######## pcs_cacheline_adapter ########
$ cat config.mk
export PLATFORM = sky130hd
export DESIGN_NAME = pcs_cacheline_adapter
export DESIGN_NICKNAME = d
export VERILOG_FILES = /design/src/rtl/cache_types.sv /design/src/rtl/pcs_cacheline_adapter.sv
export SDC_FILE = /design/constraint.sdc
export NUM_CORES = 1
export LEC_CHECK = 0
export CELL_PAD_IN_SITES_DETAIL_PLACEMENT = 0
export CELL_PAD_IN_SITES_GLOBAL_PLACEMENT = 1
export CORE_AREA = 2 2 291 293
export DETAILED_ROUTE_END_ITERATION = 10
export DIE_AREA = 0 0 293 295
export PLACE_DENSITY_LB_ADDON = 0.08
export SLEW_MARGIN = 20
export SYNTH_ARGS = -nofsm -noshare
export SYNTH_HDL_FRONTEND = slang
export SYNTH_SLANG_ARGS = --single-unit
$ cat constraint.sdc
create_clock -name clk -period 3.7 [get_ports clk]
set_input_delay 0.37 -clock clk [delete_from_list [all_inputs] [get_ports clk]]
set_output_delay 0.37 -clock clk [all_outputs]
set_load 0.01 [all_outputs]
$ cat src/rtl/cache_types.sv
// Shared types and burst geometry for the PCS cache-line adapter.
package cache_types;

    localparam int BURST_BEATS = 4;
    localparam int BEAT_WIDTH  = 64;
    localparam int LINE_WIDTH  = BURST_BEATS * BEAT_WIDTH;

    typedef enum logic [2:0] {
        IDLE    = 3'd0,
        RD_CMD  = 3'd1,
        RD_DATA = 3'd2,
        WR_DATA = 3'd3,
        RESP    = 3'd4
    } adapter_state_t;

    function automatic logic [31:0] line_align(input logic [31:0] addr);
        return {addr[31:5], 5'b00000};
    endfunction

endpackage

$ cat src/rtl/pcs_cacheline_adapter.sv
// Converts 256-bit cache line fills/writebacks into 4-beat 64-bit bursts.
// Optional macro PCS_ADAPTER_RADDR_CHECK_EN: drop read beats with a wrong address tag and flag addr_err.
module pcs_cacheline_adapter
    import cache_types::*;
(
    input  logic         clk,
    input  logic         rst,
    input  logic [31:0]  mem_addr,
    input  logic         mem_read,
    input  logic         mem_write,
    input  logic [255:0] mem_line_wb,
    output logic [255:0] mem_line,
    output logic         mem_resp,
    output logic [31:0]  bmem_addr,
    output logic         bmem_read,
    output logic         bmem_write,
    output logic [63:0]  bmem_wdata,
    input  logic         bmem_ready,
    input  logic [31:0]  bmem_raddr,
    input  logic [63:0]  bmem_rdata,
    input  logic         bmem_rvalid,
    output logic         addr_err
);

    adapter_state_t          state_q, state_d;
    logic [1:0]              cnt_q, cnt_d;
    logic                    is_rd_q, is_rd_d;
    logic [31:0]             addr_q, addr_d;
    logic [LINE_WIDTH-1:0]   line_q, line_d;
    logic                    beat_ok_s;
    logic                    addr_unused_s;

`ifdef PCS_ADAPTER_RADDR_CHECK_EN
    logic                    addr_err_q, addr_err_d;

    assign beat_ok_s     = (bmem_raddr == addr_q);
    assign addr_err      = addr_err_q;
    assign addr_unused_s = ^mem_addr[4:0];
`else
    assign beat_ok_s     = 1'b1;
    assign addr_err      = 1'b0;
    assign addr_unused_s = ^{mem_addr[4:0], bmem_raddr};
`endif

    // Control state: FSM, beat counter, request kind and sticky error flag.
    always_ff @(posedge clk) begin
        if (rst) begin
            state_q    <= IDLE;
            cnt_q      <= 2'd0;
            is_rd_q    <= 1'b0;
`ifdef PCS_ADAPTER_RADDR_CHECK_EN
            addr_err_q <= 1'b0;
`endif
        end else begin
            state_q    <= state_d;
            cnt_q      <= cnt_d;
            is_rd_q    <= is_rd_d;
`ifdef PCS_ADAPTER_RADDR_CHECK_EN
            addr_err_q <= addr_err_d;
`endif
        end
    end

    // Datapath registers carry no reset; they are always loaded before use.
    always_ff @(posedge clk) begin
        addr_q <= addr_d;
        line_q <= line_d;
    end

    // Next-state and datapath update.
    always_comb begin
        state_d    = state_q;
        cnt_d      = cnt_q;
        is_rd_d    = is_rd_q;
        addr_d     = addr_q;
        line_d     = line_q;
`ifdef PCS_ADAPTER_RADDR_CHECK_EN
        addr_err_d = addr_err_q;
`endif
        case (state_q)
            IDLE: begin
                if (mem_write) begin
                    addr_d  = line_align(mem_addr);
                    line_d  = mem_line_wb;
                    is_rd_d = 1'b0;
                    cnt_d   = 2'd0;
                    state_d = WR_DATA;
                end else if (mem_read) begin
                    addr_d  = line_align(mem_addr);
                    is_rd_d = 1'b1;
                    state_d = RD_CMD;
                end else begin
                    state_d = IDLE;
                end
            end
            RD_CMD: begin
                if (bmem_ready) begin
                    cnt_d   = 2'd0;
                    state_d = RD_DATA;
                end else begin
                    state_d = RD_CMD;
                end
            end
            RD_DATA: begin
                if (bmem_rvalid && beat_ok_s) begin
                    line_d[int'(cnt_q) * BEAT_WIDTH +: BEAT_WIDTH] = bmem_rdata;
                    cnt_d = cnt_q + 2'd1;
                    if (cnt_q == 2'd3) begin
                        state_d = RESP;
                    end else begin
                        state_d = RD_DATA;
                    end
                end else begin
`ifdef PCS_ADAPTER_RADDR_CHECK_EN
                    if (bmem_rvalid) begin
                        addr_err_d = 1'b1;
                    end else begin
                        addr_err_d = addr_err_q;
                    end
`endif
                    state_d = RD_DATA;
                end
            end
            WR_DATA: begin
                if (bmem_ready) begin
                    cnt_d = cnt_q + 2'd1;
                    if (cnt_q == 2'd3) begin
                        state_d = RESP;
                    end else begin
                        state_d = WR_DATA;
                    end
                end else begin
                    state_d = WR_DATA;
                end
            end
            RESP: begin
                state_d = IDLE;
            end
            default: begin
                state_d = IDLE;
            end
        endcase
    end

    // Output decode straight from registered state.
    always_comb begin
        bmem_read  = 1'b0;
        bmem_write = 1'b0;
        bmem_addr  = {32{1'bx}};
        bmem_wdata = {BEAT_WIDTH{1'bx}};
        mem_resp   = 1'b0;
        mem_line   = {LINE_WIDTH{1'bx}};
        case (state_q)
            RD_CMD: begin
                bmem_read = 1'b1;
                bmem_addr = addr_q;
            end
            WR_DATA: begin
                bmem_write = 1'b1;
                bmem_addr  = addr_q;
                bmem_wdata = line_q[int'(cnt_q) * BEAT_WIDTH +: BEAT_WIDTH];
            end
            RESP: begin
                mem_resp = 1'b1;
                if (is_rd_q) begin
                    mem_line = line_q;
                end else begin
                    mem_line = {LINE_WIDTH{1'bx}};
                end
            end
            default: begin
                bmem_read = 1'b0;
            end
        endcase
    end

endmodule

==> impl_metrics.yaml <==
# physical design summary
floorplan:
  row_count: 106
  core_area_um2: 83200
  die_w_um: 293
timing:
  timing.hold.ws_ns: 0.367
  timing.final.max_slew_violations: 0
  timing.final.ws_setup_ns: 0.455
  grt_setup_unrepaired: "no"
drt:
  maxUsedRoutingLayer: "met5"
  drt.antenna.violating_nets: 0
  detailed_routed_wire_length_on_met2_mm: 37.2
clocking:
  cts_post_setup_buffers_inserted: 0
  cts.path.max_buffers: 3
  clock_tree.htree_level_count: 2
hold_path:
  holdPathEnd: "addr_q[28]$_DFFE_PP_"
  min-delay-path-class: "in2reg"
place:
  postPlaceCellArea_um2: 21500
  place.detailed.instances: 2470
logic_synthesis:
  synthTopCellsByCount: "283 x sky130_fd_sc_hd__edfxtp_1, 256 x sky130_fd_sc_hd__a22o_1, 64 x sky130_fd_sc_hd__mux4_2, 48 x sky130_fd_sc_hd__clkbuf_1, 15 x sky130_fd_sc_hd__buf_2"
  asyncSetResetFlopFracSynth: 0
worst_setup_path:
  endpoint_kind: "output port"
  crit_reg_reg_endpoint: "line_q[222]$_DFFE_PP_"
  crit_path_cell_trace: "buf_4 > mux4_2 > clkdlybuf4s50_1"
global_routing:
  grt_pass1_wl_mm: 96.6
layout:
  largest_register_ffs: 256
  seq_cells: 288
  post-route-cell-area_um2: 22700
  layout.core_utilization: 0.273
  clock_cell_area_share: 0.0544
outcome:
  status: "finished, final reports clean"
power_and_ir_drop:
  comb_power_mw: 3.16
pcs_cacheline_adapter/class_map.png
Bar = 100 µm.
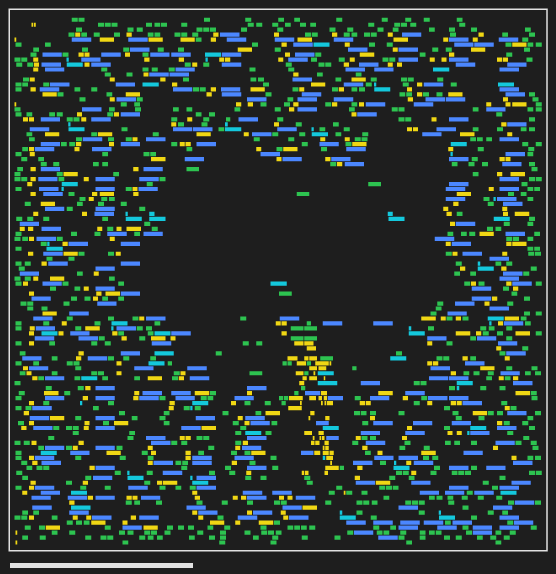
sequential cells: in blue, cells 288, share of their area 40%. remaining logic cells: in yellow, cells 376, share of their area 20%. clock drivers and dummy loads: in cyan, cells 71, share of their area 5.8%. remaining buffers and delay cells: in green, cells 726, share of their area 34%.

pcs_cacheline_adapter/clock_wires.png
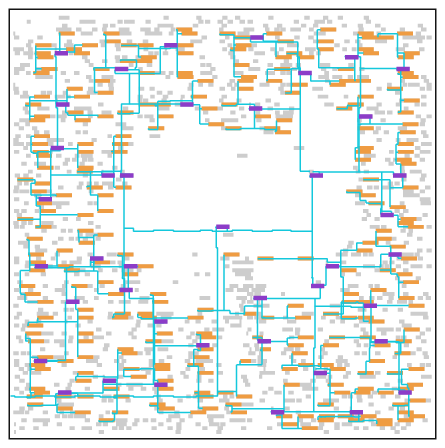
clock wires: in cyan, length 5580 µm. flip-flops: in orange, count 288. clock-net drivers: in purple, count 41.
There are 42 routed clock nets. Position of the flops: widely spread.


######## calc_host ########
calc_host/class_map.png
Bar = 20 µm.
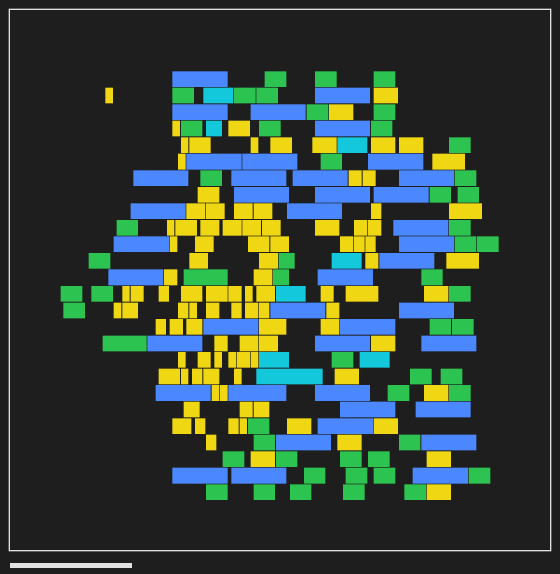
calc_host/sizing.png
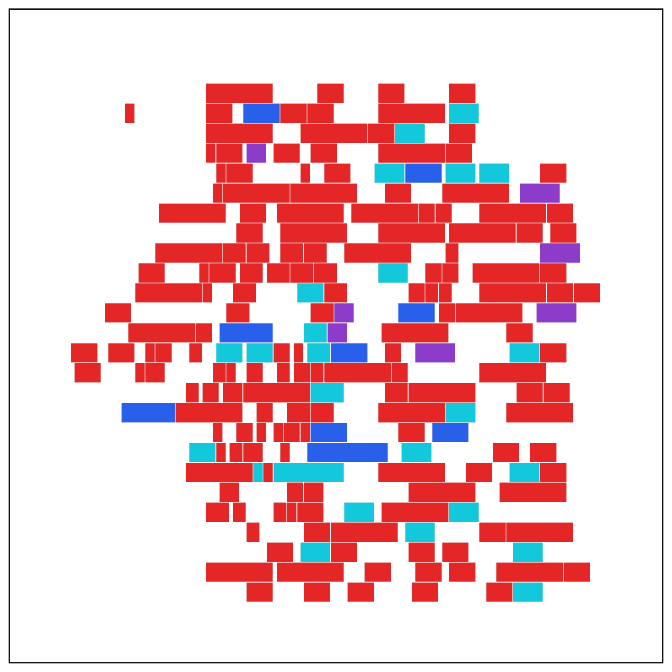
<file path="src/rtl/calc_host.sv">
// calc_host: request/response front end that drives a command/data calculator device.
// Optional timeout watchdog on device waits is enabled by defining CALC_HOST_TIMEOUT_EN.
module calc_host #(
  parameter int DW = 8
) (
  input  logic          clk,
  input  logic          rst,
  input  logic          req_valid,
  output logic          req_ready,
  input  logic [1:0]    req_op,
  input  logic [DW-1:0] req_a,
  input  logic [DW-1:0] req_b,
  output logic          rsp_valid,
  input  logic          rsp_ready,
  output logic [DW-1:0] rsp_data,
  output logic          rsp_err,
  output logic          dev_cs,
  output logic [DW-1:0] dev_din,
  input  logic          dev_busy,
  input  logic          dev_drdy,
  input  logic [DW-1:0] dev_dout
);

  typedef enum logic [2:0] {
    ST_IDLE, ST_CMD, ST_DATA, ST_WAIT, ST_RD, ST_RSP
  } state_t;

  typedef enum logic [1:0] {
    P_OP2, P_OP1, P_TX
  } phase_t;

  state_t        state, state_n;
  phase_t        phase, phase_n;
  logic [1:0]    op, op_n;
  logic [DW-1:0] a, a_n;
  logic [DW-1:0] b, b_n;
  logic [DW-1:0] data_n;
  logic [DW-1:0] din_n;
  logic          tmo;

  function automatic logic [DW-1:0] cmd_byte(phase_t p, logic [1:0] o);
    logic [DW-1:0] c;
    c = '0;
    case (p)
      P_OP2: c = DW'(8'h08);
      P_OP1: begin
        case (o)
          2'd0:    c = DW'(8'h80);
          2'd1:    c = DW'(8'h40);
          2'd2:    c = DW'(8'h20);
          default: c = DW'(8'h10);
        endcase
      end
      default: c = '0;
    endcase
    return c;
  endfunction

  assign req_ready = (state == ST_IDLE) && !rst;

`ifdef CALC_HOST_TIMEOUT_EN
  logic [3:0] cnt;
  logic       err_n;

  // Fires on the edge at which the wait count would reach 15.
  assign tmo = (cnt == 4'd14);

  always_ff @(posedge clk or posedge rst) begin
    if (rst) begin
      cnt     <= '0;
      rsp_err <= 1'b0;
    end else begin
      cnt     <= (state_n != state) ? 4'd0 : cnt + 4'd1;
      rsp_err <= err_n;
    end
  end
`else
  assign tmo     = 1'b0;
  assign rsp_err = 1'b0;
`endif

  always_comb begin
    state_n = state;
    phase_n = phase;
    op_n    = op;
    a_n     = a;
    b_n     = b;
    data_n  = rsp_data;
`ifdef CALC_HOST_TIMEOUT_EN
    err_n   = rsp_err;
`endif
    case (state)
      ST_IDLE: begin
        if (req_valid && req_ready) begin
          op_n    = req_op;
          a_n     = req_a;
          b_n     = req_b;
          phase_n = req_op[1] ? P_OP1 : P_OP2;
          state_n = ST_CMD;
        end
      end
      ST_CMD:  state_n = (phase == P_TX) ? ST_RD : ST_DATA;
      ST_DATA: state_n = ST_WAIT;
      ST_WAIT: begin
        if (!dev_busy) begin
          phase_n = (phase == P_OP2) ? P_OP1 : P_TX;
          state_n = ST_CMD;
        end else if (tmo) begin
          data_n  = '0;
`ifdef CALC_HOST_TIMEOUT_EN
          err_n   = 1'b1;
`endif
          state_n = ST_RSP;
        end
      end
      ST_RD: begin
        if (dev_drdy) begin
          data_n  = dev_dout;
`ifdef CALC_HOST_TIMEOUT_EN
          err_n   = 1'b0;
`endif
          state_n = ST_RSP;
        end else if (tmo) begin
          data_n  = '0;
`ifdef CALC_HOST_TIMEOUT_EN
          err_n   = 1'b1;
`endif
          state_n = ST_RSP;
        end
      end
      ST_RSP:  if (rsp_ready) state_n = ST_IDLE;
      default: state_n = ST_IDLE;
    endcase

    // Device bus values are computed from the upcoming state so they are registered.
    din_n = '0;
    if (state_n == ST_CMD)
      din_n = cmd_byte(phase_n, op_n);
    else if (state_n == ST_DATA)
      din_n = (phase_n == P_OP2) ? b_n : a_n;
  end

  always_ff @(posedge clk or posedge rst) begin
    if (rst) begin
      state     <= ST_IDLE;
      phase     <= P_OP2;
      op        <= '0;
      a         <= '0;
      b         <= '0;
      dev_cs    <= 1'b0;
      dev_din   <= '0;
      rsp_valid <= 1'b0;
      rsp_data  <= '0;
    end else begin
      state     <= state_n;
      phase     <= phase_n;
      op        <= op_n;
      a         <= a_n;
      b         <= b_n;
      dev_cs    <= (state_n == ST_CMD);
      dev_din   <= din_n;
      rsp_valid <= (state_n == ST_RSP);
      rsp_data  <= data_n;
    end
  end

endmodule

</file>
<file path="config.mk">
export PLATFORM = sky130hd
export DESIGN_NAME = calc_host
export DESIGN_NICKNAME = d
export VERILOG_FILES = /design/src/rtl/calc_host.sv
export SDC_FILE = /design/constraint.sdc
export NUM_CORES = 1
export LEC_CHECK = 0
export CAP_MARGIN = 0
export CORE_MARGIN = 8
export CORE_UTILIZATION = 35
export CTS_BUF_LIST = sky130_fd_sc_hd__clkbuf_4 sky130_fd_sc_hd__clkbuf_8
export DETAILED_ROUTE_END_ITERATION = 10
export GPL_ROUTABILITY_DRIVEN = 0
export SLEW_MARGIN = 40
export SYNTH_ARGS = -nofsm -noshare
export SYNTH_HDL_FRONTEND = slang
export SYNTH_SLANG_ARGS = --single-unit
</file>
<file path="constraint.sdc">
create_clock -name clk -period 2.4 [get_ports clk]
set_input_delay 0.36 -clock clk [delete_from_list [all_inputs] [get_ports clk]]
set_output_delay 0.36 -clock clk [all_outputs]
set_load 0.01 [all_outputs]
</file>
==> impl_metrics.yaml <==
# physical design summary
floorplan:
  chip_area_um2: 7900
logic_synthesis:
  yosys-top-cells-area: "sky130_fd_sc_hd__dfrtp_1 55%, sky130_fd_sc_hd__mux2_2 9.7%, sky130_fd_sc_hd__mux2_4 3.2%, sky130_fd_sc_hd__o311ai_1 2.8%, sky130_fd_sc_hd__mux2i_1 2.7%"
  asyncSetResetFlopFracSynth: 1.00
  synthFlopType: "sky130_fd_sc_hd__dfrtp_1"
  post_synth_num_cell_types: 39
  yosys_area_um2: 1860
power_and_ir_drop:
  power.sequential.fraction: 0.374
  power.share.switching: 0.350
  power_density_nw_per_um2: 1180
drt:
  detailedRoute.firstIterationViolations: 51
  postRouteWirelength_mm: 4.54
  met1_length_mm: 1.88
timing:
  grt_setup_unrepaired: "no"
  timing.final.setup_violations: 0
  timing.final.max_slew_violations: 0
  finalCriticalPeriod_ns: 2.23
worst_setup_path:
  crit_reg_reg_endpoint: "dev_din[7]$_DFF_PP0_"
  endpoint_kind: "output port"
  r2r.worst_path.cells: 5
  worstReg2RegStart: "state[2]$_DFF_PP0_"
clocking:
  cts_post_setup_buffers_inserted: 0
layout:
  comb_area_frac: 0.293
  final_layout_non_clock_buffer_area_share: 0.216
place:
  postPlaceCellArea_um2: 2450
global_routing:
  grt_pass1_wl_mm: 7.58
outcome:
  status: "finished, final reports clean"
job:
  timing.max_cap.violations: 0
## Picture notes: calc_host/class_map.png
remaining logic cells: in yellow, cells 103, share of their area 32%. remaining buffers and delay cells: in green, cells 54, share of their area 22%. sequential cells: in blue, cells 41, share of their area 41%. clock drivers and dummy loads: in cyan, cells 8, share of their area 4.8%.

## Picture notes: calc_host/sizing.png
x6 and larger: in blue, cells 9, share 4.4%. x2: in cyan, cells 25, share 12%. x3 and x4: in purple, cells 7, share 3.4%. x1 and smaller: in red, cells 165, share 80%.


######## lcd_cmd_arbiter ########
lcd_cmd_arbiter/class_map.png
Bar = 20 µm.
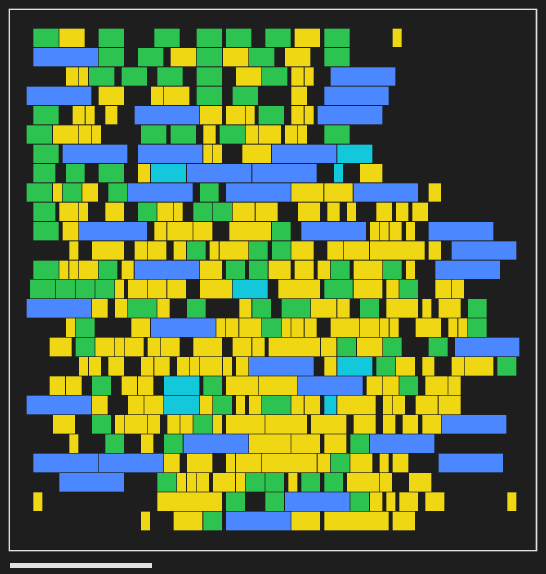
lcd_cmd_arbiter/clock_wires.png
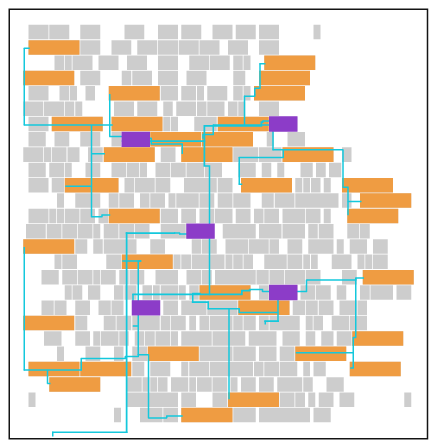
lcd_cmd_arbiter/m1.png
Supply wires on this layer in gray. Cells faint in the background.
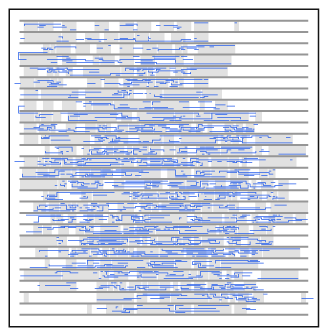
[config.mk]
export PLATFORM = sky130hd
export DESIGN_NAME = lcd_cmd_arbiter
export DESIGN_NICKNAME = d
export VERILOG_FILES = /design/src/rtl/lcd_cmd_arbiter.sv
export SDC_FILE = /design/constraint.sdc
export NUM_CORES = 1
export LEC_CHECK = 0
export CORE_AREA = 2 2 72 74
export DETAILED_ROUTE_END_ITERATION = 10
export DIE_AREA = 0 0 74 76
export GPL_TIMING_DRIVEN = 1
export PLACE_DENSITY = 0.72
export SLEW_MARGIN = 25
export SYNTH_ARGS = -nofsm -noshare
export SYNTH_HDL_FRONTEND = slang
export SYNTH_SLANG_ARGS = --single-unit
[constraint.sdc]
create_clock -name clk_clk -period 2.06 [get_ports clk_clk]
set_input_delay 0.309 -clock clk_clk [delete_from_list [all_inputs] [get_ports clk_clk]]
set_output_delay 0.309 -clock clk_clk [all_outputs]
set_load 0.01 [all_outputs]
[src/rtl/lcd_cmd_arbiter.sv]
// lcd_cmd_arbiter
// Shares a write-only HD44780-style character-LCD bus between two requesters.
// Requester 0 is the IR-decode display path and requester 1 is the CPU/Avalon path.
// Requests are granted round-robin. Each accepted word is then driven onto the bus
// with this timing: RS/data setup, an EN pulse, a hold time, and an execution wait.
//
// Optional feature: define LCD_INIT_SEQ_EN to add a power-up wait. The wait is
// followed by the internal init writes 0x38, 0x0C, 0x01 and 0x06. No request is
// served until those writes finish.
//
// Ports:
//   clk_clk, reset_reset          clock, asynchronous active-high reset
//   req0_valid/req0_data/ready    requester 0 handshake, data = {rs, db[7:0]}
//   req1_valid/req1_data/ready    requester 1 handshake, data = {rs, db[7:0]}
//   busy                          a transfer (or an init write) is in progress
//   init_done                     the LCD is initialised and requests are served
//   lcd_data/rw/en/rs/on/blon     exported LCD conduit (all registered)
module lcd_cmd_arbiter #(
   parameter int unsigned T_SETUP = 2,
   parameter int unsigned T_EN    = 12,
   parameter int unsigned T_HOLD  = 2,
   parameter int unsigned T_EXEC  = 2000,
   parameter int unsigned T_LONG  = 82000,
   parameter int unsigned T_PWRUP = 750000
) (
   input  logic       clk_clk,
   input  logic       reset_reset,
   input  logic       req0_valid,
   input  logic [8:0] req0_data,
   output logic       req0_ready,
   input  logic       req1_valid,
   input  logic [8:0] req1_data,
   output logic       req1_ready,
   output logic       busy,
   output logic       init_done,
   output logic [7:0] lcd_data,
   output logic       lcd_rw,
   output logic       lcd_en,
   output logic       lcd_rs,
   output logic       lcd_on,
   output logic       lcd_blon
);

   // The shared down-counter is sized to hold the largest interval.
   localparam int unsigned T_MAX_A = (T_SETUP > T_EN)     ? T_SETUP : T_EN;
   localparam int unsigned T_MAX_B = (T_HOLD > T_EXEC)    ? T_HOLD  : T_EXEC;
   localparam int unsigned T_MAX_C = (T_LONG > T_PWRUP)   ? T_LONG  : T_PWRUP;
   localparam int unsigned T_MAX_D = (T_MAX_A > T_MAX_B)  ? T_MAX_A : T_MAX_B;
   localparam int unsigned T_MAX   = (T_MAX_C > T_MAX_D)  ? T_MAX_C : T_MAX_D;
   localparam int unsigned CNT_W   = (T_MAX > 1) ? $clog2(T_MAX) : 1;

   localparam logic [CNT_W-1:0] LD_SETUP = CNT_W'(T_SETUP - 1);
   localparam logic [CNT_W-1:0] LD_EN    = CNT_W'(T_EN - 1);
   localparam logic [CNT_W-1:0] LD_HOLD  = CNT_W'(T_HOLD - 1);
   localparam logic [CNT_W-1:0] LD_EXEC  = CNT_W'(T_EXEC - 1);
   localparam logic [CNT_W-1:0] LD_LONG  = CNT_W'(T_LONG - 1);

   typedef enum logic [2:0] {
      S_IDLE,
      S_SETUP,
      S_PULSE,
      S_HOLD,
      S_EXEC,
      S_INIT_WAIT
   } state_t;

   state_t           state;
   logic [CNT_W-1:0] cnt;
   logic             last_grant;
   logic             grant;
   logic             idle_rdy;
   logic             accept;
   logic [8:0]       acc_word;
   logic             exec_long;

`ifdef LCD_INIT_SEQ_EN
   localparam logic [CNT_W-1:0] LD_PWRUP = CNT_W'(T_PWRUP - 1);

   logic [1:0] init_idx;

   // Fixed init program: 8-bit bus with 2 lines, display on, clear, entry mode.
   function automatic logic [7:0] init_word(input logic [1:0] idx);
      case (idx)
         2'd0:    init_word = 8'h38;
         2'd1:    init_word = 8'h0C;
         2'd2:    init_word = 8'h01;
         default: init_word = 8'h06;
      endcase
   endfunction
`else
   assign init_done = 1'b1;
`endif

   // Round-robin grant. With contention the requester that did not win last time is chosen.
   always_comb begin
      grant = 1'b0;
      if (req0_valid && req1_valid) begin
         grant = ~last_grant;
      end else if (req1_valid) begin
         grant = 1'b1;
      end
      idle_rdy   = (state == S_IDLE) && init_done && !reset_reset;
      req0_ready = idle_rdy && !grant;
      req1_ready = idle_rdy && grant;
      accept     = (req0_valid && req0_ready) || (req1_valid && req1_ready);
      acc_word   = grant ? req1_data : req0_data;
   end

   // Clear (0x01) and return-home (0x02/0x03) commands need the long execution wait.
   assign exec_long = !lcd_rs && ((lcd_data == 8'h01) || (lcd_data == 8'h02) ||
                                  (lcd_data == 8'h03));

   // Bus sequencer. Every timed state loads interval-1 on entry and leaves when the count reaches 0.
   always_ff @(posedge clk_clk or posedge reset_reset) begin
      if (reset_reset) begin
`ifdef LCD_INIT_SEQ_EN
         state     <= S_INIT_WAIT;
         cnt       <= LD_PWRUP;
         init_done <= 1'b0;
         init_idx  <= 2'd0;
`else
         state     <= S_IDLE;
         cnt       <= '0;
`endif
         last_grant <= 1'b1;
         busy       <= 1'b0;
         lcd_en     <= 1'b0;
         lcd_rs     <= 1'b0;
         lcd_data   <= 8'h00;
         lcd_rw     <= 1'b0;
         lcd_on     <= 1'b1;
         lcd_blon   <= 1'b1;
      end else begin
         lcd_rw   <= 1'b0;
         lcd_on   <= 1'b1;
         lcd_blon <= 1'b1;
         case (state)
            S_IDLE: begin
               if (accept) begin
                  lcd_rs     <= acc_word[8];
                  lcd_data   <= acc_word[7:0];
                  last_grant <= grant;
                  busy       <= 1'b1;
                  cnt        <= LD_SETUP;
                  state      <= S_SETUP;
               end
            end
            S_SETUP: begin
               if (cnt == '0) begin
                  lcd_en <= 1'b1;
                  cnt    <= LD_EN;
                  state  <= S_PULSE;
               end else begin
                  cnt <= cnt - CNT_W'(1);
               end
            end
            S_PULSE: begin
               if (cnt == '0) begin
                  lcd_en <= 1'b0;
                  cnt    <= LD_HOLD;
                  state  <= S_HOLD;
               end else begin
                  cnt <= cnt - CNT_W'(1);
               end
            end
            S_HOLD: begin
               if (cnt == '0) begin
                  cnt   <= exec_long ? LD_LONG : LD_EXEC;
                  state <= S_EXEC;
               end else begin
                  cnt <= cnt - CNT_W'(1);
               end
            end
            S_EXEC: begin
               if (cnt == '0) begin
`ifdef LCD_INIT_SEQ_EN
                  // Go straight on to the next init word. Only the last one ends in IDLE.
                  if (!init_done && (init_idx != 2'd3)) begin
                     init_idx <= init_idx + 2'd1;
                     lcd_rs   <= 1'b0;
                     lcd_data <= init_word(init_idx + 2'd1);
                     cnt      <= LD_SETUP;
                     state    <= S_SETUP;
                  end else begin
                     init_done <= 1'b1;
                     busy      <= 1'b0;
                     state     <= S_IDLE;
                  end
`else
                  busy  <= 1'b0;
                  state <= S_IDLE;
`endif
               end else begin
                  cnt <= cnt - CNT_W'(1);
               end
            end
`ifdef LCD_INIT_SEQ_EN
            S_INIT_WAIT: begin
               if (cnt == '0) begin
                  lcd_rs   <= 1'b0;
                  lcd_data <= init_word(2'd0);
                  busy     <= 1'b1;
                  cnt      <= LD_SETUP;
                  state    <= S_SETUP;
               end else begin
                  cnt <= cnt - CNT_W'(1);
               end
            end
`endif
            default: begin
               lcd_en <= 1'b0;
               busy   <= 1'b0;
               state  <= S_IDLE;
            end
         endcase
      end
   end

endmodule

==> impl_metrics.yaml <==
# physical design summary
worst_setup_path:
  crit_reg_reg_endpoint: "cnt[14]$_DFFE_PP0P_"
power_and_ir_drop:
  clock_net_power_mw: 0.522
  power.sequential.fraction: 0.254
  powerSeq_mw: 1.22
outcome:
  status: "finished with violations"
  violations: "setup timing"
timing:
  timing.final.max_slew_violations: 0
  timing.final.setup_violations: 24
  timing.final.ws_setup_ns: -0.294
hold_path:
  min-delay-path-class: "in2async"
logic_synthesis:
  top_non_seq_family: "AND-OR/OR-AND gates"
  yosysCellCount: 267
  post_synth_num_cell_types: 58
layout:
  comb_area_frac: 0.452
  fillCellCount: 366
Notes on lcd_cmd_arbiter/class_map.png above:
remaining logic cells: in yellow, cells 218, share of their area 47%. sequential cells: in blue, cells 35, share of their area 27%. clock drivers and dummy loads: in cyan, cells 8, share of their area 2.8%. remaining buffers and delay cells: in green, cells 90, share of their area 23%.

Notes on lcd_cmd_arbiter/clock_wires.png above:
flip-flops: in orange, count 35. clock-net drivers: in purple, count 5. clock wires: in cyan, length 485 µm.
Position of the flops: widely spread.

Notes on lcd_cmd_arbiter/m1.png above:
The longest straight run is 17.9 µm. The layer holds 42% of the routed length. The layer carries 3060 µm of wire. The wires run mostly horizontal.


######## gamemode_ctrl ########
gamemode_ctrl/sizing.png
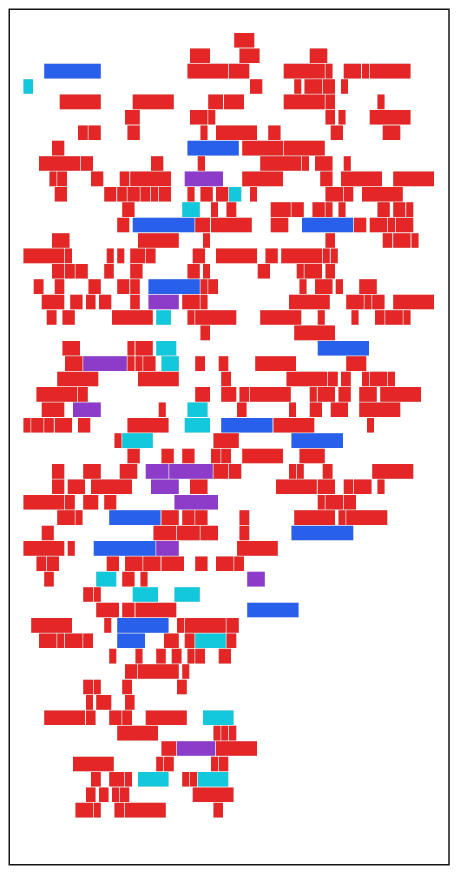
gamemode_ctrl/clock_wires.png
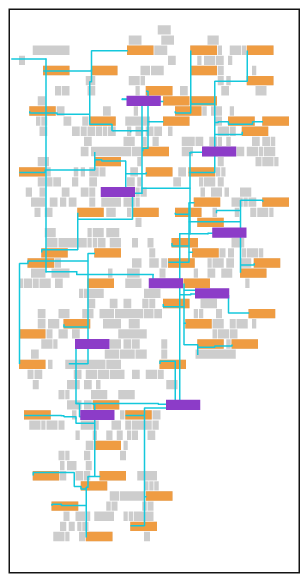
gamemode_ctrl/class_map.png
Bar = 20 µm.
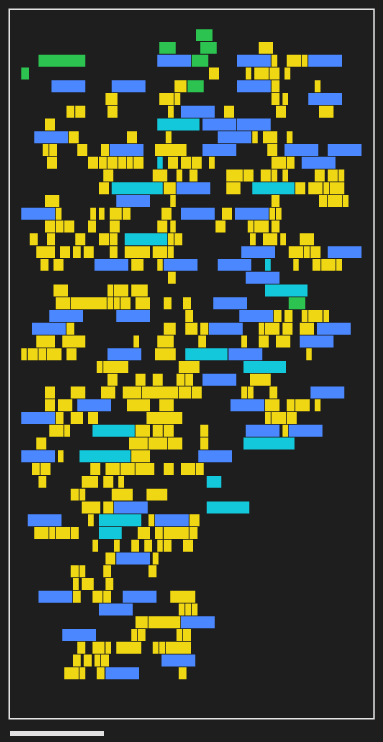
[src/rtl/gamemode_ctrl.sv]
// gamemode_ctrl: debounced start button and collision driven game-mode FSM with timed sound windows
module gamemode_ctrl #(
  parameter int DEBOUNCE_CYCLES = 1000000,
  parameter int START_CYCLES = 100000000,
  parameter int OVER_CYCLES = 150000000
) (
  input  logic       clk,
  input  logic       rst,
  input  logic       btn_start,
  input  logic       collide,
  output logic [1:0] gamemode,
  output logic       mode_change,
  output logic       sound_window
);
  localparam int DW = $clog2(DEBOUNCE_CYCLES + 1);
  localparam int MAXC = START_CYCLES > OVER_CYCLES ? START_CYCLES : OVER_CYCLES;
  localparam int TW = $clog2(MAXC + 1);
  localparam logic [DW-1:0] DB_LAST = DW'(DEBOUNCE_CYCLES - 1);
  localparam logic [TW-1:0] START_LAST = TW'(START_CYCLES - 1);
  localparam logic [TW-1:0] OVER_LAST = TW'(OVER_CYCLES - 1);
  typedef enum logic [1:0] {IDLE = 2'b00, START = 2'b01, PLAY = 2'b10, OVER = 2'b11} mode_t;
  mode_t state, next_state;
  logic s1, s2, db, db_q, press, expired, next_expired;
  logic [DW-1:0] db_cnt;
  logic [TW-1:0] timer, next_timer;
  assign gamemode = state;
  always_ff @(posedge clk) begin
    if (rst) begin
      s1 <= 1'b0;
      s2 <= 1'b0;
      db <= 1'b0;
      db_q <= 1'b0;
      press <= 1'b0;
      db_cnt <= '0;
    end else begin
      s1 <= btn_start;
      s2 <= s1;
      db_q <= db;
      press <= db & ~db_q;
      if (s2 == db) db_cnt <= '0;
      else if (db_cnt == DB_LAST) begin
        db <= s2;
        db_cnt <= '0;
      end else db_cnt <= db_cnt + 1'b1;
    end
  end
  always_ff @(posedge clk) begin
    if (rst) begin
      state <= IDLE;
      timer <= '0;
      expired <= 1'b0;
      mode_change <= 1'b0;
      sound_window <= 1'b0;
    end else begin
      state <= next_state;
      timer <= next_timer;
      expired <= next_expired;
      mode_change <= next_state != state;
      sound_window <= next_state == START || (next_state == OVER && !next_expired);
    end
  end
  // OVER keeps its timer saturated once expired so a late press is the only exit
  always_comb begin
    next_state = state;
    next_timer = timer;
    next_expired = expired;
    unique case (state)
      IDLE: if (press) begin
        next_state = START;
        next_timer = '0;
      end
      START: if (timer == START_LAST) next_state = PLAY;
        else next_timer = timer + 1'b1;
      PLAY: if (collide) begin
        next_state = OVER;
        next_timer = '0;
        next_expired = 1'b0;
      end
      OVER: if (expired && press) begin
        next_state = START;
        next_timer = '0;
      end else if (timer == OVER_LAST) next_expired = 1'b1;
        else next_timer = timer + 1'b1;
    endcase
  end
endmodule

[config.mk]
export PLATFORM = sky130hd
export DESIGN_NAME = gamemode_ctrl
export DESIGN_NICKNAME = d
export VERILOG_FILES = /design/src/rtl/gamemode_ctrl.sv
export SDC_FILE = /design/constraint.sdc
export NUM_CORES = 1
export LEC_CHECK = 0
export CAP_MARGIN = 15
export CORE_ASPECT_RATIO = 2
export CORE_MARGIN = 2
export CORE_UTILIZATION = 29
export CTS_CLUSTER_SIZE = 24
export DETAILED_ROUTE_END_ITERATION = 10
export GPL_TIMING_DRIVEN = 0
export PLACE_DENSITY = 0.46
export REMOVE_ABC_BUFFERS = 1
export SLEW_MARGIN = 25
export SYNTH_ARGS = -nofsm -noshare
export SYNTH_HDL_FRONTEND = slang
export SYNTH_SLANG_ARGS = --single-unit
[constraint.sdc]
create_clock -name clk -period 6 [get_ports clk]
set_clock_uncertainty 0.1 [all_clocks]
set_input_delay 1.8 -clock clk [delete_from_list [all_inputs] [get_ports clk]]
set_output_delay 1.8 -clock clk [all_outputs]
set_load 0.05 [all_outputs]
==> impl_metrics.yaml <==
# physical design summary
logic_synthesis:
  synthFlopType: "sky130_fd_sc_hd__dfxtp_1"
  asyncSetResetFlopFracSynth: 0
  yosys_area_um2: 3130
  top_cell: "sky130_fd_sc_hd__dfxtp_1"
  edf_count: 0
  synthCells: 365
timing:
  timing.hold.ws_ns: 0.285
worst_setup_path:
  critPathLaunch: "gamemode[0]$_SDFF_PP0_"
  endpoint_kind: "output port"
  critPathArrivalTime_ns: 1.93
  crit_path_cell_trace: "clkdlybuf4s50_1"
  cp-endpoint: "gamemode[0]"
layout:
  mostFrequentLayoutCells: "58 x sky130_fd_sc_hd__dfxtp_1, 40 x sky130_fd_sc_hd__nor2_1, 25 x sky130_fd_sc_hd__nand3_1, 25 x sky130_fd_sc_hd__nand2_1, 20 x sky130_fd_sc_hd__a21oi_1"
  post-route-cell-area_um2: 3660
  final_layout_non_clock_buffer_area_share: 0.0253
  non_clock_inverter_count: 10
global_routing:
  vias_in_the_first_global_route: 2839
  met2_track_utilization_from_global_routing: 0.310
clocking:
  clock_tree.htree_level_count: 3
drt:
  detailed_routed_wire_length_on_met2_mm: 4.97
outcome:
  status: "finished, final reports clean"
power_and_ir_drop:
  share_comb_of_total_power: 0.011
  powerSeq_mw: 0.387
  power.share.switching: 0.193
floorplan:
  row_count: 53
Notes on gamemode_ctrl/sizing.png above:
x1 and smaller: in red, cells 330, share 89%. x2: in cyan, cells 16, share 4.3%. x3 and x4: in purple, cells 11, share 3.0%. x6 and larger: in blue, cells 14, share 3.8%.

Notes on gamemode_ctrl/clock_wires.png above:
clock wires: in cyan, length 983 µm. flip-flops: in orange, count 58. clock-net drivers: in purple, count 9.
Position of the flops: widely spread.

Notes on gamemode_ctrl/class_map.png above:
sequential cells: in blue, cells 58, share of their area 33%. remaining logic cells: in yellow, cells 289, share of their area 54%. clock drivers and dummy loads: in cyan, cells 16, share of their area 9.9%. remaining buffers and delay cells: in green, cells 8, share of their area 2.7%.


######## cnn16_mem_arbiter_flat ########
cnn16_mem_arbiter_flat/clock_wires.png
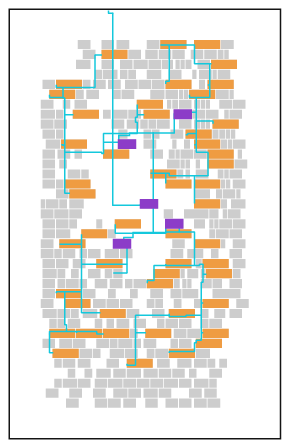
cnn16_mem_arbiter_flat/m1.png
Supply wires on this layer in gray. Cells faint in the background.
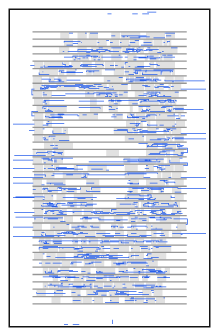
**config.mk**
```make
export PLATFORM = sky130hd
export DESIGN_NAME = cnn16_mem_arbiter_flat
export DESIGN_NICKNAME = d
export VERILOG_FILES = /design/src/rtl/cnn16_pkg.sv /design/src/rtl/cnn16_mem_arbiter_if.sv /design/src/rtl/cnn16_mem_arbiter.sv /design/src/flat_wrapper.sv
export SDC_FILE = /design/constraint.sdc
export NUM_CORES = 1
export LEC_CHECK = 0
export CAP_MARGIN = 25
export CORE_ASPECT_RATIO = 1.75
export CORE_MARGIN = 8
export CORE_UTILIZATION = 44
export CTS_CLUSTER_DIAMETER = 100
export CTS_CLUSTER_SIZE = 25
export DETAILED_ROUTE_END_ITERATION = 16
export HOLD_SLACK_MARGIN = 0.1
export PLACE_DENSITY = 0.95
export SYNTH_ARGS = -nofsm -noshare
export SYNTH_HDL_FRONTEND = slang
export SYNTH_SLANG_ARGS = --single-unit
```
**constraint.sdc**
```tcl
create_clock -name clk -period 3.98 [get_ports clk]
set_input_delay 0.796 -clock clk [delete_from_list [all_inputs] [get_ports clk]]
set_output_delay 0.796 -clock clk [all_outputs]
set_load 0.02 [all_outputs]
```
**src/rtl/cnn16_pkg.sv**
```systemverilog
// ---------------------------------------------------------------------------
// cnn16_pkg
//   Shared definitions for the CNN-16 memory subsystem: default address and
//   data widths, and the state encoding of the RAM arbiter FSM.
// ---------------------------------------------------------------------------
package cnn16_pkg;

  localparam int AW = 12;  // RAM address width
  localparam int DW = 16;  // RAM data width

  // Arbiter states:
  //   IDLE   - nobody owns the RAM, waiting for loader or CPU
  //   LOAD   - external loader owns the RAM, CPU stalled
  //   CPU_WR - single-cycle CPU write to RAM
  //   CPU_RD - CPU read address held while the RAM produces data
  //   RD_CAP - RAM read data captured into the CPU read register
  typedef enum logic [2:0] {
    IDLE,
    LOAD,
    CPU_WR,
    CPU_RD,
    RD_CAP
  } arb_state_t;

endpackage

```
**src/rtl/cnn16_mem_arbiter_if.sv**
```systemverilog
// ---------------------------------------------------------------------------
// cnn16_mem_arbiter_if
//   CPU-side memory bus of the CNN-16 core.
//   master : CPU core      (drives cpu_req/cpu_we/cpu_adr/cpu_wdata)
//   slave  : RAM arbiter   (drives cpu_rdata/mem_ready/cpu_hold)
//
//   cpu_req    request, held by the CPU until mem_ready
//   cpu_we     1 = write, 0 = read
//   cpu_adr    word address
//   cpu_wdata  write data
//   cpu_rdata  registered read data, valid while mem_ready = 1
//   mem_ready  one-cycle completion pulse
//   cpu_hold   loader owns the RAM; the CPU must stall
// ---------------------------------------------------------------------------
interface cnn16_mem_arbiter_if #(
  parameter int AW = cnn16_pkg::AW,
  parameter int DW = cnn16_pkg::DW
);

  logic          cpu_req;
  logic          cpu_we;
  logic [AW-1:0] cpu_adr;
  logic [DW-1:0] cpu_wdata;
  logic [DW-1:0] cpu_rdata;
  logic          mem_ready;
  logic          cpu_hold;

  modport master (
    output cpu_req, cpu_we, cpu_adr, cpu_wdata,
    input  cpu_rdata, mem_ready, cpu_hold
  );

  modport slave (
    input  cpu_req, cpu_we, cpu_adr, cpu_wdata,
    output cpu_rdata, mem_ready, cpu_hold
  );

endinterface

```
**src/rtl/cnn16_mem_arbiter.sv**
```systemverilog
// ---------------------------------------------------------------------------
// cnn16_mem_arbiter
//   Shares the single-port CNN-16 program/data RAM between the external
//   program loader and the CPU core, and generates the CPU's mem_ready
//   handshake. The loader has priority but never preempts a CPU access that
//   is already in flight. CPU accesses are registered and sequenced through
//   a small FSM that waits out the RAM read latency.
//
// Parameters
//   AW        address width
//   DW        data width
//   RD_LAT    RAM read latency in cycles (legal 1..3)
//   PROG_TOP  highest write-protected address (protection build only)
//
// Ports
//   clk        clock, all state on the rising edge
//   rst        synchronous active-high reset
//   cpu        CPU memory bus (slave side of cnn16_mem_arbiter_if)
//   ld_sel     loader requests RAM ownership
//   ld_we      loader write strobe, one word per cycle
//   ld_adr     loader address
//   ld_data    loader write data
//   owner      0 = CPU, 1 = loader
//   ram_we     RAM write enable
//   ram_adr    RAM address
//   ram_wdata  RAM write data
//   ram_rdata  RAM read data
//   wp_err     pulses with mem_ready when a CPU write was suppressed
//
// Build option
//   CNN16_ARB_WPROT_EN  when defined, CPU writes to addresses <= PROG_TOP
//                       are dropped and flagged on wp_err; loader writes are
//                       never protected. When undefined wp_err is always 0.
// ---------------------------------------------------------------------------
module cnn16_mem_arbiter
  import cnn16_pkg::arb_state_t;
  import cnn16_pkg::IDLE;
  import cnn16_pkg::LOAD;
  import cnn16_pkg::CPU_WR;
  import cnn16_pkg::CPU_RD;
  import cnn16_pkg::RD_CAP;
#(
  parameter int            AW       = cnn16_pkg::AW,
  parameter int            DW       = cnn16_pkg::DW,
  parameter int            RD_LAT   = 1,
  parameter logic [AW-1:0] PROG_TOP = 12'h0FF
) (
  input  logic                clk,
  input  logic                rst,

  cnn16_mem_arbiter_if.slave  cpu,

  input  logic                ld_sel,
  input  logic                ld_we,
  input  logic [AW-1:0]       ld_adr,
  input  logic [DW-1:0]       ld_data,

  output logic                owner,

  output logic                ram_we,
  output logic [AW-1:0]       ram_adr,
  output logic [DW-1:0]       ram_wdata,
  input  logic [DW-1:0]       ram_rdata,

  output logic                wp_err
);

`ifdef CNN16_ARB_WPROT_EN
  localparam bit WPROT_EN = 1'b1;
`else
  localparam bit WPROT_EN = 1'b0;
`endif

  // The counter is loaded with RD_LAT-1 so CPU_RD lasts exactly RD_LAT cycles.
  localparam logic [1:0] RD_CNT_INIT = 2'(RD_LAT - 1);

  arb_state_t    state, state_d;
  logic [AW-1:0] lat_adr;
  logic [DW-1:0] lat_wdata;
  logic [1:0]    rd_cnt;
  logic [DW-1:0] cpu_rdata_q;
  logic          mem_ready_q;
  logic          wp_err_q;
  logic          accept;
  logic          wp_hit;

  // Constant-false in the unprotected build, so no write is ever suppressed.
  assign wp_hit = WPROT_EN && (lat_adr <= PROG_TOP);

  // State register.
  // NOTE: clocked state uses non-blocking assignments so every register
  // samples the values from before the edge, independent of block order.
  always_ff @(posedge clk) begin
    if (rst) state <= IDLE;
    else     state <= state_d;
  end

  // Next state and RAM-side outputs.
  // NOTE: every output gets a default at the top of the block; a path that
  // leaves one unassigned would otherwise infer a latch.
  always_comb begin
    state_d   = state;
    accept    = 1'b0;
    ram_we    = 1'b0;
    ram_adr   = lat_adr;
    ram_wdata = lat_wdata;

    unique case (state)
      IDLE: begin
        // Loader wins a same-cycle tie. A request still visible during the
        // mem_ready cycle belongs to the access that just finished.
        if (ld_sel) begin
          state_d = LOAD;
        end else if (cpu.cpu_req && !mem_ready_q) begin
          accept  = 1'b1;
          state_d = cpu.cpu_we ? CPU_WR : CPU_RD;
        end
      end
      LOAD: begin
        // Loader drives the RAM directly so its writes land this cycle.
        ram_we    = ld_we;
        ram_adr   = ld_adr;
        ram_wdata = ld_data;
        if (!ld_sel) state_d = IDLE;
      end
      CPU_WR: begin
        ram_we  = !wp_hit;
        state_d = IDLE;
      end
      CPU_RD: begin
        if (rd_cnt == 2'd0) state_d = RD_CAP;
      end
      RD_CAP: begin
        state_d = IDLE;
      end
      default: begin
        state_d = IDLE;
      end
    endcase

    // A reset arriving in the write cycle aborts the write, not just the FSM.
    if (rst) ram_we = 1'b0;
  end

  // CPU request latch, read-latency counter and CPU-side response registers.
  always_ff @(posedge clk) begin
    if (rst) begin
      lat_adr     <= '0;
      lat_wdata   <= '0;
      rd_cnt      <= 2'd0;
      cpu_rdata_q <= '0;
      mem_ready_q <= 1'b0;
      wp_err_q    <= 1'b0;
    end else begin
      mem_ready_q <= (state == CPU_WR) || (state == RD_CAP);
      wp_err_q    <= (state == CPU_WR) && wp_hit;

      if (accept) begin
        lat_adr   <= cpu.cpu_adr;
        lat_wdata <= cpu.cpu_wdata;
        rd_cnt    <= RD_CNT_INIT;
      end else if ((state == CPU_RD) && (rd_cnt != 2'd0)) begin
        rd_cnt <= rd_cnt - 2'd1;
      end

      if (state == RD_CAP) cpu_rdata_q <= ram_rdata;
    end
  end

  assign owner         = (state == LOAD);
  assign cpu.cpu_hold  = (state == LOAD);
  assign cpu.mem_ready = mem_ready_q;
  assign cpu.cpu_rdata = cpu_rdata_q;
  assign wp_err        = wp_err_q;

endmodule

```
**src/flat_wrapper.sv**
```systemverilog
// flat-port wrapper written by rule: the top's interface ports become plain ports
module cnn16_mem_arbiter_flat import cnn16_pkg::arb_state_t; import cnn16_pkg::IDLE; import cnn16_pkg::LOAD; import cnn16_pkg::CPU_WR; import cnn16_pkg::CPU_RD; import cnn16_pkg::RD_CAP;
#(
  parameter int            AW       = cnn16_pkg::AW,
  parameter int            DW       = cnn16_pkg::DW,
  parameter int            RD_LAT   = 1,
  parameter logic [AW-1:0] PROG_TOP = 12'h0FF
)
  (clk, rst, ld_sel, ld_we, ld_adr, ld_data, owner, ram_we, ram_adr, ram_wdata, ram_rdata, wp_err, cpu_cpu_req, cpu_cpu_we, cpu_cpu_adr, cpu_cpu_wdata, cpu_cpu_rdata, cpu_mem_ready, cpu_cpu_hold);
  cnn16_mem_arbiter_if #(.AW(AW), .DW(DW)) cpu_i ();
  input  logic clk;
  input  logic rst;
  input  logic ld_sel;
  input  logic ld_we;
  input  logic [AW-1:0] ld_adr;
  input  logic [DW-1:0] ld_data;
  output logic owner;
  output logic ram_we;
  output logic [AW-1:0] ram_adr;
  output logic [DW-1:0] ram_wdata;
  input  logic [DW-1:0] ram_rdata;
  output logic wp_err;
  input wire logic [$bits(cpu_i.cpu_req)-1:0] cpu_cpu_req;
  input wire logic [$bits(cpu_i.cpu_we)-1:0] cpu_cpu_we;
  input wire logic [$bits(cpu_i.cpu_adr)-1:0] cpu_cpu_adr;
  input wire logic [$bits(cpu_i.cpu_wdata)-1:0] cpu_cpu_wdata;
  output wire logic [$bits(cpu_i.cpu_rdata)-1:0] cpu_cpu_rdata;
  output wire logic [$bits(cpu_i.mem_ready)-1:0] cpu_mem_ready;
  output wire logic [$bits(cpu_i.cpu_hold)-1:0] cpu_cpu_hold;
  assign cpu_i.cpu_req = cpu_cpu_req;
  assign cpu_i.cpu_we = cpu_cpu_we;
  assign cpu_i.cpu_adr = cpu_cpu_adr;
  assign cpu_i.cpu_wdata = cpu_cpu_wdata;
  assign cpu_cpu_rdata = cpu_i.cpu_rdata;
  assign cpu_mem_ready = cpu_i.mem_ready;
  assign cpu_cpu_hold = cpu_i.cpu_hold;
  cnn16_mem_arbiter #(.AW(AW), .DW(DW), .RD_LAT(RD_LAT), .PROG_TOP(PROG_TOP)) u_core (.clk(clk), .rst(rst), .cpu(cpu_i), .ld_sel(ld_sel), .ld_we(ld_we), .ld_adr(ld_adr), .ld_data(ld_data), .owner(owner), .ram_we(ram_we), .ram_adr(ram_adr), .ram_wdata(ram_wdata), .ram_rdata(ram_rdata), .wp_err(wp_err));
endmodule
```
==> impl_metrics.yaml <==
# physical design summary
drt:
  viasPerCell: 4.77
  wl_met3_um: 358
logic_synthesis:
  synthAdderAreaFrac: 0.00489
  asyncSetResetFlopFracSynth: 0
  yosys-top-cells-area: "sky130_fd_sc_hd__dfxtp_1 39%, sky130_fd_sc_hd__nand2b_1 14%, sky130_fd_sc_hd__mux2_2 11%, sky130_fd_sc_hd__mux2i_1 11%, sky130_fd_sc_hd__nand2_1 5.0%"
  synth.cellmix.compoundShare: 0.0484
timing:
  setup-tns-final_ns: 0
worst_setup_path:
  r2r.worst_path.cells: 3
  cp-endpoint: "ram_wdata[7]"
power_and_ir_drop:
  leakagePower_nw: 1.36
  power_density_nw_per_um2: 291
  share_comb_of_total_power: 0.264
  clock_power_share: 0.257
floorplan:
  floorplan.die.height_um: 117
  row_count: 37
  chip_area_um2: 8600
clocking:
  clock_tree_from_tritoncts: "done"
  cts.path.max_buffers: 2
outcome:
  status: "finished, final reports clean"
layout:
  layout.core_utilization: 0.665
  stdcell_count: 449
## Picture notes: cnn16_mem_arbiter_flat/clock_wires.png
clock-net drivers: in purple, count 5. flip-flops: in orange, count 50. clock wires: in cyan, length 571 µm.
There are 6 routed clock nets.

## Picture notes: cnn16_mem_arbiter_flat/m1.png
The wires run mostly horizontal. The layer carries 2370 µm of wire. The layer holds 34% of the routed length. The longest straight run is 32.0 µm.


######## keypad_scan_controller ########
**src/rtl/keypad_scan_controller_pkg.sv**
```systemverilog
// Purpose: shared definitions for the keypad scan peripheral.
//   Register offsets of the CPU window, CTRL bit positions, the key-code
//   width, the scan sequencer state type and two small bit helpers used
//   by the press-event logic.
// Ports: none (package).
package keypad_scan_controller_pkg;

   localparam logic [1:0] KPD_STATUS = 2'd0;
   localparam logic [1:0] KPD_DATA   = 2'd1;
   localparam logic [1:0] KPD_CTRL   = 2'd2;

   localparam int CTRL_IE_BIT    = 0;
   localparam int CTRL_FLUSH_BIT = 1;
   localparam int CTRL_CLEAR_BIT = 2;

   localparam int KEY_CODE_W = 4;

   typedef enum logic {
      SCAN_IDLE,
      SCAN_RUN
   } scan_state_t;

   // Index of the lowest set bit; the caller only uses it when some bit is set.
   function automatic logic [KEY_CODE_W-1:0] lowest_set_index(input logic [15:0] bits);
      logic [KEY_CODE_W-1:0] idx;
      idx = '0;
      for (int i = 15; i >= 0; i--) begin
         if (bits[i]) begin
            idx = KEY_CODE_W'(i);
         end
      end
      return idx;
   endfunction

   // True when two or more bits are set (clearing the lowest still leaves one).
   function automatic logic more_than_one(input logic [15:0] bits);
      return (bits & (bits - 16'd1)) != 16'd0;
   endfunction

endpackage

```
**src/rtl/sync_fifo.sv**
```systemverilog
// Purpose: small synchronous FIFO with push/pop/flush, used for keypad
//   events and reusable by later serial peripherals.
// Ports:
//   clk, rst           clock and synchronous active-high reset
//   push, push_data    write request and data (ignored while full unless popping)
//   pop                read request (ignored while empty)
//   flush              empties the FIFO; wins over a same-cycle push and pop
//   head               entry at the read pointer (valid when not empty)
//   full, empty, count occupancy status
module sync_fifo #(
   parameter int WIDTH = 8,
   parameter int DEPTH = 8
) (
   input  logic                     clk,
   input  logic                     rst,
   input  logic                     push,
   input  logic [WIDTH-1:0]         push_data,
   input  logic                     pop,
   input  logic                     flush,
   output logic [WIDTH-1:0]         head,
   output logic                     full,
   output logic                     empty,
   output logic [$clog2(DEPTH):0]   count
);

   localparam int AW = $clog2(DEPTH);
   localparam logic [AW:0] FULL_COUNT = (AW + 1)'(DEPTH);

   logic [WIDTH-1:0] mem [DEPTH];
   logic [AW-1:0]    rd_ptr;
   logic [AW-1:0]    wr_ptr;
   logic             do_push;
   logic             do_pop;

   // A pop frees a slot in the same cycle, so a full FIFO still accepts
   // a push that coincides with a pop.
   assign full    = (count == FULL_COUNT);
   assign empty   = (count == '0);
   assign do_pop  = pop & ~empty;
   assign do_push = push & (~full | do_pop);
   assign head    = mem[rd_ptr];

   // Storage array is kept out of the reset path; only the pointers
   // decide what is valid.
   always_ff @(posedge clk) begin
      if (!rst && !flush && do_push) begin
         mem[wr_ptr] <= push_data;
      end
   end

   // Pointers wrap naturally because DEPTH is a power of two.
   always_ff @(posedge clk) begin
      if (rst || flush) begin
         rd_ptr <= '0;
         wr_ptr <= '0;
         count  <= '0;
      end else begin
         if (do_push) begin
            wr_ptr <= wr_ptr + 1'b1;
         end
         if (do_pop) begin
            rd_ptr <= rd_ptr + 1'b1;
         end
         if (do_push && !do_pop) begin
            count <= count + 1'b1;
         end else if (do_pop && !do_push) begin
            count <= count - 1'b1;
         end
      end
   end

endmodule

```
**src/rtl/keypad_scan_controller.sv**
```systemverilog
// Purpose: scans a 4x4 active-low matrix keypad one row at a time,
//   debounces whole-matrix frames, queues key-press codes in a FIFO and
//   exposes STATUS/DATA/CTRL registers to the CPU.
// Ports:
//   clk, rst      peripheral clock, synchronous active-high reset
//   rows          row drive, active-low, one row low at a time
//   cols          column sense, active-low, asynchronous
//   sel, address, writeEnable, din   bus strobe, register select, direction, write data
//   dout          registered read data
//   irq           FIFO non-empty and interrupts enabled
module keypad_scan_controller
   import keypad_scan_controller_pkg::*;
#(
   parameter int SCAN_DIV       = 64,
   parameter int DEBOUNCE_SCANS = 3,
   parameter int FIFO_DEPTH     = 8
) (
   input  logic        clk,
   input  logic        rst,
   output logic [3:0]  rows,
   input  logic [3:0]  cols,
   input  logic        sel,
   input  logic [1:0]  address,
   input  logic        writeEnable,
   input  logic [31:0] din,
   output logic [31:0] dout,
   output logic        irq
);

   localparam int DIV_W = (SCAN_DIV > 1) ? $clog2(SCAN_DIV) : 1;
   localparam logic [DIV_W-1:0] DIV_LAST = DIV_W'(SCAN_DIV - 1);
   localparam int DB_W = $clog2(DEBOUNCE_SCANS + 1);
   localparam logic [DB_W-1:0] DB_MAX = DB_W'(DEBOUNCE_SCANS);

   scan_state_t       scan_state;
   logic [3:0]        cols_meta;
   logic [3:0]        cols_sync;
   logic [DIV_W-1:0]  div_cnt;
   logic [1:0]        row_idx;
   logic [1:0]        row_next;
   logic [15:0]       snapshot;
   logic [15:0]       prev_frame;
   logic [15:0]       stable_map;
   logic [DB_W-1:0]   match_cnt;
   logic [DB_W-1:0]   match_next;
   logic [15:0]       frame;
   logic [15:0]       new_presses;
   logic              row_done;
   logic              frame_done;
   logic              accept;
   logic              key_push;
   logic [KEY_CODE_W-1:0] key_code;

   logic              ie;
   logic              overflow;
   logic              multi;

   logic              rd_strobe;
   logic              wr_strobe;
   logic              ctrl_write;
   logic              fifo_pop;
   logic              fifo_flush;
   logic              push_dropped;
   logic [KEY_CODE_W-1:0] fifo_head;
   logic              fifo_full;
   logic              fifo_empty;
   logic [$clog2(FIFO_DEPTH):0] fifo_count;
   logic [3:0]        count4;
   logic              unused_din;

   assign unused_din = ^din[31:3];

   // Two-flop synchronizer on the asynchronous column inputs; idle high.
   always_ff @(posedge clk) begin
      if (rst) begin
         cols_meta <= 4'hF;
         cols_sync <= 4'hF;
      end else begin
         cols_meta <= cols;
         cols_sync <= cols_meta;
      end
   end

   // Frame-end decisions. The last row is not yet in the snapshot register,
   // so the full frame is assembled from the live synchronized columns.
   always_comb begin
      row_done    = (scan_state == SCAN_RUN) && (div_cnt == DIV_LAST);
      frame_done  = row_done && (row_idx == 2'd3);
      row_next    = row_idx + 2'd1;
      frame       = {~cols_sync, snapshot[11:0]};
      if (frame == prev_frame) begin
         match_next = (match_cnt == DB_MAX) ? DB_MAX : match_cnt + 1'b1;
      end else begin
         match_next = DB_W'(1);
      end
      accept      = frame_done && (match_next == DB_MAX);
      new_presses = frame & ~stable_map;
      key_push    = accept && (new_presses != 16'd0);
      key_code    = lowest_set_index(new_presses);
   end

   // Row scan sequencer. IDLE lasts exactly one cycle after reset so row 0
   // goes low on the first clock with reset released; each row is then held
   // for SCAN_DIV cycles and its columns captured on the last one.
   always_ff @(posedge clk) begin
      if (rst) begin
         scan_state <= SCAN_IDLE;
         rows       <= 4'hF;
         div_cnt    <= '0;
         row_idx    <= 2'd0;
         snapshot   <= '0;
         prev_frame <= '0;
         match_cnt  <= '0;
         stable_map <= '0;
      end else begin
         case (scan_state)
            SCAN_IDLE: begin
               scan_state <= SCAN_RUN;
               rows       <= 4'b1110;
               div_cnt    <= '0;
               row_idx    <= 2'd0;
            end
            SCAN_RUN: begin
               if (row_done) begin
                  div_cnt <= '0;
                  row_idx <= row_next;
                  rows    <= ~(4'b0001 << row_next);
                  snapshot[{row_idx, 2'b00} +: 4] <= ~cols_sync;
                  if (frame_done) begin
                     prev_frame <= frame;
                     match_cnt  <= match_next;
                     if (accept) begin
                        stable_map <= frame;
                     end
                  end
               end else begin
                  div_cnt <= div_cnt + 1'b1;
               end
            end
            default: scan_state <= SCAN_IDLE;
         endcase
      end
   end

   // Bus decode. A DATA read pops only when there is something to return;
   // a flush beats any push from the scanner in the same cycle.
   always_comb begin
      rd_strobe    = sel & ~writeEnable;
      wr_strobe    = sel & writeEnable;
      ctrl_write   = wr_strobe && (address == KPD_CTRL);
      fifo_pop     = rd_strobe && (address == KPD_DATA) && !fifo_empty;
      fifo_flush   = ctrl_write && din[CTRL_FLUSH_BIT];
      push_dropped = key_push && fifo_full && !fifo_pop && !fifo_flush;
      count4       = 4'(fifo_count);
   end

   sync_fifo #(
      .WIDTH (KEY_CODE_W),
      .DEPTH (FIFO_DEPTH)
   ) u_fifo (
      .clk       (clk),
      .rst       (rst),
      .push      (key_push),
      .push_data (key_code),
      .pop       (fifo_pop),
      .flush     (fifo_flush),
      .head      (fifo_head),
      .full      (fifo_full),
      .empty     (fifo_empty),
      .count     (fifo_count)
   );

   // Control/status flags and registered read data. Sticky flag sets are
   // placed after the CTRL clear so an event in the clearing cycle is kept.
   always_ff @(posedge clk) begin
      if (rst) begin
         ie       <= 1'b0;
         overflow <= 1'b0;
         multi    <= 1'b0;
         dout     <= '0;
      end else begin
         if (ctrl_write) begin
            ie <= din[CTRL_IE_BIT];
            if (din[CTRL_CLEAR_BIT]) begin
               overflow <= 1'b0;
               multi    <= 1'b0;
            end
         end
         if (push_dropped) begin
            overflow <= 1'b1;
         end
         if (key_push && more_than_one(new_presses)) begin
            multi <= 1'b1;
         end
         if (rd_strobe) begin
            case (address)
               KPD_STATUS: dout <= {24'b0, count4, ie, multi, overflow, ~fifo_empty};
               KPD_DATA:   dout <= fifo_empty ? 32'd0 : {27'b0, 1'b1, fifo_head};
               KPD_CTRL:   dout <= {31'b0, ie};
               default:    dout <= 32'd0;
            endcase
         end
      end
   end

   assign irq = ~fifo_empty & ie;

endmodule

```
**config.mk**
```make
export PLATFORM = sky130hd
export DESIGN_NAME = keypad_scan_controller
export DESIGN_NICKNAME = d
export VERILOG_FILES = /design/src/rtl/keypad_scan_controller_pkg.sv /design/src/rtl/sync_fifo.sv /design/src/rtl/keypad_scan_controller.sv
export SDC_FILE = /design/constraint.sdc
export NUM_CORES = 1
export LEC_CHECK = 0
export CORE_MARGIN = 8
export CORE_UTILIZATION = 25
export CTS_BUF_LIST = sky130_fd_sc_hd__clkbuf_16
export CTS_CLUSTER_SIZE = 25
export DETAILED_ROUTE_END_ITERATION = 8
export SYNTH_ARGS = -nofsm -noshare
export SYNTH_HDL_FRONTEND = slang
export SYNTH_HIERARCHICAL = 1
export SYNTH_SLANG_ARGS = --single-unit
```
**constraint.sdc**
```tcl
create_clock -name clk -period 6.6 [get_ports clk]
set_input_delay 1.32 -clock clk [delete_from_list [all_inputs] [get_ports clk]]
set_output_delay 1.32 -clock clk [all_outputs]
set_load 0.01 [all_outputs]
```
keypad_scan_controller/class_map.png
Bar = 50 µm.
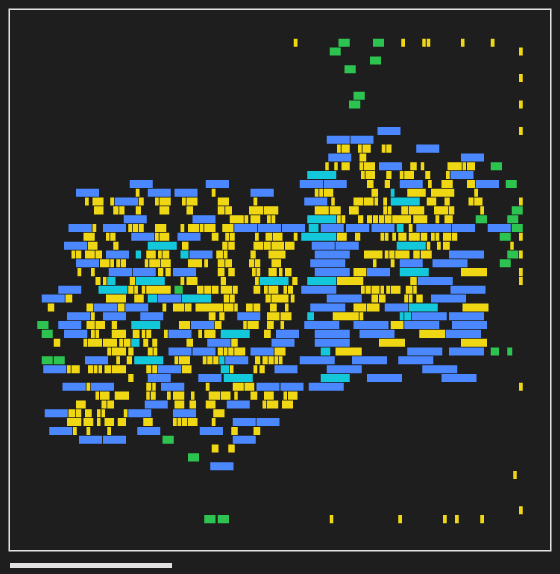
clock drivers and dummy loads: in cyan, cells 32, share of their area 8.8%. sequential cells: in blue, cells 123, share of their area 44%. remaining buffers and delay cells: in green, cells 27, share of their area 4.2%. remaining logic cells: in yellow, cells 403, share of their area 43%.

keypad_scan_controller/sizing.png
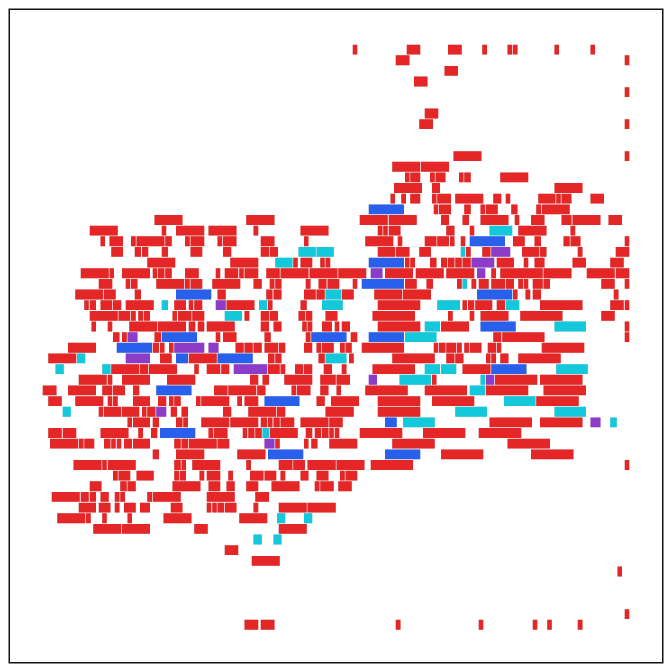
x2: in cyan, cells 37, share 6.3%. x1 and smaller: in red, cells 513, share 88%. x6 and larger: in blue, cells 20, share 3.4%. x3 and x4: in purple, cells 15, share 2.6%.

keypad_scan_controller/m1.png
Supply wires on this layer in gray. Cells faint in the background.
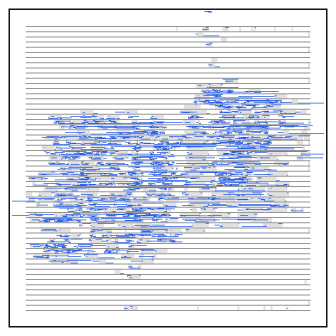
The longest straight run is 78.4 µm. The wires run mostly horizontal. The layer carries 5690 µm of wire. 546 nets have wire on it. The layer holds 48% of the routed length.

==> impl_metrics.yaml <==
# physical design summary
layout:
  non_clock_inverter_count: 12
  clock_cell_area_share: 0.0829
  nNonClkBuffers: 27
floorplan:
  row_count: 55
  floorplan.tapcells: 285
power_and_ir_drop:
  power.share.switching: 0.226
  power_leader: "clock"
logic_synthesis:
  yosys_area_um2: 5660
  synthFlopType: "sky130_fd_sc_hd__dfxtp_1"
  synthesis_warnings: 6
  yosysCellCount: 551
  synth.cellmix.xorXnorShare: 0.0431
  synth_simple_gate_area_share: 0.184
timing:
  slew_headroom: 0.277
  timing.hold.ws_ns: 0.408
  finalCriticalPeriod_ns: 3.96
worst_setup_path:
  timing.critical_path.required_ns: 6.91
  worstReg2RegStart: "div_cnt[0]$_SDFF_PP0_"
clocking:
  clock_tree_from_tritoncts: "done"
global_routing:
  antenna_found_initial: 0
  gr-max-usage-layer: "met2"
  grt_usage: 0.0886
  grt_pass1_wl_mm: 19.8
drt:
  wl_met3_um: 468
  drc: 0
hold_path:
  whs_path_cells: 1
outcome:
  status: "finished, final reports clean"

######## persiana_multipos ########
persiana_multipos/clock_nets.png
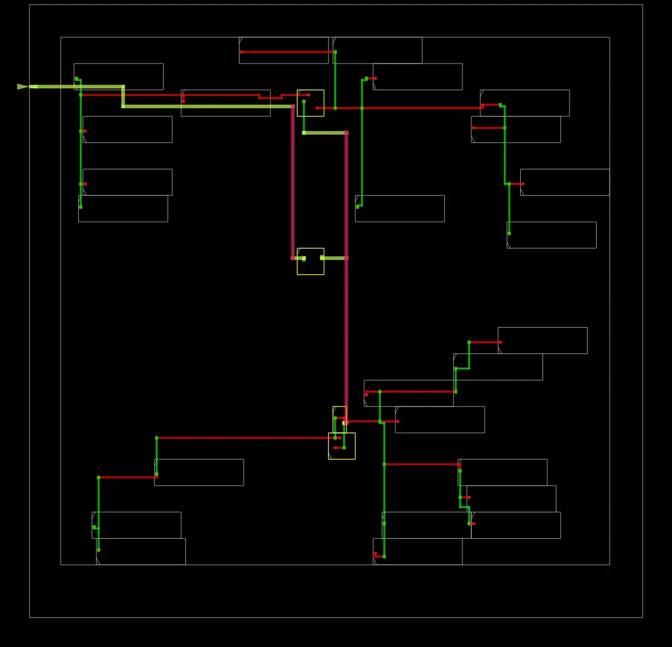
### config.mk
export PLATFORM = sky130hd
export DESIGN_NAME = persiana_multipos
export DESIGN_NICKNAME = d
export VERILOG_FILES = /design/src/rtl/persiana_pkg.sv /design/src/rtl/persiana_pos_tracker.sv /design/src/rtl/persiana_multipos.sv
export SDC_FILE = /design/constraint.sdc
export NUM_CORES = 1
export LEC_CHECK = 0
export CAP_MARGIN = 15
export CELL_PAD_IN_SITES_DETAIL_PLACEMENT = 0
export CELL_PAD_IN_SITES_GLOBAL_PLACEMENT = 1
export CORE_MARGIN = 3
export CORE_UTILIZATION = 46
export CTS_CLUSTER_SIZE = 20
export DETAILED_ROUTE_END_ITERATION = 16
export PLACE_DENSITY_LB_ADDON = 0.1
export SYNTH_ARGS = -nofsm -noshare
export SYNTH_HDL_FRONTEND = slang
export SYNTH_SLANG_ARGS = --single-unit
### constraint.sdc
create_clock -name Reloj -period 6.44 [get_ports Reloj]
set_input_delay 1.288 -clock Reloj [delete_from_list [all_inputs] [get_ports Reloj]]
set_output_delay 1.288 -clock Reloj [all_outputs]
set_load 0.03 [all_outputs]
### src/rtl/persiana_pkg.sv
// persiana_pkg
// Shared definitions for the multi-position blind controller:
//   - controller state encoding
//   - motor direction encoding
//   - auto_target: maps a light level onto a position index
//   - clamp_pos:   limits a requested position to the valid range
package persiana_pkg;

    typedef enum logic [2:0] {
        ST_HOMING   = 3'd0,
        ST_IDLE     = 3'd1,
        ST_SUBIENDO = 3'd2,
        ST_BAJANDO  = 3'd3,
        ST_PAUSA    = 3'd4,
        ST_FALLA    = 3'd5
    } state_t;

    // One-hot style encoding, so the up and down outputs can never be
    // active together.
    typedef enum logic [1:0] {
        DIR_STOP = 2'b00,
        DIR_UP   = 2'b01,
        DIR_DOWN = 2'b10
    } dir_t;

    // Brighter light selects a higher index, which is further down.
    // The result is floor(level * (npos-1) / (2^sens_w - 1)).
    function automatic int unsigned auto_target(input int unsigned level,
                                                input int unsigned npos,
                                                input int unsigned sens_w);
        int unsigned full_scale;
        full_scale = (32'd1 << sens_w) - 32'd1;
        return (level * (npos - 32'd1)) / full_scale;
    endfunction

    function automatic int unsigned clamp_pos(input int unsigned req,
                                              input int unsigned npos);
        return (req >= npos) ? (npos - 32'd1) : req;
    endfunction

endpackage

### src/rtl/persiana_pos_tracker.sv
// persiana_pos_tracker
// Converts the limit-sensor vector into a position index and keeps
// the last known position.
//   clk, rst   : clock and asynchronous active-high reset
//   pos_sens   : limit sensors, bit i set when the blind is at position i
//   pos_q      : registered last known position
//   pos_d      : value pos_q takes at the next edge
//   multi_hot  : two or more sensors are active together
module persiana_pos_tracker
    import persiana_pkg::*;
#(
    parameter int NPOS = 4,
    parameter int PW   = 2
) (
    input  logic            clk,
    input  logic            rst,
    input  logic [NPOS-1:0] pos_sens,
    output logic [PW-1:0]   pos_q,
    output logic [PW-1:0]   pos_d,
    output logic            multi_hot
);

    logic [PW-1:0] hot_idx;

    always_comb begin
        hot_idx = '0;
        for (int i = 0; i < NPOS; i++) begin
            if (pos_sens[i]) begin
                hot_idx = PW'(i);
            end
        end
    end

    // Clearing the lowest set bit leaves something only when more than
    // one bit was set.
    assign multi_hot = |(pos_sens & (pos_sens - NPOS'(1)));

    // Between sensors, and while the sensor vector is inconsistent,
    // the last known position is kept.
    always_comb begin
        pos_d = pos_q;
        if ((pos_sens != '0) && !multi_hot) begin
            pos_d = hot_idx;
        end
    end

    always_ff @(posedge clk or posedge rst) begin
        if (rst) begin
            pos_q <= '0;
        end else begin
            pos_q <= pos_d;
        end
    end

endmodule

### src/rtl/persiana_multipos.sv
// persiana_multipos
// Blind controller with NPOS limit-sensed positions. Position 0 is
// fully open (top) and NPOS-1 is fully closed (bottom). The controller
// homes upward after reset. Every stop is followed by a dead time, and
// it locks into a fault state on a motor-on timeout or on
// contradictory limit sensors.
//   Reloj, reset : clock and asynchronous active-high reset
//   cmd_valid    : one-cycle manual command strobe
//   cmd_pos      : manual target index (clamped to NPOS-1)
//   automatico   : target follows the light sensor; cmd_valid is ignored
//   sensor       : light level, higher is brighter
//   pos_sens     : limit sensors, one bit per position
//   subir/bajar  : motor up / motor down
//   en_pos       : idle and at target
//   pos_actual   : last known position
//   fault        : locked in the fault state until reset
// All outputs are flops loaded from the next-state decode. This keeps
// them equal to a decode of the current state, and it lets reset force
// them low asynchronously.
module persiana_multipos
    import persiana_pkg::*;
#(
    parameter int NPOS        = 4,
    parameter int SENS_W      = 2,
    parameter int DEAD_CYC    = 8,
    parameter int TIMEOUT_CYC = 1000,
    localparam int PW         = (NPOS > 2) ? $clog2(NPOS) : 1
) (
    input  logic              Reloj,
    input  logic              reset,
    input  logic              cmd_valid,
    input  logic [PW-1:0]     cmd_pos,
    input  logic              automatico,
    input  logic [SENS_W-1:0] sensor,
    input  logic [NPOS-1:0]   pos_sens,
    output logic              subir,
    output logic              bajar,
    output logic              en_pos,
    output logic [PW-1:0]     pos_actual,
    output logic              fault
);

    localparam int OW = $clog2(TIMEOUT_CYC + 1);
    localparam int DW = (DEAD_CYC > 1) ? $clog2(DEAD_CYC + 1) : 1;
    localparam logic [OW-1:0] ON_LAST   = OW'(TIMEOUT_CYC - 1);
    localparam logic [DW-1:0] DEAD_LAST = DW'(DEAD_CYC - 1);

    state_t        state_q, state_d;
    dir_t          dir_q, dir_d;
    logic [PW-1:0] target_q, target_d;
    logic [OW-1:0] on_cnt_q, on_cnt_d;
    logic [DW-1:0] dead_cnt_q, dead_cnt_d;
    logic          en_pos_q, en_pos_d;
    logic          fault_q, fault_d;

    logic [PW-1:0] pos_q, pos_d;
    logic          multi_hot;
    logic          arrived;
    logic          timed_out;
    logic          moving;

    persiana_pos_tracker #(
        .NPOS (NPOS),
        .PW   (PW)
    ) u_tracker (
        .clk       (Reloj),
        .rst       (reset),
        .pos_sens  (pos_sens),
        .pos_q     (pos_q),
        .pos_d     (pos_d),
        .multi_hot (multi_hot)
    );

    always_comb begin
        state_d    = state_q;
        target_d   = target_q;
        on_cnt_d   = on_cnt_q;
        dead_cnt_d = '0;
        arrived    = pos_sens[target_q];
        timed_out  = (on_cnt_q == ON_LAST);
        moving     = (state_q == ST_HOMING) || (state_q == ST_SUBIENDO) ||
                     (state_q == ST_BAJANDO);

        case (state_q)
            ST_HOMING: begin
                if (pos_sens[0]) begin
                    state_d = ST_PAUSA;
                end else if (timed_out) begin
                    state_d = ST_FALLA;
                end
            end
            ST_IDLE: begin
                if (target_q < pos_q) begin
                    state_d = ST_SUBIENDO;
                end else if (target_q > pos_q) begin
                    state_d = ST_BAJANDO;
                end
            end
            ST_SUBIENDO: begin
                // Between sensors pos_q is the position just left, so a
                // target equal to it already lies behind the blind.
                if (arrived || (target_q >= pos_q)) begin
                    state_d = ST_PAUSA;
                end else if (timed_out) begin
                    state_d = ST_FALLA;
                end
            end
            ST_BAJANDO: begin
                if (arrived || (target_q <= pos_q)) begin
                    state_d = ST_PAUSA;
                end else if (timed_out) begin
                    state_d = ST_FALLA;
                end
            end
            ST_PAUSA: begin
                if (dead_cnt_q == DEAD_LAST) begin
                    state_d = ST_IDLE;
                end else begin
                    dead_cnt_d = dead_cnt_q + DW'(1);
                end
            end
            ST_FALLA: begin
                state_d = ST_FALLA;
            end
            default: begin
                state_d = ST_FALLA;
            end
        endcase

        // Contradictory sensors override every other transition.
        if (multi_hot && (state_q != ST_FALLA)) begin
            state_d = ST_FALLA;
        end

        if (state_d == ST_PAUSA) begin
            on_cnt_d = '0;
        end else if (moving) begin
            on_cnt_d = on_cnt_q + OW'(1);
        end

        // The auto target is sampled only while idle. This stops a
        // flickering light level from making the blind hunt mid-travel.
        if ((state_q != ST_HOMING) && (state_q != ST_FALLA)) begin
            if (automatico) begin
                if (state_q == ST_IDLE) begin
                    target_d = PW'(auto_target(32'(sensor), NPOS, SENS_W));
                end
            end else if (cmd_valid) begin
                target_d = PW'(clamp_pos(32'(cmd_pos), NPOS));
            end
        end

        case (state_d)
            ST_HOMING, ST_SUBIENDO: dir_d = DIR_UP;
            ST_BAJANDO:             dir_d = DIR_DOWN;
            default:                dir_d = DIR_STOP;
        endcase

        en_pos_d = (state_d == ST_IDLE) && (target_d == pos_d);
        fault_d  = (state_d == ST_FALLA);
    end

    always_ff @(posedge Reloj or posedge reset) begin
        if (reset) begin
            state_q    <= ST_HOMING;
            dir_q      <= DIR_STOP;
            target_q   <= '0;
            on_cnt_q   <= '0;
            dead_cnt_q <= '0;
            en_pos_q   <= 1'b0;
            fault_q    <= 1'b0;
        end else begin
            state_q    <= state_d;
            dir_q      <= dir_d;
            target_q   <= target_d;
            on_cnt_q   <= on_cnt_d;
            dead_cnt_q <= dead_cnt_d;
            en_pos_q   <= en_pos_d;
            fault_q    <= fault_d;
        end
    end

    assign subir      = (dir_q == DIR_UP);
    assign bajar      = (dir_q == DIR_DOWN);
    assign en_pos     = en_pos_q;
    assign pos_actual = pos_q;
    assign fault      = fault_q;

endmodule

==> impl_metrics.yaml <==
# physical design summary
outcome:
  status: "finished, final reports clean"
logic_synthesis:
  synthCells: 156
  yosysCellCount: 156
  top_non_seq_family: "simple AND/OR/NAND/NOR gates"
  synth.cellmix.compoundShare: 0.151
global_routing:
  antenna_found_initial: 0
timing:
  finalCriticalPeriod_ns: 3.05
place:
  postPlaceCellArea_um2: 1690
worst_setup_path:
  rrSetupSlack_ns: 4.11
  crit_reg_reg_endpoint: "on_cnt_q[2]$_DFFE_PP0P_"
layout:
  dominant-cell-class: "combinational gates"
  largest_register_ffs: 10
power_and_ir_drop:
  power.total_mw: 0.271
floorplan:
  floorplan.tapcells: 44
job:
  timing.max_cap.violations: 0
drt:
  detailed_routed_wire_length_on_met2_mm: 1.25
## Picture notes: persiana_multipos/clock_nets.png
reported clock group power: 0.0702 mW
largest clock skew in the final design: 0.00162 ns
Seq Cell Count: 25
clock buffers created by TritonCTS: 3
number of clock sinks seen by CTS: 25


######## param_decode_stage ########
param_decode_stage/class_map.png
Bar = 50 µm.
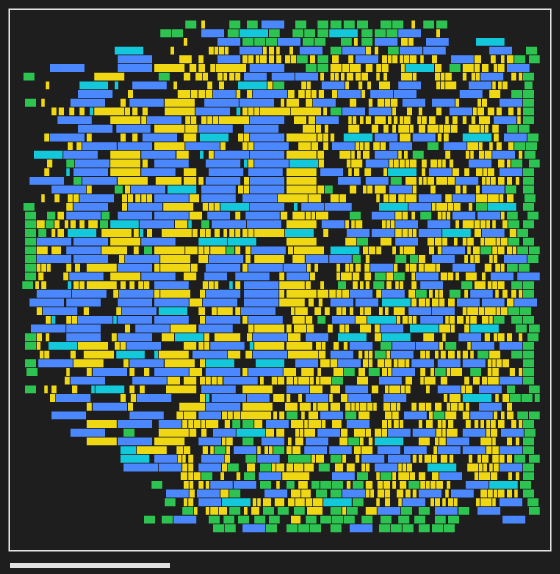
param_decode_stage/clock_wires.png
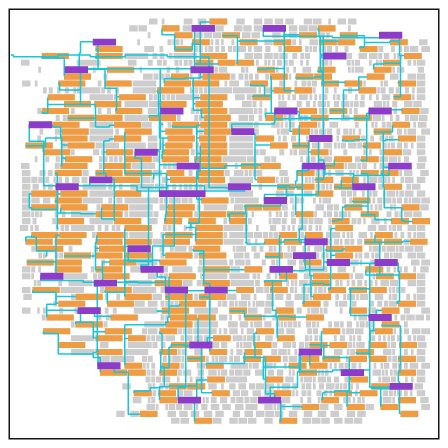
**config.mk**
```make
export PLATFORM = sky130hd
export DESIGN_NAME = param_decode_stage
export DESIGN_NICKNAME = d
export VERILOG_FILES = /design/src/rtl/decode_pkg.sv /design/src/rtl/param_reg_file.sv /design/src/rtl/param_decode_stage.sv
export SDC_FILE = /design/constraint.sdc
export NUM_CORES = 1
export LEC_CHECK = 0
export CAP_MARGIN = 15
export CORE_MARGIN = 3
export CORE_UTILIZATION = 57
export CTS_CLUSTER_SIZE = 8
export DETAILED_ROUTE_END_ITERATION = 8
export PLACE_DENSITY = 0.83
export SETUP_SLACK_MARGIN = 0.05
export SYNTH_ARGS = -nofsm -noshare
export SYNTH_HDL_FRONTEND = slang
export SYNTH_HIERARCHICAL = 1
export SYNTH_SLANG_ARGS = --single-unit
```
**constraint.sdc**
```tcl
create_clock -name clk -period 6.5 [get_ports clk]
set_input_delay 0.65 -clock clk [delete_from_list [all_inputs] [get_ports clk]]
set_output_delay 0.65 -clock clk [all_outputs]
set_load 0.1 [all_outputs]
```
**src/rtl/decode_pkg.sv**
```systemverilog
// Shared definitions for the decode stage: FSM state encoding and
// instruction field positions.
package decode_pkg;

    // Decode FSM: S_IDLE decodes fresh instructions, S_IMM waits for the
    // immediate word that follows a two-word instruction.
    typedef enum logic [0:0] {
        S_IDLE = 1'b0,
        S_IMM  = 1'b1
    } dec_state_e;

    // Instruction word width and field bit positions (LSB of each field).
    localparam int INSTR_W   = 16;
    localparam int SRC1_LSB  = 8;   // src1 and dst share bits [10:8]
    localparam int SRC2_LSB  = 5;   // src2 in bits [7:5]
    localparam int SHAMT_LSB = 0;   // shift amount in bits [3:0]
    localparam int SHAMT_W   = 4;

endpackage : decode_pkg

```
**src/rtl/param_reg_file.sv**
```systemverilog
// Register file for the decode stage: N_REGS x WIDTH, two combinational
// read ports, one write port committed on the clock edge.
// Build option: DECODE_WB_BYPASS_EN forwards same-cycle write data to the
// read ports; without it a read returns the value held before the write.
module param_reg_file #(
    parameter  int WIDTH  = 16,
    parameter  int N_REGS = 8,
    localparam int ADDR_W = $clog2(N_REGS)
) (
    input  logic              clk,
    input  logic              reset,
    input  logic              we,
    input  logic [ADDR_W-1:0] waddr,
    input  logic [WIDTH-1:0]  wdata,
    input  logic [ADDR_W-1:0] raddr1,
    input  logic [ADDR_W-1:0] raddr2,
    output logic [WIDTH-1:0]  rdata1,
    output logic [WIDTH-1:0]  rdata2
);

    logic [WIDTH-1:0] regs_r [N_REGS];
    logic [WIDTH-1:0] rd1_raw_s;
    logic [WIDTH-1:0] rd2_raw_s;
    logic [WIDTH-1:0] rd1_s;
    logic [WIDTH-1:0] rd2_s;

    // Storage: clear on reset, otherwise commit the write-back port.
    always_ff @(posedge clk) begin
        if (!reset) begin
            for (int i = 0; i < N_REGS; i++) begin
                regs_r[i] <= '0;
            end
        end else if (we && (int'(waddr) < N_REGS)) begin
            regs_r[waddr] <= wdata;
        end
    end

    // Raw array reads; addresses beyond N_REGS read as zero.
    always_comb begin
        rd1_raw_s = '0;
        rd2_raw_s = '0;
        if (int'(raddr1) < N_REGS) begin
            rd1_raw_s = regs_r[raddr1];
        end else begin
            rd1_raw_s = '0;
        end
        if (int'(raddr2) < N_REGS) begin
            rd2_raw_s = regs_r[raddr2];
        end else begin
            rd2_raw_s = '0;
        end
    end

    // Read ports, optionally forwarding the in-flight write.
    always_comb begin
        rd1_s = rd1_raw_s;
        rd2_s = rd2_raw_s;
`ifdef DECODE_WB_BYPASS_EN
        if (we && (waddr == raddr1)) begin
            rd1_s = wdata;
        end else begin
            rd1_s = rd1_raw_s;
        end
        if (we && (waddr == raddr2)) begin
            rd2_s = wdata;
        end else begin
            rd2_s = rd2_raw_s;
        end
`else
        rd1_s = rd1_raw_s;
        rd2_s = rd2_raw_s;
`endif
    end

    assign rdata1 = rd1_s;
    assign rdata2 = rd2_s;

endmodule : param_reg_file

```
**src/rtl/param_decode_stage.sv**
```systemverilog
// Instruction decode stage: field extraction, register read, load-use
// hazard detection, two-word (immediate) instruction assembly and the
// ID/EX pipeline register.
// Build option: DECODE_WB_BYPASS_EN (see param_reg_file) enables
// write-back to read forwarding in the register file.
module param_decode_stage
    import decode_pkg::*;
#(
    parameter  int WIDTH  = 16,
    parameter  int N_REGS = 8,
    parameter  int PC_W   = 32,
    parameter  int CTRL_W = 24,
    localparam int ADDR_W = $clog2(N_REGS)
) (
    input  logic               clk,
    input  logic               reset,
    input  logic               instr_valid,
    input  logic [INSTR_W-1:0] instruction,
    input  logic [PC_W-1:0]    pc,
    input  logic [CTRL_W-1:0]  ctrl,
    input  logic               two_word,
    input  logic               wb_we,
    input  logic [ADDR_W-1:0]  wb_addr,
    input  logic [WIDTH-1:0]   wb_data,
    input  logic               ex_mem_read,
    input  logic [ADDR_W-1:0]  ex_rd,
    input  logic               flush,
    input  logic               ex_stall,
    output logic               stall_fetch,
    output logic               id_valid,
    output logic [CTRL_W-1:0]  id_ctrl,
    output logic [WIDTH-1:0]   id_src1_data,
    output logic [WIDTH-1:0]   id_src2_data,
    output logic [ADDR_W-1:0]  id_src1,
    output logic [ADDR_W-1:0]  id_src2,
    output logic [ADDR_W-1:0]  id_dst,
    output logic [PC_W-1:0]    id_pc,
    output logic [WIDTH-1:0]   id_imm,
    output logic [SHAMT_W-1:0] id_shamt
);

    // Fields of the word currently presented.
    logic [ADDR_W-1:0]  cur_src1_s;
    logic [ADDR_W-1:0]  cur_src2_s;
    logic [SHAMT_W-1:0] cur_shamt_s;
    logic [WIDTH-1:0]   imm_word_s;

    // FSM and the held first word of a two-word instruction.
    dec_state_e         state_r, state_next_s;
    logic [CTRL_W-1:0]  held_ctrl_r, held_ctrl_s;
    logic [PC_W-1:0]    held_pc_r, held_pc_s;
    logic [ADDR_W-1:0]  held_src1_r, held_src1_s;
    logic [ADDR_W-1:0]  held_src2_r, held_src2_s;
    logic [SHAMT_W-1:0] held_shamt_r, held_shamt_s;

    // Register file read side.
    logic [ADDR_W-1:0]  rd1_addr_s;
    logic [ADDR_W-1:0]  rd2_addr_s;
    logic [WIDTH-1:0]   rd1_data_s;
    logic [WIDTH-1:0]   rd2_data_s;

    logic               hazard_s;

    // ID/EX register and its next value.
    logic               idv_r, idv_s;
    logic [CTRL_W-1:0]  ctrl_r, ctrl_s;
    logic [WIDTH-1:0]   s1d_r, s1d_s;
    logic [WIDTH-1:0]   s2d_r, s2d_s;
    logic [ADDR_W-1:0]  s1_r, s1_s;
    logic [ADDR_W-1:0]  s2_r, s2_s;
    logic [ADDR_W-1:0]  dst_r, dst_s;
    logic [PC_W-1:0]    pc_r, pc_s;
    logic [WIDTH-1:0]   imm_r, imm_s;
    logic [SHAMT_W-1:0] shamt_r, shamt_s;

    assign cur_src1_s  = instruction[SRC1_LSB +: ADDR_W];
    assign cur_src2_s  = instruction[SRC2_LSB +: ADDR_W];
    assign cur_shamt_s = instruction[SHAMT_LSB +: SHAMT_W];
    assign imm_word_s  = WIDTH'(instruction);

    // In S_IMM the held instruction's operands are re-read so that a
    // write-back landing between the two words is observed.
    always_comb begin
        rd1_addr_s = cur_src1_s;
        rd2_addr_s = cur_src2_s;
        if (state_r == S_IMM) begin
            rd1_addr_s = held_src1_r;
            rd2_addr_s = held_src2_r;
        end else begin
            rd1_addr_s = cur_src1_s;
            rd2_addr_s = cur_src2_s;
        end
    end

    param_reg_file #(
        .WIDTH  (WIDTH),
        .N_REGS (N_REGS)
    ) u_reg_file (
        .clk    (clk),
        .reset  (reset),
        .we     (wb_we),
        .waddr  (wb_addr),
        .wdata  (wb_data),
        .raddr1 (rd1_addr_s),
        .raddr2 (rd2_addr_s),
        .rdata1 (rd1_data_s),
        .rdata2 (rd2_data_s)
    );

    // Load-use hazard: a fresh instruction reads the register a load in EX
    // is about to produce.
    always_comb begin
        hazard_s = 1'b0;
        if ((state_r == S_IDLE) && instr_valid && ex_mem_read &&
            ((ex_rd == cur_src1_s) || (ex_rd == cur_src2_s))) begin
            hazard_s = 1'b1;
        end else begin
            hazard_s = 1'b0;
        end
    end

    // A flush redirects fetch, so it overrides the fetch stall.
    assign stall_fetch = reset & ~flush & (ex_stall | hazard_s);

    // Next-state and ID/EX next-value selection in priority order:
    // flush > ex_stall > hazard > no valid word > normal decode.
    always_comb begin
        state_next_s = state_r;
        held_ctrl_s  = held_ctrl_r;
        held_pc_s    = held_pc_r;
        held_src1_s  = held_src1_r;
        held_src2_s  = held_src2_r;
        held_shamt_s = held_shamt_r;
        idv_s        = 1'b0;
        ctrl_s       = '0;
        s1d_s        = '0;
        s2d_s        = '0;
        s1_s         = '0;
        s2_s         = '0;
        dst_s        = '0;
        pc_s         = '0;
        imm_s        = '0;
        shamt_s      = '0;
        if (flush) begin
            state_next_s = S_IDLE;
            held_ctrl_s  = '0;
            held_pc_s    = '0;
            held_src1_s  = '0;
            held_src2_s  = '0;
            held_shamt_s = '0;
        end else if (ex_stall) begin
            idv_s   = idv_r;
            ctrl_s  = ctrl_r;
            s1d_s   = s1d_r;
            s2d_s   = s2d_r;
            s1_s    = s1_r;
            s2_s    = s2_r;
            dst_s   = dst_r;
            pc_s    = pc_r;
            imm_s   = imm_r;
            shamt_s = shamt_r;
        end else if (hazard_s) begin
            state_next_s = state_r;
        end else if (!instr_valid) begin
            state_next_s = state_r;
        end else begin
            case (state_r)
                S_IDLE: begin
                    if (two_word) begin
                        held_ctrl_s  = ctrl;
                        held_pc_s    = pc;
                        held_src1_s  = cur_src1_s;
                        held_src2_s  = cur_src2_s;
                        held_shamt_s = cur_shamt_s;
                        state_next_s = S_IMM;
                    end else begin
                        idv_s   = 1'b1;
                        ctrl_s  = ctrl;
                        s1d_s   = rd1_data_s;
                        s2d_s   = rd2_data_s;
                        s1_s    = cur_src1_s;
                        s2_s    = cur_src2_s;
                        dst_s   = cur_src1_s;
                        pc_s    = pc;
                        imm_s   = '0;
                        shamt_s = cur_shamt_s;
                    end
                end
                S_IMM: begin
                    idv_s        = 1'b1;
                    ctrl_s       = held_ctrl_r;
                    s1d_s        = rd1_data_s;
                    s2d_s        = rd2_data_s;
                    s1_s         = held_src1_r;
                    s2_s         = held_src2_r;
                    dst_s        = held_src1_r;
                    pc_s         = held_pc_r;
                    imm_s        = imm_word_s;
                    shamt_s      = held_shamt_r;
                    state_next_s = S_IDLE;
                end
                default: begin
                    state_next_s = S_IDLE;
                end
            endcase
        end
    end

    // FSM, held-word and ID/EX registers with synchronous active-low reset.
    always_ff @(posedge clk) begin
        if (!reset) begin
            state_r      <= S_IDLE;
            held_ctrl_r  <= '0;
            held_pc_r    <= '0;
            held_src1_r  <= '0;
            held_src2_r  <= '0;
            held_shamt_r <= '0;
            idv_r        <= 1'b0;
            ctrl_r       <= '0;
            s1d_r        <= '0;
            s2d_r        <= '0;
            s1_r         <= '0;
            s2_r         <= '0;
            dst_r        <= '0;
            pc_r         <= '0;
            imm_r        <= '0;
            shamt_r      <= '0;
        end else begin
            state_r      <= state_next_s;
            held_ctrl_r  <= held_ctrl_s;
            held_pc_r    <= held_pc_s;
            held_src1_r  <= held_src1_s;
            held_src2_r  <= held_src2_s;
            held_shamt_r <= held_shamt_s;
            idv_r        <= idv_s;
            ctrl_r       <= ctrl_s;
            s1d_r        <= s1d_s;
            s2d_r        <= s2d_s;
            s1_r         <= s1_s;
            s2_r         <= s2_s;
            dst_r        <= dst_s;
            pc_r         <= pc_s;
            imm_r        <= imm_s;
            shamt_r      <= shamt_s;
        end
    end

    assign id_valid     = idv_r;
    assign id_ctrl      = ctrl_r;
    assign id_src1_data = s1d_r;
    assign id_src2_data = s2d_r;
    assign id_src1      = s1_r;
    assign id_src2      = s2_r;
    assign id_dst       = dst_r;
    assign id_pc        = pc_r;
    assign id_imm       = imm_r;
    assign id_shamt     = shamt_r;

endmodule : param_decode_stage

```
==> impl_metrics.yaml <==
# physical design summary
outcome:
  status: "finished, final reports clean"
place:
  port-buffer-count: 220
  gp_routability_congestion: 0.829
power_and_ir_drop:
  power.sequential.fraction: 0.451
  power.internal_mw: 3.58
  power.share.switching: 0.244
  power_leader: "registers"
  power.switching_mw: 1.16
timing:
  hold_viol_final: 0
  achievable-frequency_mhz: 246
layout:
  dominant-cell-class: "flip-flops and latches"
  largest-register: "u_reg_file/regs_r"
  antenna-diode-count: 3
  clock_buffer_count: 63
  fillCellCount: 1898
logic_synthesis:
  synth.cellmix.xorXnorShare: 0.00347
hold_path:
  min-delay-path-class: "reg2reg"
  hold_path.startpoint: "held_pc_r[6]$_SDFFE_PN0P_"
clocking:
  cts_made_buffers: 44
  clock_tree.htree_level_count: 2
  ctsResizeCount: 0
  cts_post_setup_buffers_inserted: 0
worst_setup_path:
  worstPathBufferInverterCount: 2
  critPathLaunch: "reset"
  critical_path_peak_fanout: 48
  cpLargestDelayFamily: "buffers and inverters"
drt:
  met1_length_mm: 16.4
## Picture notes: param_decode_stage/class_map.png
clock drivers and dummy loads: in cyan, cells 63, share of their area 6.7%. remaining buffers and delay cells: in green, cells 241, share of their area 13%. sequential cells: in blue, cells 310, share of their area 41%. remaining logic cells: in yellow, cells 1028, share of their area 39%.

## Picture notes: param_decode_stage/clock_wires.png
clock-net drivers: in purple, count 44. clock wires: in cyan, length 3770 µm. flip-flops: in orange, count 310.
There are 45 routed clock nets.


######## sub_bytes_serial ########
===== src/rtl/sub_bytes_serial.sv =====
// sub_bytes_serial: byte-serial AES SubBytes/InvSubBytes, one byte per clock through a single shared S-box.
// bSbox: bidirectional AES S-box built from GF(2^8) inversion (x^254) wrapped by the affine maps.
module bSbox (
  input  logic [7:0] a,
  input  logic       encrypt,
  output logic [7:0] q
);
  function automatic logic [7:0] gmul(input logic [7:0] x, input logic [7:0] y);
    logic [7:0] p;
    logic [7:0] t;
    p = '0;
    t = x;
    for (int i = 0; i < 8; i++) begin
      p = y[i] ? p ^ t : p;
      t = {t[6:0], 1'b0} ^ (t[7] ? 8'h1b : 8'h00);
    end
    return p;
  endfunction

  function automatic logic [7:0] rotl(input logic [7:0] x, input int n);
    logic [15:0] w;
    w = {x, x} << n;
    return w[15:8];
  endfunction

  logic [7:0] pre, x2, x3, x12, x15, x240, inv;

  // x^254 via 2,3,12,15,240 chain; zero maps to zero naturally
  always_comb begin
    pre  = encrypt ? a : rotl(a, 1) ^ rotl(a, 3) ^ rotl(a, 6) ^ 8'h05;
    x2   = gmul(pre, pre);
    x3   = gmul(x2, pre);
    x12  = gmul(gmul(x3, x3), gmul(x3, x3));
    x15  = gmul(x12, x3);
    x240 = gmul(gmul(gmul(gmul(x15, x15), gmul(x15, x15)), gmul(gmul(x15, x15), gmul(x15, x15))),
                gmul(gmul(gmul(x15, x15), gmul(x15, x15)), gmul(gmul(x15, x15), gmul(x15, x15))));
    inv  = gmul(gmul(x240, x12), x2);
    q    = encrypt ? inv ^ rotl(inv, 1) ^ rotl(inv, 2) ^ rotl(inv, 3) ^ rotl(inv, 4) ^ 8'h63 : inv;
  end
endmodule

module sub_bytes_serial (
  input  logic         clk,
  input  logic         rst,
  input  logic         start,
  input  logic         enc,
  input  logic [127:0] state_in,
  output logic [127:0] state_out,
  output logic         busy,
  output logic         done
);
  typedef enum logic {IDLE, RUN} state_t;

  state_t       state_q, state_d;
  logic [3:0]   cnt_q, cnt_d;
  logic [127:0] work_q, work_d;
  logic [127:0] out_q, out_d;
  logic         mode_q, mode_d;
  logic         done_q, done_d;
  logic [7:0]   sbox_out;
  logic         accept, last;

  bSbox u_sbox (
    .a       (work_q[127:120]),
    .encrypt (mode_q),
    .q       (sbox_out)
  );

  always_ff @(posedge clk or negedge rst) begin
    if (!rst) begin
      state_q <= IDLE;
      cnt_q   <= '0;
      work_q  <= '0;
      mode_q  <= 1'b1;
      out_q   <= '0;
      done_q  <= 1'b0;
    end else begin
      state_q <= state_d;
      cnt_q   <= cnt_d;
      work_q  <= work_d;
      mode_q  <= mode_d;
      out_q   <= out_d;
      done_q  <= done_d;
    end
  end

  always_comb begin
    accept  = (state_q == IDLE) && start;
    last    = (state_q == RUN) && (cnt_q == 4'd15);
    state_d = accept ? RUN : last ? IDLE : state_q;
  end

  // the byte leaving the top of work re-enters at the bottom substituted
  always_comb begin
    work_d = accept ? state_in : (state_q == RUN) ? {work_q[119:0], sbox_out} : work_q;
    mode_d = accept ? enc : mode_q;
    cnt_d  = accept ? 4'd0 : (state_q == RUN) ? cnt_q + 4'd1 : cnt_q;
    out_d  = last ? {work_q[119:0], sbox_out} : out_q;
    done_d = last;
  end

  always_comb begin
    busy      = (state_q == RUN);
    done      = done_q;
    state_out = out_q;
  end
endmodule


===== config.mk =====
export PLATFORM = sky130hd
export DESIGN_NAME = sub_bytes_serial
export DESIGN_NICKNAME = d
export VERILOG_FILES = /design/src/rtl/sub_bytes_serial.sv
export SDC_FILE = /design/constraint.sdc
export NUM_CORES = 1
export LEC_CHECK = 0
export ABC_AREA = 0
export CORE_MARGIN = 5
export CORE_UTILIZATION = 63
export CTS_CLUSTER_DIAMETER = 50
export DETAILED_ROUTE_END_ITERATION = 16
export PLACE_DENSITY = 0.88
export SYNTH_ARGS = -nofsm -noshare
export SYNTH_HDL_FRONTEND = slang
export SYNTH_HIERARCHICAL = 1
export SYNTH_SLANG_ARGS = --single-unit

===== constraint.sdc =====
create_clock -name clk -period 63.3 [get_ports clk]
set_clock_uncertainty 0.1 [all_clocks]
set_input_delay 6.33 -clock clk [delete_from_list [all_inputs] [get_ports clk]]
set_output_delay 6.33 -clock clk [all_outputs]
set_load 0.03 [all_outputs]

==> impl_metrics.yaml <==
# physical design summary
outcome:
  status: "finished, final reports clean"
floorplan:
  core_area_um2: 37400
  floorplan.die.height_um: 204
global_routing:
  met2_track_utilization_from_global_routing: 0.550
  grtUsageMet3: 0.0733
  globalRouteMet1Util: 0.405
  antenna_found_initial: 5
  vias_in_the_first_global_route: 20600
logic_synthesis:
  syn-cell-area_um2: 23600
  cell_type_with_the_largest_total_area_after_synthesis: "sky130_fd_sc_hd__dfrtp_1"
  asyncSetResetFlopFracSynth: 1.00
  top_non_seq_family: "XOR/XNOR gates"
  top_cell: "sky130_fd_sc_hd__nand2_1"
  synthesis.nets: 2878
  post_synth_num_cell_types: 101
  synthTopCellsByCount: "654 x sky130_fd_sc_hd__nand2_1, 285 x sky130_fd_sc_hd__xnor2_1, 262 x sky130_fd_sc_hd__dfrtp_1, 231 x sky130_fd_sc_hd__nor2_1, 177 x sky130_fd_sc_hd__mux2i_1"
layout:
  area_delta_synth_final_pct: 14.5
  nNonClkBuffers: 307
  antenna-diode-count: 5
  layout.core_utilization: 0.724
  seq-cell-share: 0.243
worst_setup_path:
  critical_path_peak_fanout: 34
timing:
  tightest_slew_ns: 1.26
place:
  port-buffer-count: 261
  place.detailed.hpwl_mm: 49.3
sub_bytes_serial/clock_nets.png
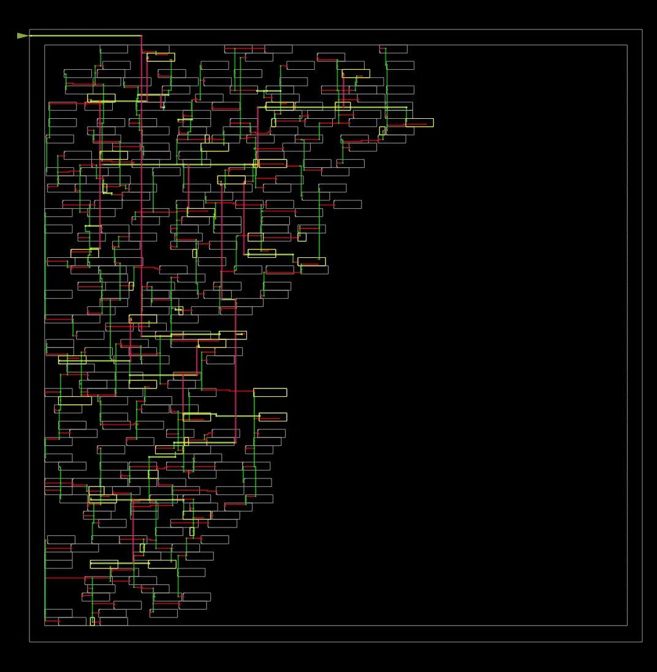
clock buffers created by TritonCTS: 25
number of clock sinks seen by CTS: 263
clkbuf count: 39
clk ins delay skew pair: 0.54 ns

sub_bytes_serial/sizing.png
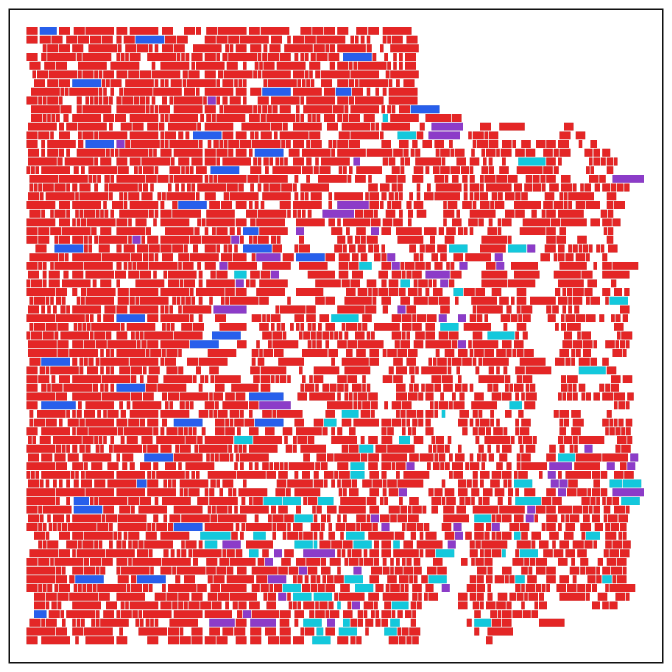
x1 and smaller: in red, cells 2727, share 94%. x3 and x4: in purple, cells 64, share 2.2%. x2: in cyan, cells 66, share 2.3%. x6 and larger: in blue, cells 33, share 1.1%.


######## port_merge5to1_flat ########
$ cat src/rtl/noc_pkg.sv
// Shared router definitions: port codes (same encoding as the 1-to-5 demux
// select), port count, default flit width and the merge FSM state type.
package noc_pkg;

  localparam int NP     = 5;
  localparam int DW_DEF = 64;

  localparam logic [2:0] PORT_0 = 3'd0;
  localparam logic [2:0] PORT_1 = 3'd1;
  localparam logic [2:0] PORT_2 = 3'd2;
  localparam logic [2:0] PORT_3 = 3'd3;
  localparam logic [2:0] PORT_4 = 3'd4;

  typedef enum logic {
    ST_IDLE   = 1'b0,
    ST_LOCKED = 1'b1
  } merge_state_e;

  // (p + k) mod 5 for port codes; both operands are 0..4.
  function automatic logic [2:0] port_add(input logic [2:0] p, input logic [2:0] k);
    logic [3:0] s;
    s = {1'b0, p} + {1'b0, k};
    if (s > {1'b0, PORT_4}) s = s - 4'd5;
    return s[2:0];
  endfunction

endpackage

$ cat src/rtl/port_merge5to1_if.sv
// Flit bundle between the five input channels, the merge stage and the
// single output channel. master = traffic source/sink, slave = merge block.
interface port_merge5to1_if
  import noc_pkg::*;
#(
  parameter int DW = DW_DEF,
  parameter int NP = noc_pkg::NP
);

  logic [NP-1:0]    in_valid;
  logic [NP*DW-1:0] in_data;
  logic [NP-1:0]    in_head;
  logic [NP-1:0]    in_tail;
  logic [NP-1:0]    in_ready;
  logic             out_valid;
  logic [DW-1:0]    out_data;
  logic             out_head;
  logic             out_tail;
  logic [2:0]       out_src;
  logic             out_ready;

  modport master (
    output in_valid, in_data, in_head, in_tail, out_ready,
    input  in_ready, out_valid, out_data, out_head, out_tail, out_src
  );

  modport slave (
    input  in_valid, in_data, in_head, in_tail, out_ready,
    output in_ready, out_valid, out_data, out_head, out_tail, out_src
  );

endinterface

$ cat src/rtl/rr_arb5.sv
// Five-way round-robin pick: first requester scanning ptr, ptr+1, ... mod 5.
// Purely combinational; the pointer register lives in the parent.
module rr_arb5
  import noc_pkg::*;
(
  input  logic [4:0] req,
  input  logic [2:0] ptr,
  output logic       gnt_vld,
  output logic [2:0] gnt_idx
);

  logic [2:0] idx;

  // Scan from the farthest offset down so the nearest requester wins last.
  always_comb begin
    gnt_vld = 1'b0;
    gnt_idx = PORT_0;
    idx     = PORT_0;
    for (int k = 4; k >= 0; k--) begin
      idx = port_add(ptr, 3'(k));
      if (req[idx]) begin
        gnt_vld = 1'b1;
        gnt_idx = idx;
      end
    end
  end

endmodule

$ cat src/rtl/port_merge5to1.sv
// Output-side merge of five flit channels into one: round-robin head
// arbitration, packet lock until tail, single registered output stage.
module port_merge5to1
  import noc_pkg::*;
#(
  parameter int DW = DW_DEF,
  parameter int NP = noc_pkg::NP
)(
  input  logic               clk,
  input  logic               reset,
  port_merge5to1_if.slave    bus
);

  merge_state_e  state_q;
  logic [2:0]    ptr_q;
  logic [2:0]    lk_q;
  logic          out_valid_q;
  logic [DW-1:0] out_data_q;
  logic          out_head_q;
  logic          out_tail_q;
  logic [2:0]    out_src_q;

  logic          ld;
  logic [4:0]    req;
  logic          gnt_vld;
  logic [2:0]    gnt_idx;
  logic [2:0]    sel;
  logic          sel_vld;
  logic [NP-1:0] rdy;
  logic [DW-1:0] sel_data;
  logic          sel_head;
  logic          sel_tail;
  logic          xfer;

  assign ld  = ~out_valid_q | bus.out_ready;
  // Only heads compete, and only while no packet holds the output.
  assign req = (state_q == ST_IDLE) ? 5'(bus.in_valid & bus.in_head) : 5'b0;

  rr_arb5 u_arb (
    .req     (req),
    .ptr     (ptr_q),
    .gnt_vld (gnt_vld),
    .gnt_idx (gnt_idx)
  );

  // Select the active port (arbiter winner or locked port) and mux its flit.
  always_comb begin
    sel      = (state_q == ST_IDLE) ? gnt_idx : lk_q;
    sel_vld  = (state_q == ST_IDLE) ? gnt_vld : 1'b1;
    rdy      = '0;
    sel_data = '0;
    sel_head = 1'b0;
    sel_tail = 1'b0;
    xfer     = 1'b0;
    for (int i = 0; i < NP; i++) begin
      if (sel == 3'(i)) begin
        rdy[i]   = sel_vld & ld & ~reset;
        sel_data = bus.in_data[i*DW +: DW];
        sel_head = bus.in_head[i];
        sel_tail = bus.in_tail[i];
        xfer     = sel_vld & ld & ~reset & bus.in_valid[i];
      end
    end
  end

  assign bus.in_ready = rdy;

  // FSM, lock/pointer registers and the output register in one process.
  always_ff @(posedge clk) begin
    if (reset) begin
      state_q     <= ST_IDLE;
      ptr_q       <= PORT_0;
      lk_q        <= PORT_0;
      out_valid_q <= 1'b0;
      out_data_q  <= '0;
      out_head_q  <= 1'b0;
      out_tail_q  <= 1'b0;
      out_src_q   <= PORT_0;
    end else begin
      if (ld) out_valid_q <= xfer;
      if (xfer) begin
        out_data_q <= sel_data;
        out_head_q <= sel_head;
        out_tail_q <= sel_tail;
        out_src_q  <= sel;
        case (state_q)
          ST_IDLE: begin
            if (!sel_tail) begin
              state_q <= ST_LOCKED;
              lk_q    <= sel;
            end else begin
              ptr_q <= port_add(sel, 3'd1);
            end
          end
          ST_LOCKED: begin
            if (sel_tail) begin
              state_q <= ST_IDLE;
              ptr_q   <= port_add(lk_q, 3'd1);
            end
          end
          default: state_q <= ST_IDLE;
        endcase
      end
    end
  end

  assign bus.out_valid = out_valid_q;
  assign bus.out_data  = out_data_q;
  assign bus.out_head  = out_head_q;
  assign bus.out_tail  = out_tail_q;
  assign bus.out_src   = out_src_q;

endmodule

$ cat src/flat_wrapper.sv
// flat-port wrapper written by rule: the top's interface ports become plain ports
module port_merge5to1_flat import noc_pkg::*;
#(
  parameter int DW = DW_DEF,
  parameter int NP = noc_pkg::NP
)
  (clk, reset, bus_in_valid, bus_in_data, bus_in_head, bus_in_tail, bus_out_ready, bus_in_ready, bus_out_valid, bus_out_data, bus_out_head, bus_out_tail, bus_out_src);
  port_merge5to1_if #(.DW(DW), .NP(NP)) bus_i ();
  input  logic clk;
  input  logic reset;
  input wire logic [$bits(bus_i.in_valid)-1:0] bus_in_valid;
  input wire logic [$bits(bus_i.in_data)-1:0] bus_in_data;
  input wire logic [$bits(bus_i.in_head)-1:0] bus_in_head;
  input wire logic [$bits(bus_i.in_tail)-1:0] bus_in_tail;
  input wire logic [$bits(bus_i.out_ready)-1:0] bus_out_ready;
  output wire logic [$bits(bus_i.in_ready)-1:0] bus_in_ready;
  output wire logic [$bits(bus_i.out_valid)-1:0] bus_out_valid;
  output wire logic [$bits(bus_i.out_data)-1:0] bus_out_data;
  output wire logic [$bits(bus_i.out_head)-1:0] bus_out_head;
  output wire logic [$bits(bus_i.out_tail)-1:0] bus_out_tail;
  output wire logic [$bits(bus_i.out_src)-1:0] bus_out_src;
  assign bus_i.in_valid = bus_in_valid;
  assign bus_i.in_data = bus_in_data;
  assign bus_i.in_head = bus_in_head;
  assign bus_i.in_tail = bus_in_tail;
  assign bus_i.out_ready = bus_out_ready;
  assign bus_in_ready = bus_i.in_ready;
  assign bus_out_valid = bus_i.out_valid;
  assign bus_out_data = bus_i.out_data;
  assign bus_out_head = bus_i.out_head;
  assign bus_out_tail = bus_i.out_tail;
  assign bus_out_src = bus_i.out_src;
  port_merge5to1 #(.DW(DW), .NP(NP)) u_core (.clk(clk), .reset(reset), .bus(bus_i));
endmodule
$ cat config.mk
export PLATFORM = sky130hd
export DESIGN_NAME = port_merge5to1_flat
export DESIGN_NICKNAME = d
export VERILOG_FILES = /design/src/rtl/noc_pkg.sv /design/src/rtl/port_merge5to1_if.sv /design/src/rtl/rr_arb5.sv /design/src/rtl/port_merge5to1.sv /design/src/flat_wrapper.sv
export SDC_FILE = /design/constraint.sdc
export NUM_CORES = 1
export LEC_CHECK = 0
export CORE_AREA = 5 5 156 158
export DETAILED_ROUTE_END_ITERATION = 10
export DIE_AREA = 0 0 161 163
export PLACE_DENSITY = 0.71
export RECOVER_POWER = 100
export SETUP_SLACK_MARGIN = 0.15
export SYNTH_ARGS = -nofsm -noshare
export SYNTH_HDL_FRONTEND = slang
export SYNTH_SLANG_ARGS = --single-unit
$ cat constraint.sdc
create_clock -name clk -period 7.2 [get_ports clk]
set_input_delay 0.72 -clock clk [delete_from_list [all_inputs] [get_ports clk]]
set_output_delay 0.72 -clock clk [all_outputs]
set_load 0.02 [all_outputs]
port_merge5to1_flat/m1.png
Supply wires on this layer in gray. Cells faint in the background.
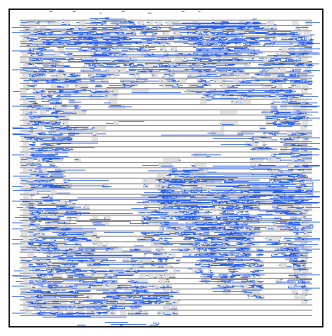
The wires run mostly horizontal. The longest straight run is 48.3 µm. The layer carries 13200 µm of wire.

port_merge5to1_flat/sizing.png
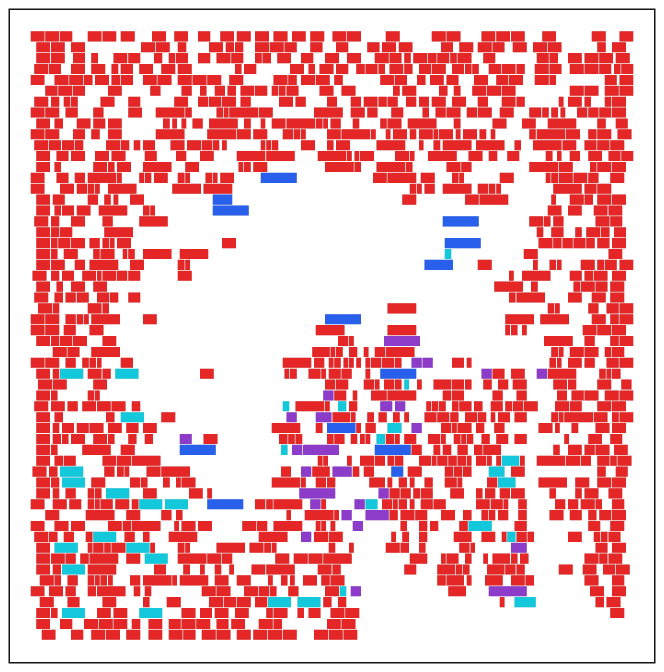
x6 and larger: in blue, cells 13, share 1.1%. x2: in cyan, cells 32, share 2.6%. x1 and smaller: in red, cells 1155, share 94%. x3 and x4: in purple, cells 27, share 2.2%.

==> impl_metrics.yaml <==
# physical design summary
outcome:
  status: "finished, final reports clean"
global_routing:
  grt_max_degree: 79
  grt_usage: 0.232
  gr-max-usage-layer: "met2"
layout:
  final_layout_non_clock_buffer_area_share: 0.381
  largest_register_ffs: 64
  post-route-cell-area_um2: 11300
  antenna-diode-count: 2
drt:
  postRouteWirelength_mm: 32.8
  avgRoutedWirePerCell_um: 21.6
logic_synthesis:
  yosysCellCount: 881
  cell_type_with_the_largest_total_area_after_synthesis: "sky130_fd_sc_hd__dfxtp_1"
  top_cell_area_share: 0.229
  synthesis_warnings: 0
  synthFlopType: "sky130_fd_sc_hd__dfxtp_1"
  yosys-top-cells-area: "sky130_fd_sc_hd__dfxtp_1 23%, sky130_fd_sc_hd__a21oi_1 11%, sky130_fd_sc_hd__a221oi_1 9.0%, sky130_fd_sc_hd__o211ai_1 7.6%, sky130_fd_sc_hd__nor2b_1 7.0%"
  top_non_seq_family: "AND-OR/OR-AND gates"
clocking:
  cts.reportedPaths.clkPinSlew_ns: 0.06
timing:
  tightest_slew_ns: 0.910
  timing.final.max_slew_violations: 0
power_and_ir_drop:
  vdd_ir_drop_max_mv: 0.186
worst_setup_path:
  timing.critical_path.required_ns: 6.48
  worstPathBufferInverterCount: 3
  critical_path_peak_fanout: 14
  endpoint_kind: "output port"
floorplan:
  floorplan.tapcells: 290
place:
  place.detailed.instances: 1501
hold_path:
  min-delay-path-class: "reg2reg"

######## switch_control ########
<file path="src/rtl/switch_control.sv">
// -----------------------------------------------------------------------------
// switch_control
// Crossbar control for an NPORT-port XY-routed wormhole router. A single
// arbiter walks the requesting inputs round-robin, XY-routes the winner's
// header flit and, if the chosen output is free, opens an input->output
// connection. Open connections move flits whenever the input FIFO is
// non-empty and the downstream side has credit; the connection closes on the
// last flit of the packet (header, size, then size payload flits).
// WIDTH must be even (X in the upper half, Y in the lower half of a flit).
//
// Ports
//   clock      rising-edge clock
//   reset      synchronous active-high reset
//   addr       this router's address {X, Y}
//   req        input FIFO i non-empty
//   head_flat  head flit of input FIFO i at [i*WIDTH +: WIDTH]
//   credit     downstream of output o accepts a flit this cycle
//   pull       pop input FIFO i this cycle (combinational)
//   tx         output o transmits a flit this cycle (combinational)
//   sel_flat   input driving output o at [o*3 +: 3], valid while out_busy[o]
//   out_busy   output o is held by a connection
// -----------------------------------------------------------------------------
`ifndef TAM_FLIT
`define TAM_FLIT 16
`endif

module switch_control #(
  parameter int unsigned WIDTH = `TAM_FLIT,
  parameter int unsigned NPORT = 5
) (
  input  logic                   clock,
  input  logic                   reset,
  input  logic [WIDTH-1:0]       addr,
  input  logic [NPORT-1:0]       req,
  input  logic [NPORT*WIDTH-1:0] head_flat,
  input  logic [NPORT-1:0]       credit,
  output logic [NPORT-1:0]       pull,
  output logic [NPORT-1:0]       tx,
  output logic [NPORT*3-1:0]     sel_flat,
  output logic [NPORT-1:0]       out_busy
);

  localparam int unsigned HW = WIDTH / 2;

  localparam logic [2:0] P_EAST  = 3'd0;
  localparam logic [2:0] P_WEST  = 3'd1;
  localparam logic [2:0] P_NORTH = 3'd2;
  localparam logic [2:0] P_SOUTH = 3'd3;
  localparam logic [2:0] P_LOCAL = 3'd4;

  typedef enum logic {S_IDLE, S_ROUTE} state_t;
  typedef enum logic [1:0] {PH_HEADER, PH_SIZE, PH_PAYLOAD} phase_t;

  state_t           r_state;
  logic [2:0]       r_rr_ptr;
  logic [2:0]       r_cand;
  logic [NPORT-1:0] r_conn;
  logic [2:0]       r_conn_out [NPORT];
  phase_t           r_phase    [NPORT];
  logic [WIDTH-1:0] r_left     [NPORT];
  logic [NPORT-1:0] r_out_busy;
  logic [2:0]       r_sel      [NPORT];

  logic [WIDTH-1:0] w_head [NPORT];
  logic [NPORT-1:0] w_fire;
  logic             w_cand_found;
  logic [2:0]       w_cand;
  logic [2:0]       w_rr_idx;
  logic [WIDTH-1:0] w_cand_head;
  logic [2:0]       w_route;

  // Unpack head flits
  always_comb begin
    for (int i = 0; i < int'(NPORT); i++) begin
      w_head[i] = head_flat[i*WIDTH +: WIDTH];
    end
  end

  // A connected input moves a flit when it has data and its output has credit
  always_comb begin
    w_fire = '0;
    for (int i = 0; i < int'(NPORT); i++) begin
      w_fire[i] = r_conn[i] & req[i] & credit[r_conn_out[i]];
    end
  end

  assign pull     = w_fire;
  assign out_busy = r_out_busy;

  // tx mirrors the fire of whichever input holds the output
  always_comb begin
    tx       = '0;
    sel_flat = '0;
    for (int o = 0; o < int'(NPORT); o++) begin
      tx[o]              = r_out_busy[o] & w_fire[r_sel[o]];
      sel_flat[o*3 +: 3] = r_sel[o];
    end
  end

  // Round-robin search for an unconnected requester, starting after r_rr_ptr
  always_comb begin
    w_cand_found = 1'b0;
    w_cand       = r_rr_ptr;
    w_rr_idx     = '0;
    for (int unsigned k = 1; k <= NPORT; k++) begin
      w_rr_idx = 3'((32'(r_rr_ptr) + k) % NPORT);
      if (!w_cand_found && req[w_rr_idx] && !r_conn[w_rr_idx]) begin
        w_cand_found = 1'b1;
        w_cand       = w_rr_idx;
      end
    end
  end

  // XY route of the latched candidate's header (X first, unsigned compares)
  always_comb begin
    w_cand_head = w_head[r_cand];
    if (w_cand_head[WIDTH-1:HW] > addr[WIDTH-1:HW]) begin
      w_route = P_EAST;
    end else if (w_cand_head[WIDTH-1:HW] < addr[WIDTH-1:HW]) begin
      w_route = P_WEST;
    end else if (w_cand_head[HW-1:0] > addr[HW-1:0]) begin
      w_route = P_NORTH;
    end else if (w_cand_head[HW-1:0] < addr[HW-1:0]) begin
      w_route = P_SOUTH;
    end else begin
      w_route = P_LOCAL;
    end
  end

  // Arbiter FSM plus per-connection packet tracking
  always_ff @(posedge clock) begin
    if (reset) begin
      r_state    <= S_IDLE;
      r_rr_ptr   <= 3'(NPORT - 1);
      r_cand     <= '0;
      r_conn     <= '0;
      r_out_busy <= '0;
      for (int i = 0; i < int'(NPORT); i++) begin
        r_conn_out[i] <= '0;
        r_phase[i]    <= PH_HEADER;
        r_left[i]     <= '0;
        r_sel[i]      <= '0;
      end
    end else begin
      // Packet progress; the last flit releases the connection at this edge
      for (int i = 0; i < int'(NPORT); i++) begin
        if (w_fire[i]) begin
          case (r_phase[i])
            PH_HEADER: r_phase[i] <= PH_SIZE;
            PH_SIZE: begin
              if (w_head[i] == '0) begin
                r_conn[i]                <= 1'b0;
                r_out_busy[r_conn_out[i]] <= 1'b0;
                r_phase[i]               <= PH_HEADER;
                r_left[i]                <= '0;
              end else begin
                r_left[i]  <= w_head[i];
                r_phase[i] <= PH_PAYLOAD;
              end
            end
            PH_PAYLOAD: begin
              if (r_left[i] == WIDTH'(1)) begin
                r_conn[i]                <= 1'b0;
                r_out_busy[r_conn_out[i]] <= 1'b0;
                r_phase[i]               <= PH_HEADER;
                r_left[i]                <= '0;
              end else begin
                r_left[i] <= r_left[i] - WIDTH'(1);
              end
            end
            default: r_phase[i] <= PH_HEADER;
          endcase
        end
      end

      // A grant only targets an output whose registered busy is clear, so it
      // can never collide with a release issued in the loop above
      case (r_state)
        S_IDLE: begin
          if (w_cand_found) begin
            r_cand  <= w_cand;
            r_state <= S_ROUTE;
          end
        end
        S_ROUTE: begin
          if (!r_out_busy[w_route]) begin
            r_conn[r_cand]      <= 1'b1;
            r_conn_out[r_cand]  <= w_route;
            r_phase[r_cand]     <= PH_HEADER;
            r_out_busy[w_route] <= 1'b1;
            r_sel[w_route]      <= r_cand;
          end
          r_rr_ptr <= r_cand;
          r_state  <= S_IDLE;
        end
        default: r_state <= S_IDLE;
      endcase
    end
  end

endmodule
</file>
<file path="config.mk">
export PLATFORM = sky130hd
export DESIGN_NAME = switch_control
export DESIGN_NICKNAME = d
export VERILOG_FILES = /design/src/rtl/switch_control.sv
export SDC_FILE = /design/constraint.sdc
export NUM_CORES = 1
export LEC_CHECK = 0
export ABC_AREA = 1
export CAP_MARGIN = 20
export CORE_ASPECT_RATIO = 0.75
export CORE_MARGIN = 3
export CORE_UTILIZATION = 35
export CTS_CLUSTER_SIZE = 16
export DETAILED_ROUTE_END_ITERATION = 16
export PLACE_DENSITY = 0.64
export SYNTH_ARGS = -nofsm -noshare
export SYNTH_HDL_FRONTEND = slang
export SYNTH_SLANG_ARGS = --single-unit
</file>
<file path="constraint.sdc">
create_clock -name clock -period 4.7 [get_ports clock]
set_clock_uncertainty 0.1 [all_clocks]
set_input_delay 0.705 -clock clock [delete_from_list [all_inputs] [get_ports clock]]
set_output_delay 0.705 -clock clock [all_outputs]
set_load 0.03 [all_outputs]
</file>
switch_control/clock_wires.png
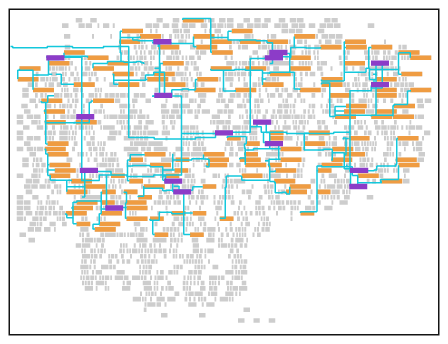
clock wires: in cyan, length 2160 µm. clock-net drivers: in purple, count 17. flip-flops: in orange, count 137.
There are 18 routed clock nets.

switch_control/class_map.png
Bar = 50 µm.
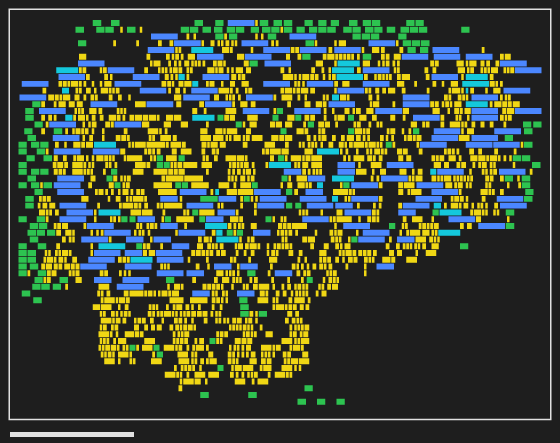
remaining buffers and delay cells: in green, cells 184, share of their area 12%. remaining logic cells: in yellow, cells 1424, share of their area 56%. clock drivers and dummy loads: in cyan, cells 32, share of their area 4.3%. sequential cells: in blue, cells 137, share of their area 28%.

==> impl_metrics.yaml <==
# physical design summary
timing:
  timing.final.ws_setup_ns: 0.421
  grt_setup_unrepaired: "no"
  timing.final.max_slew_violations: 0
logic_synthesis:
  yosysCellCount: 1589
  synthFlopType: "sky130_fd_sc_hd__edfxtp_1"
  synthesis_warnings: 0
  post_synth_num_cell_types: 62
floorplan:
  floorplan.die.height_um: 164
  floorplan.tapcells: 442
power_and_ir_drop:
  power.total_mw: 6.84
  power.share.switching: 0.470
  comb_power_mw: 3.91
job:
  number_of_logged_tool_warnings: 60
drt:
  met1_length_mm: 18.0
  detailed_routed_wire_length_on_met2_mm: 16.5
worst_setup_path:
  crit_reg_reg_endpoint: "r_conn_out[4][2]$_SDFFCE_PN0P_"
  slowest_stage: "sky130_fd_sc_hd__nor3_2"
  worstReg2RegStart: "r_cand[1]$_SDFFE_PP0P_"
layout:
  largest-register: "r_left"
  comb_area_frac: 0.463
  clock_cell_area_share: 0.0417
  register_area_um2: 3840
  nNonClkBuffers: 184
global_routing:
  gr-max-usage-layer: "met1"
place:
  place.detailed.instances: 2187
outcome:
  status: "finished, final reports clean"
hold_path:
  min-delay-path-class: "reg2reg"
  whs_path_cells: 2
switch_control/sizing.png
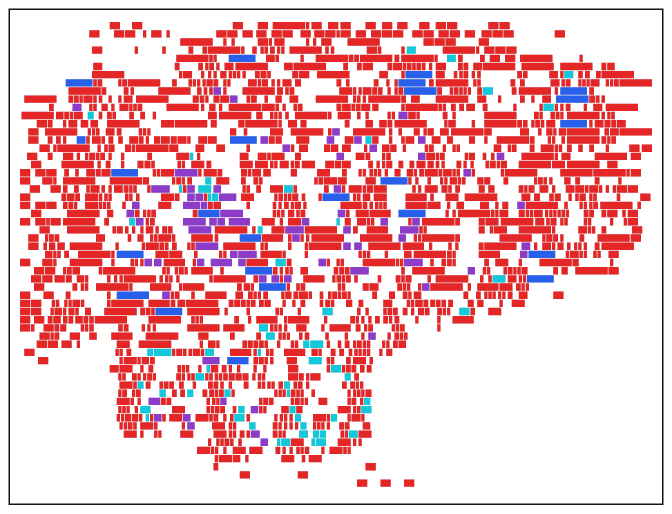
x3 and x4: in purple, cells 75, share 4.2%. x1 and smaller: in red, cells 1619, share 91%. x6 and larger: in blue, cells 24, share 1.4%. x2: in cyan, cells 59, share 3.3%.



## Gallery

Routed clock nets over the placement.
shot_01.png
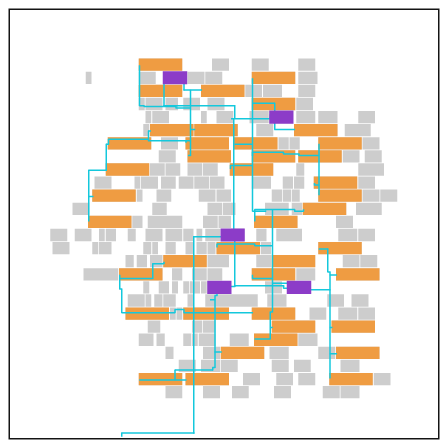
shot_02.png
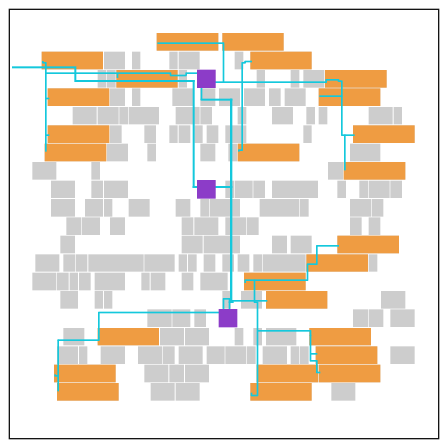
shot_03.png
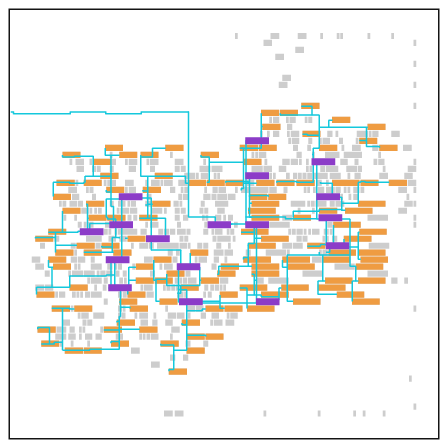
shot_04.png
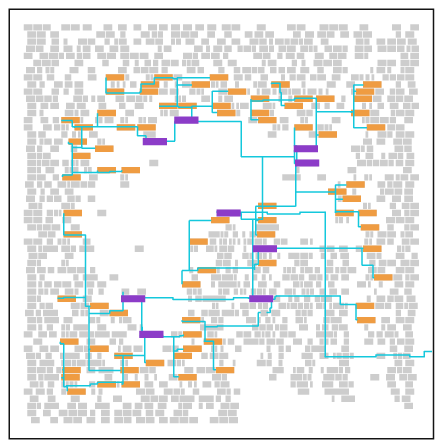
shot_05.png
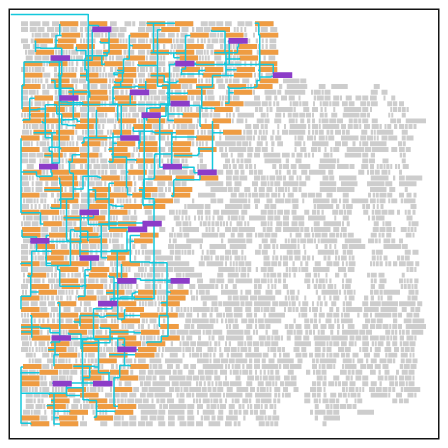
persiana_multipos: shot_02.png
keypad_scan_controller: shot_03.png
calc_host: shot_01.png
sub_bytes_serial: shot_05.png
port_merge5to1_flat: shot_04.png


## Gallery

Signal wires on met1.
Supply wires on this layer in gray. Cells faint in the background.
Plate I
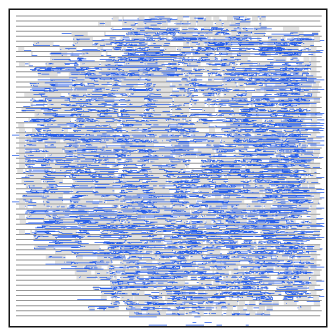
Plate II
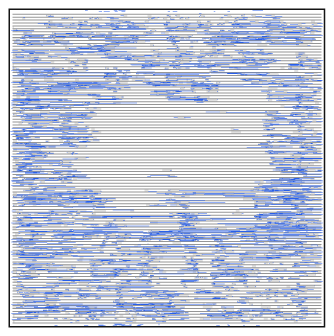
Plate III
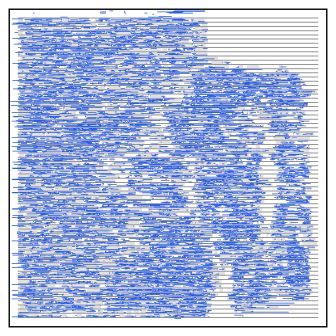
Plate IV
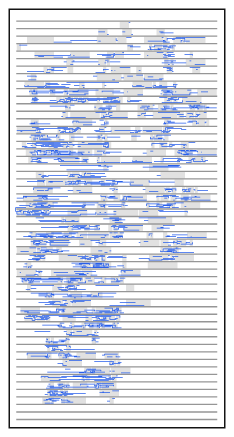
Plate V
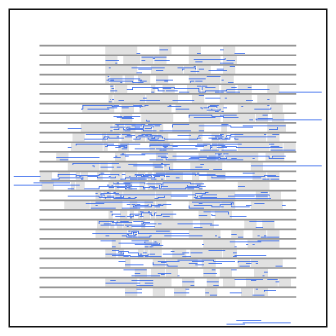
Plate VI
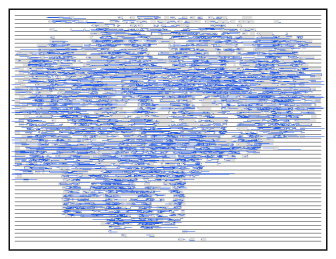
calc_host is Plate V.
pcs_cacheline_adapter is Plate II.
gamemode_ctrl is Plate IV.
switch_control is Plate VI.
sub_bytes_serial is Plate III.
param_decode_stage is Plate I.

Power is estimated from default activity; no workload was simulated.
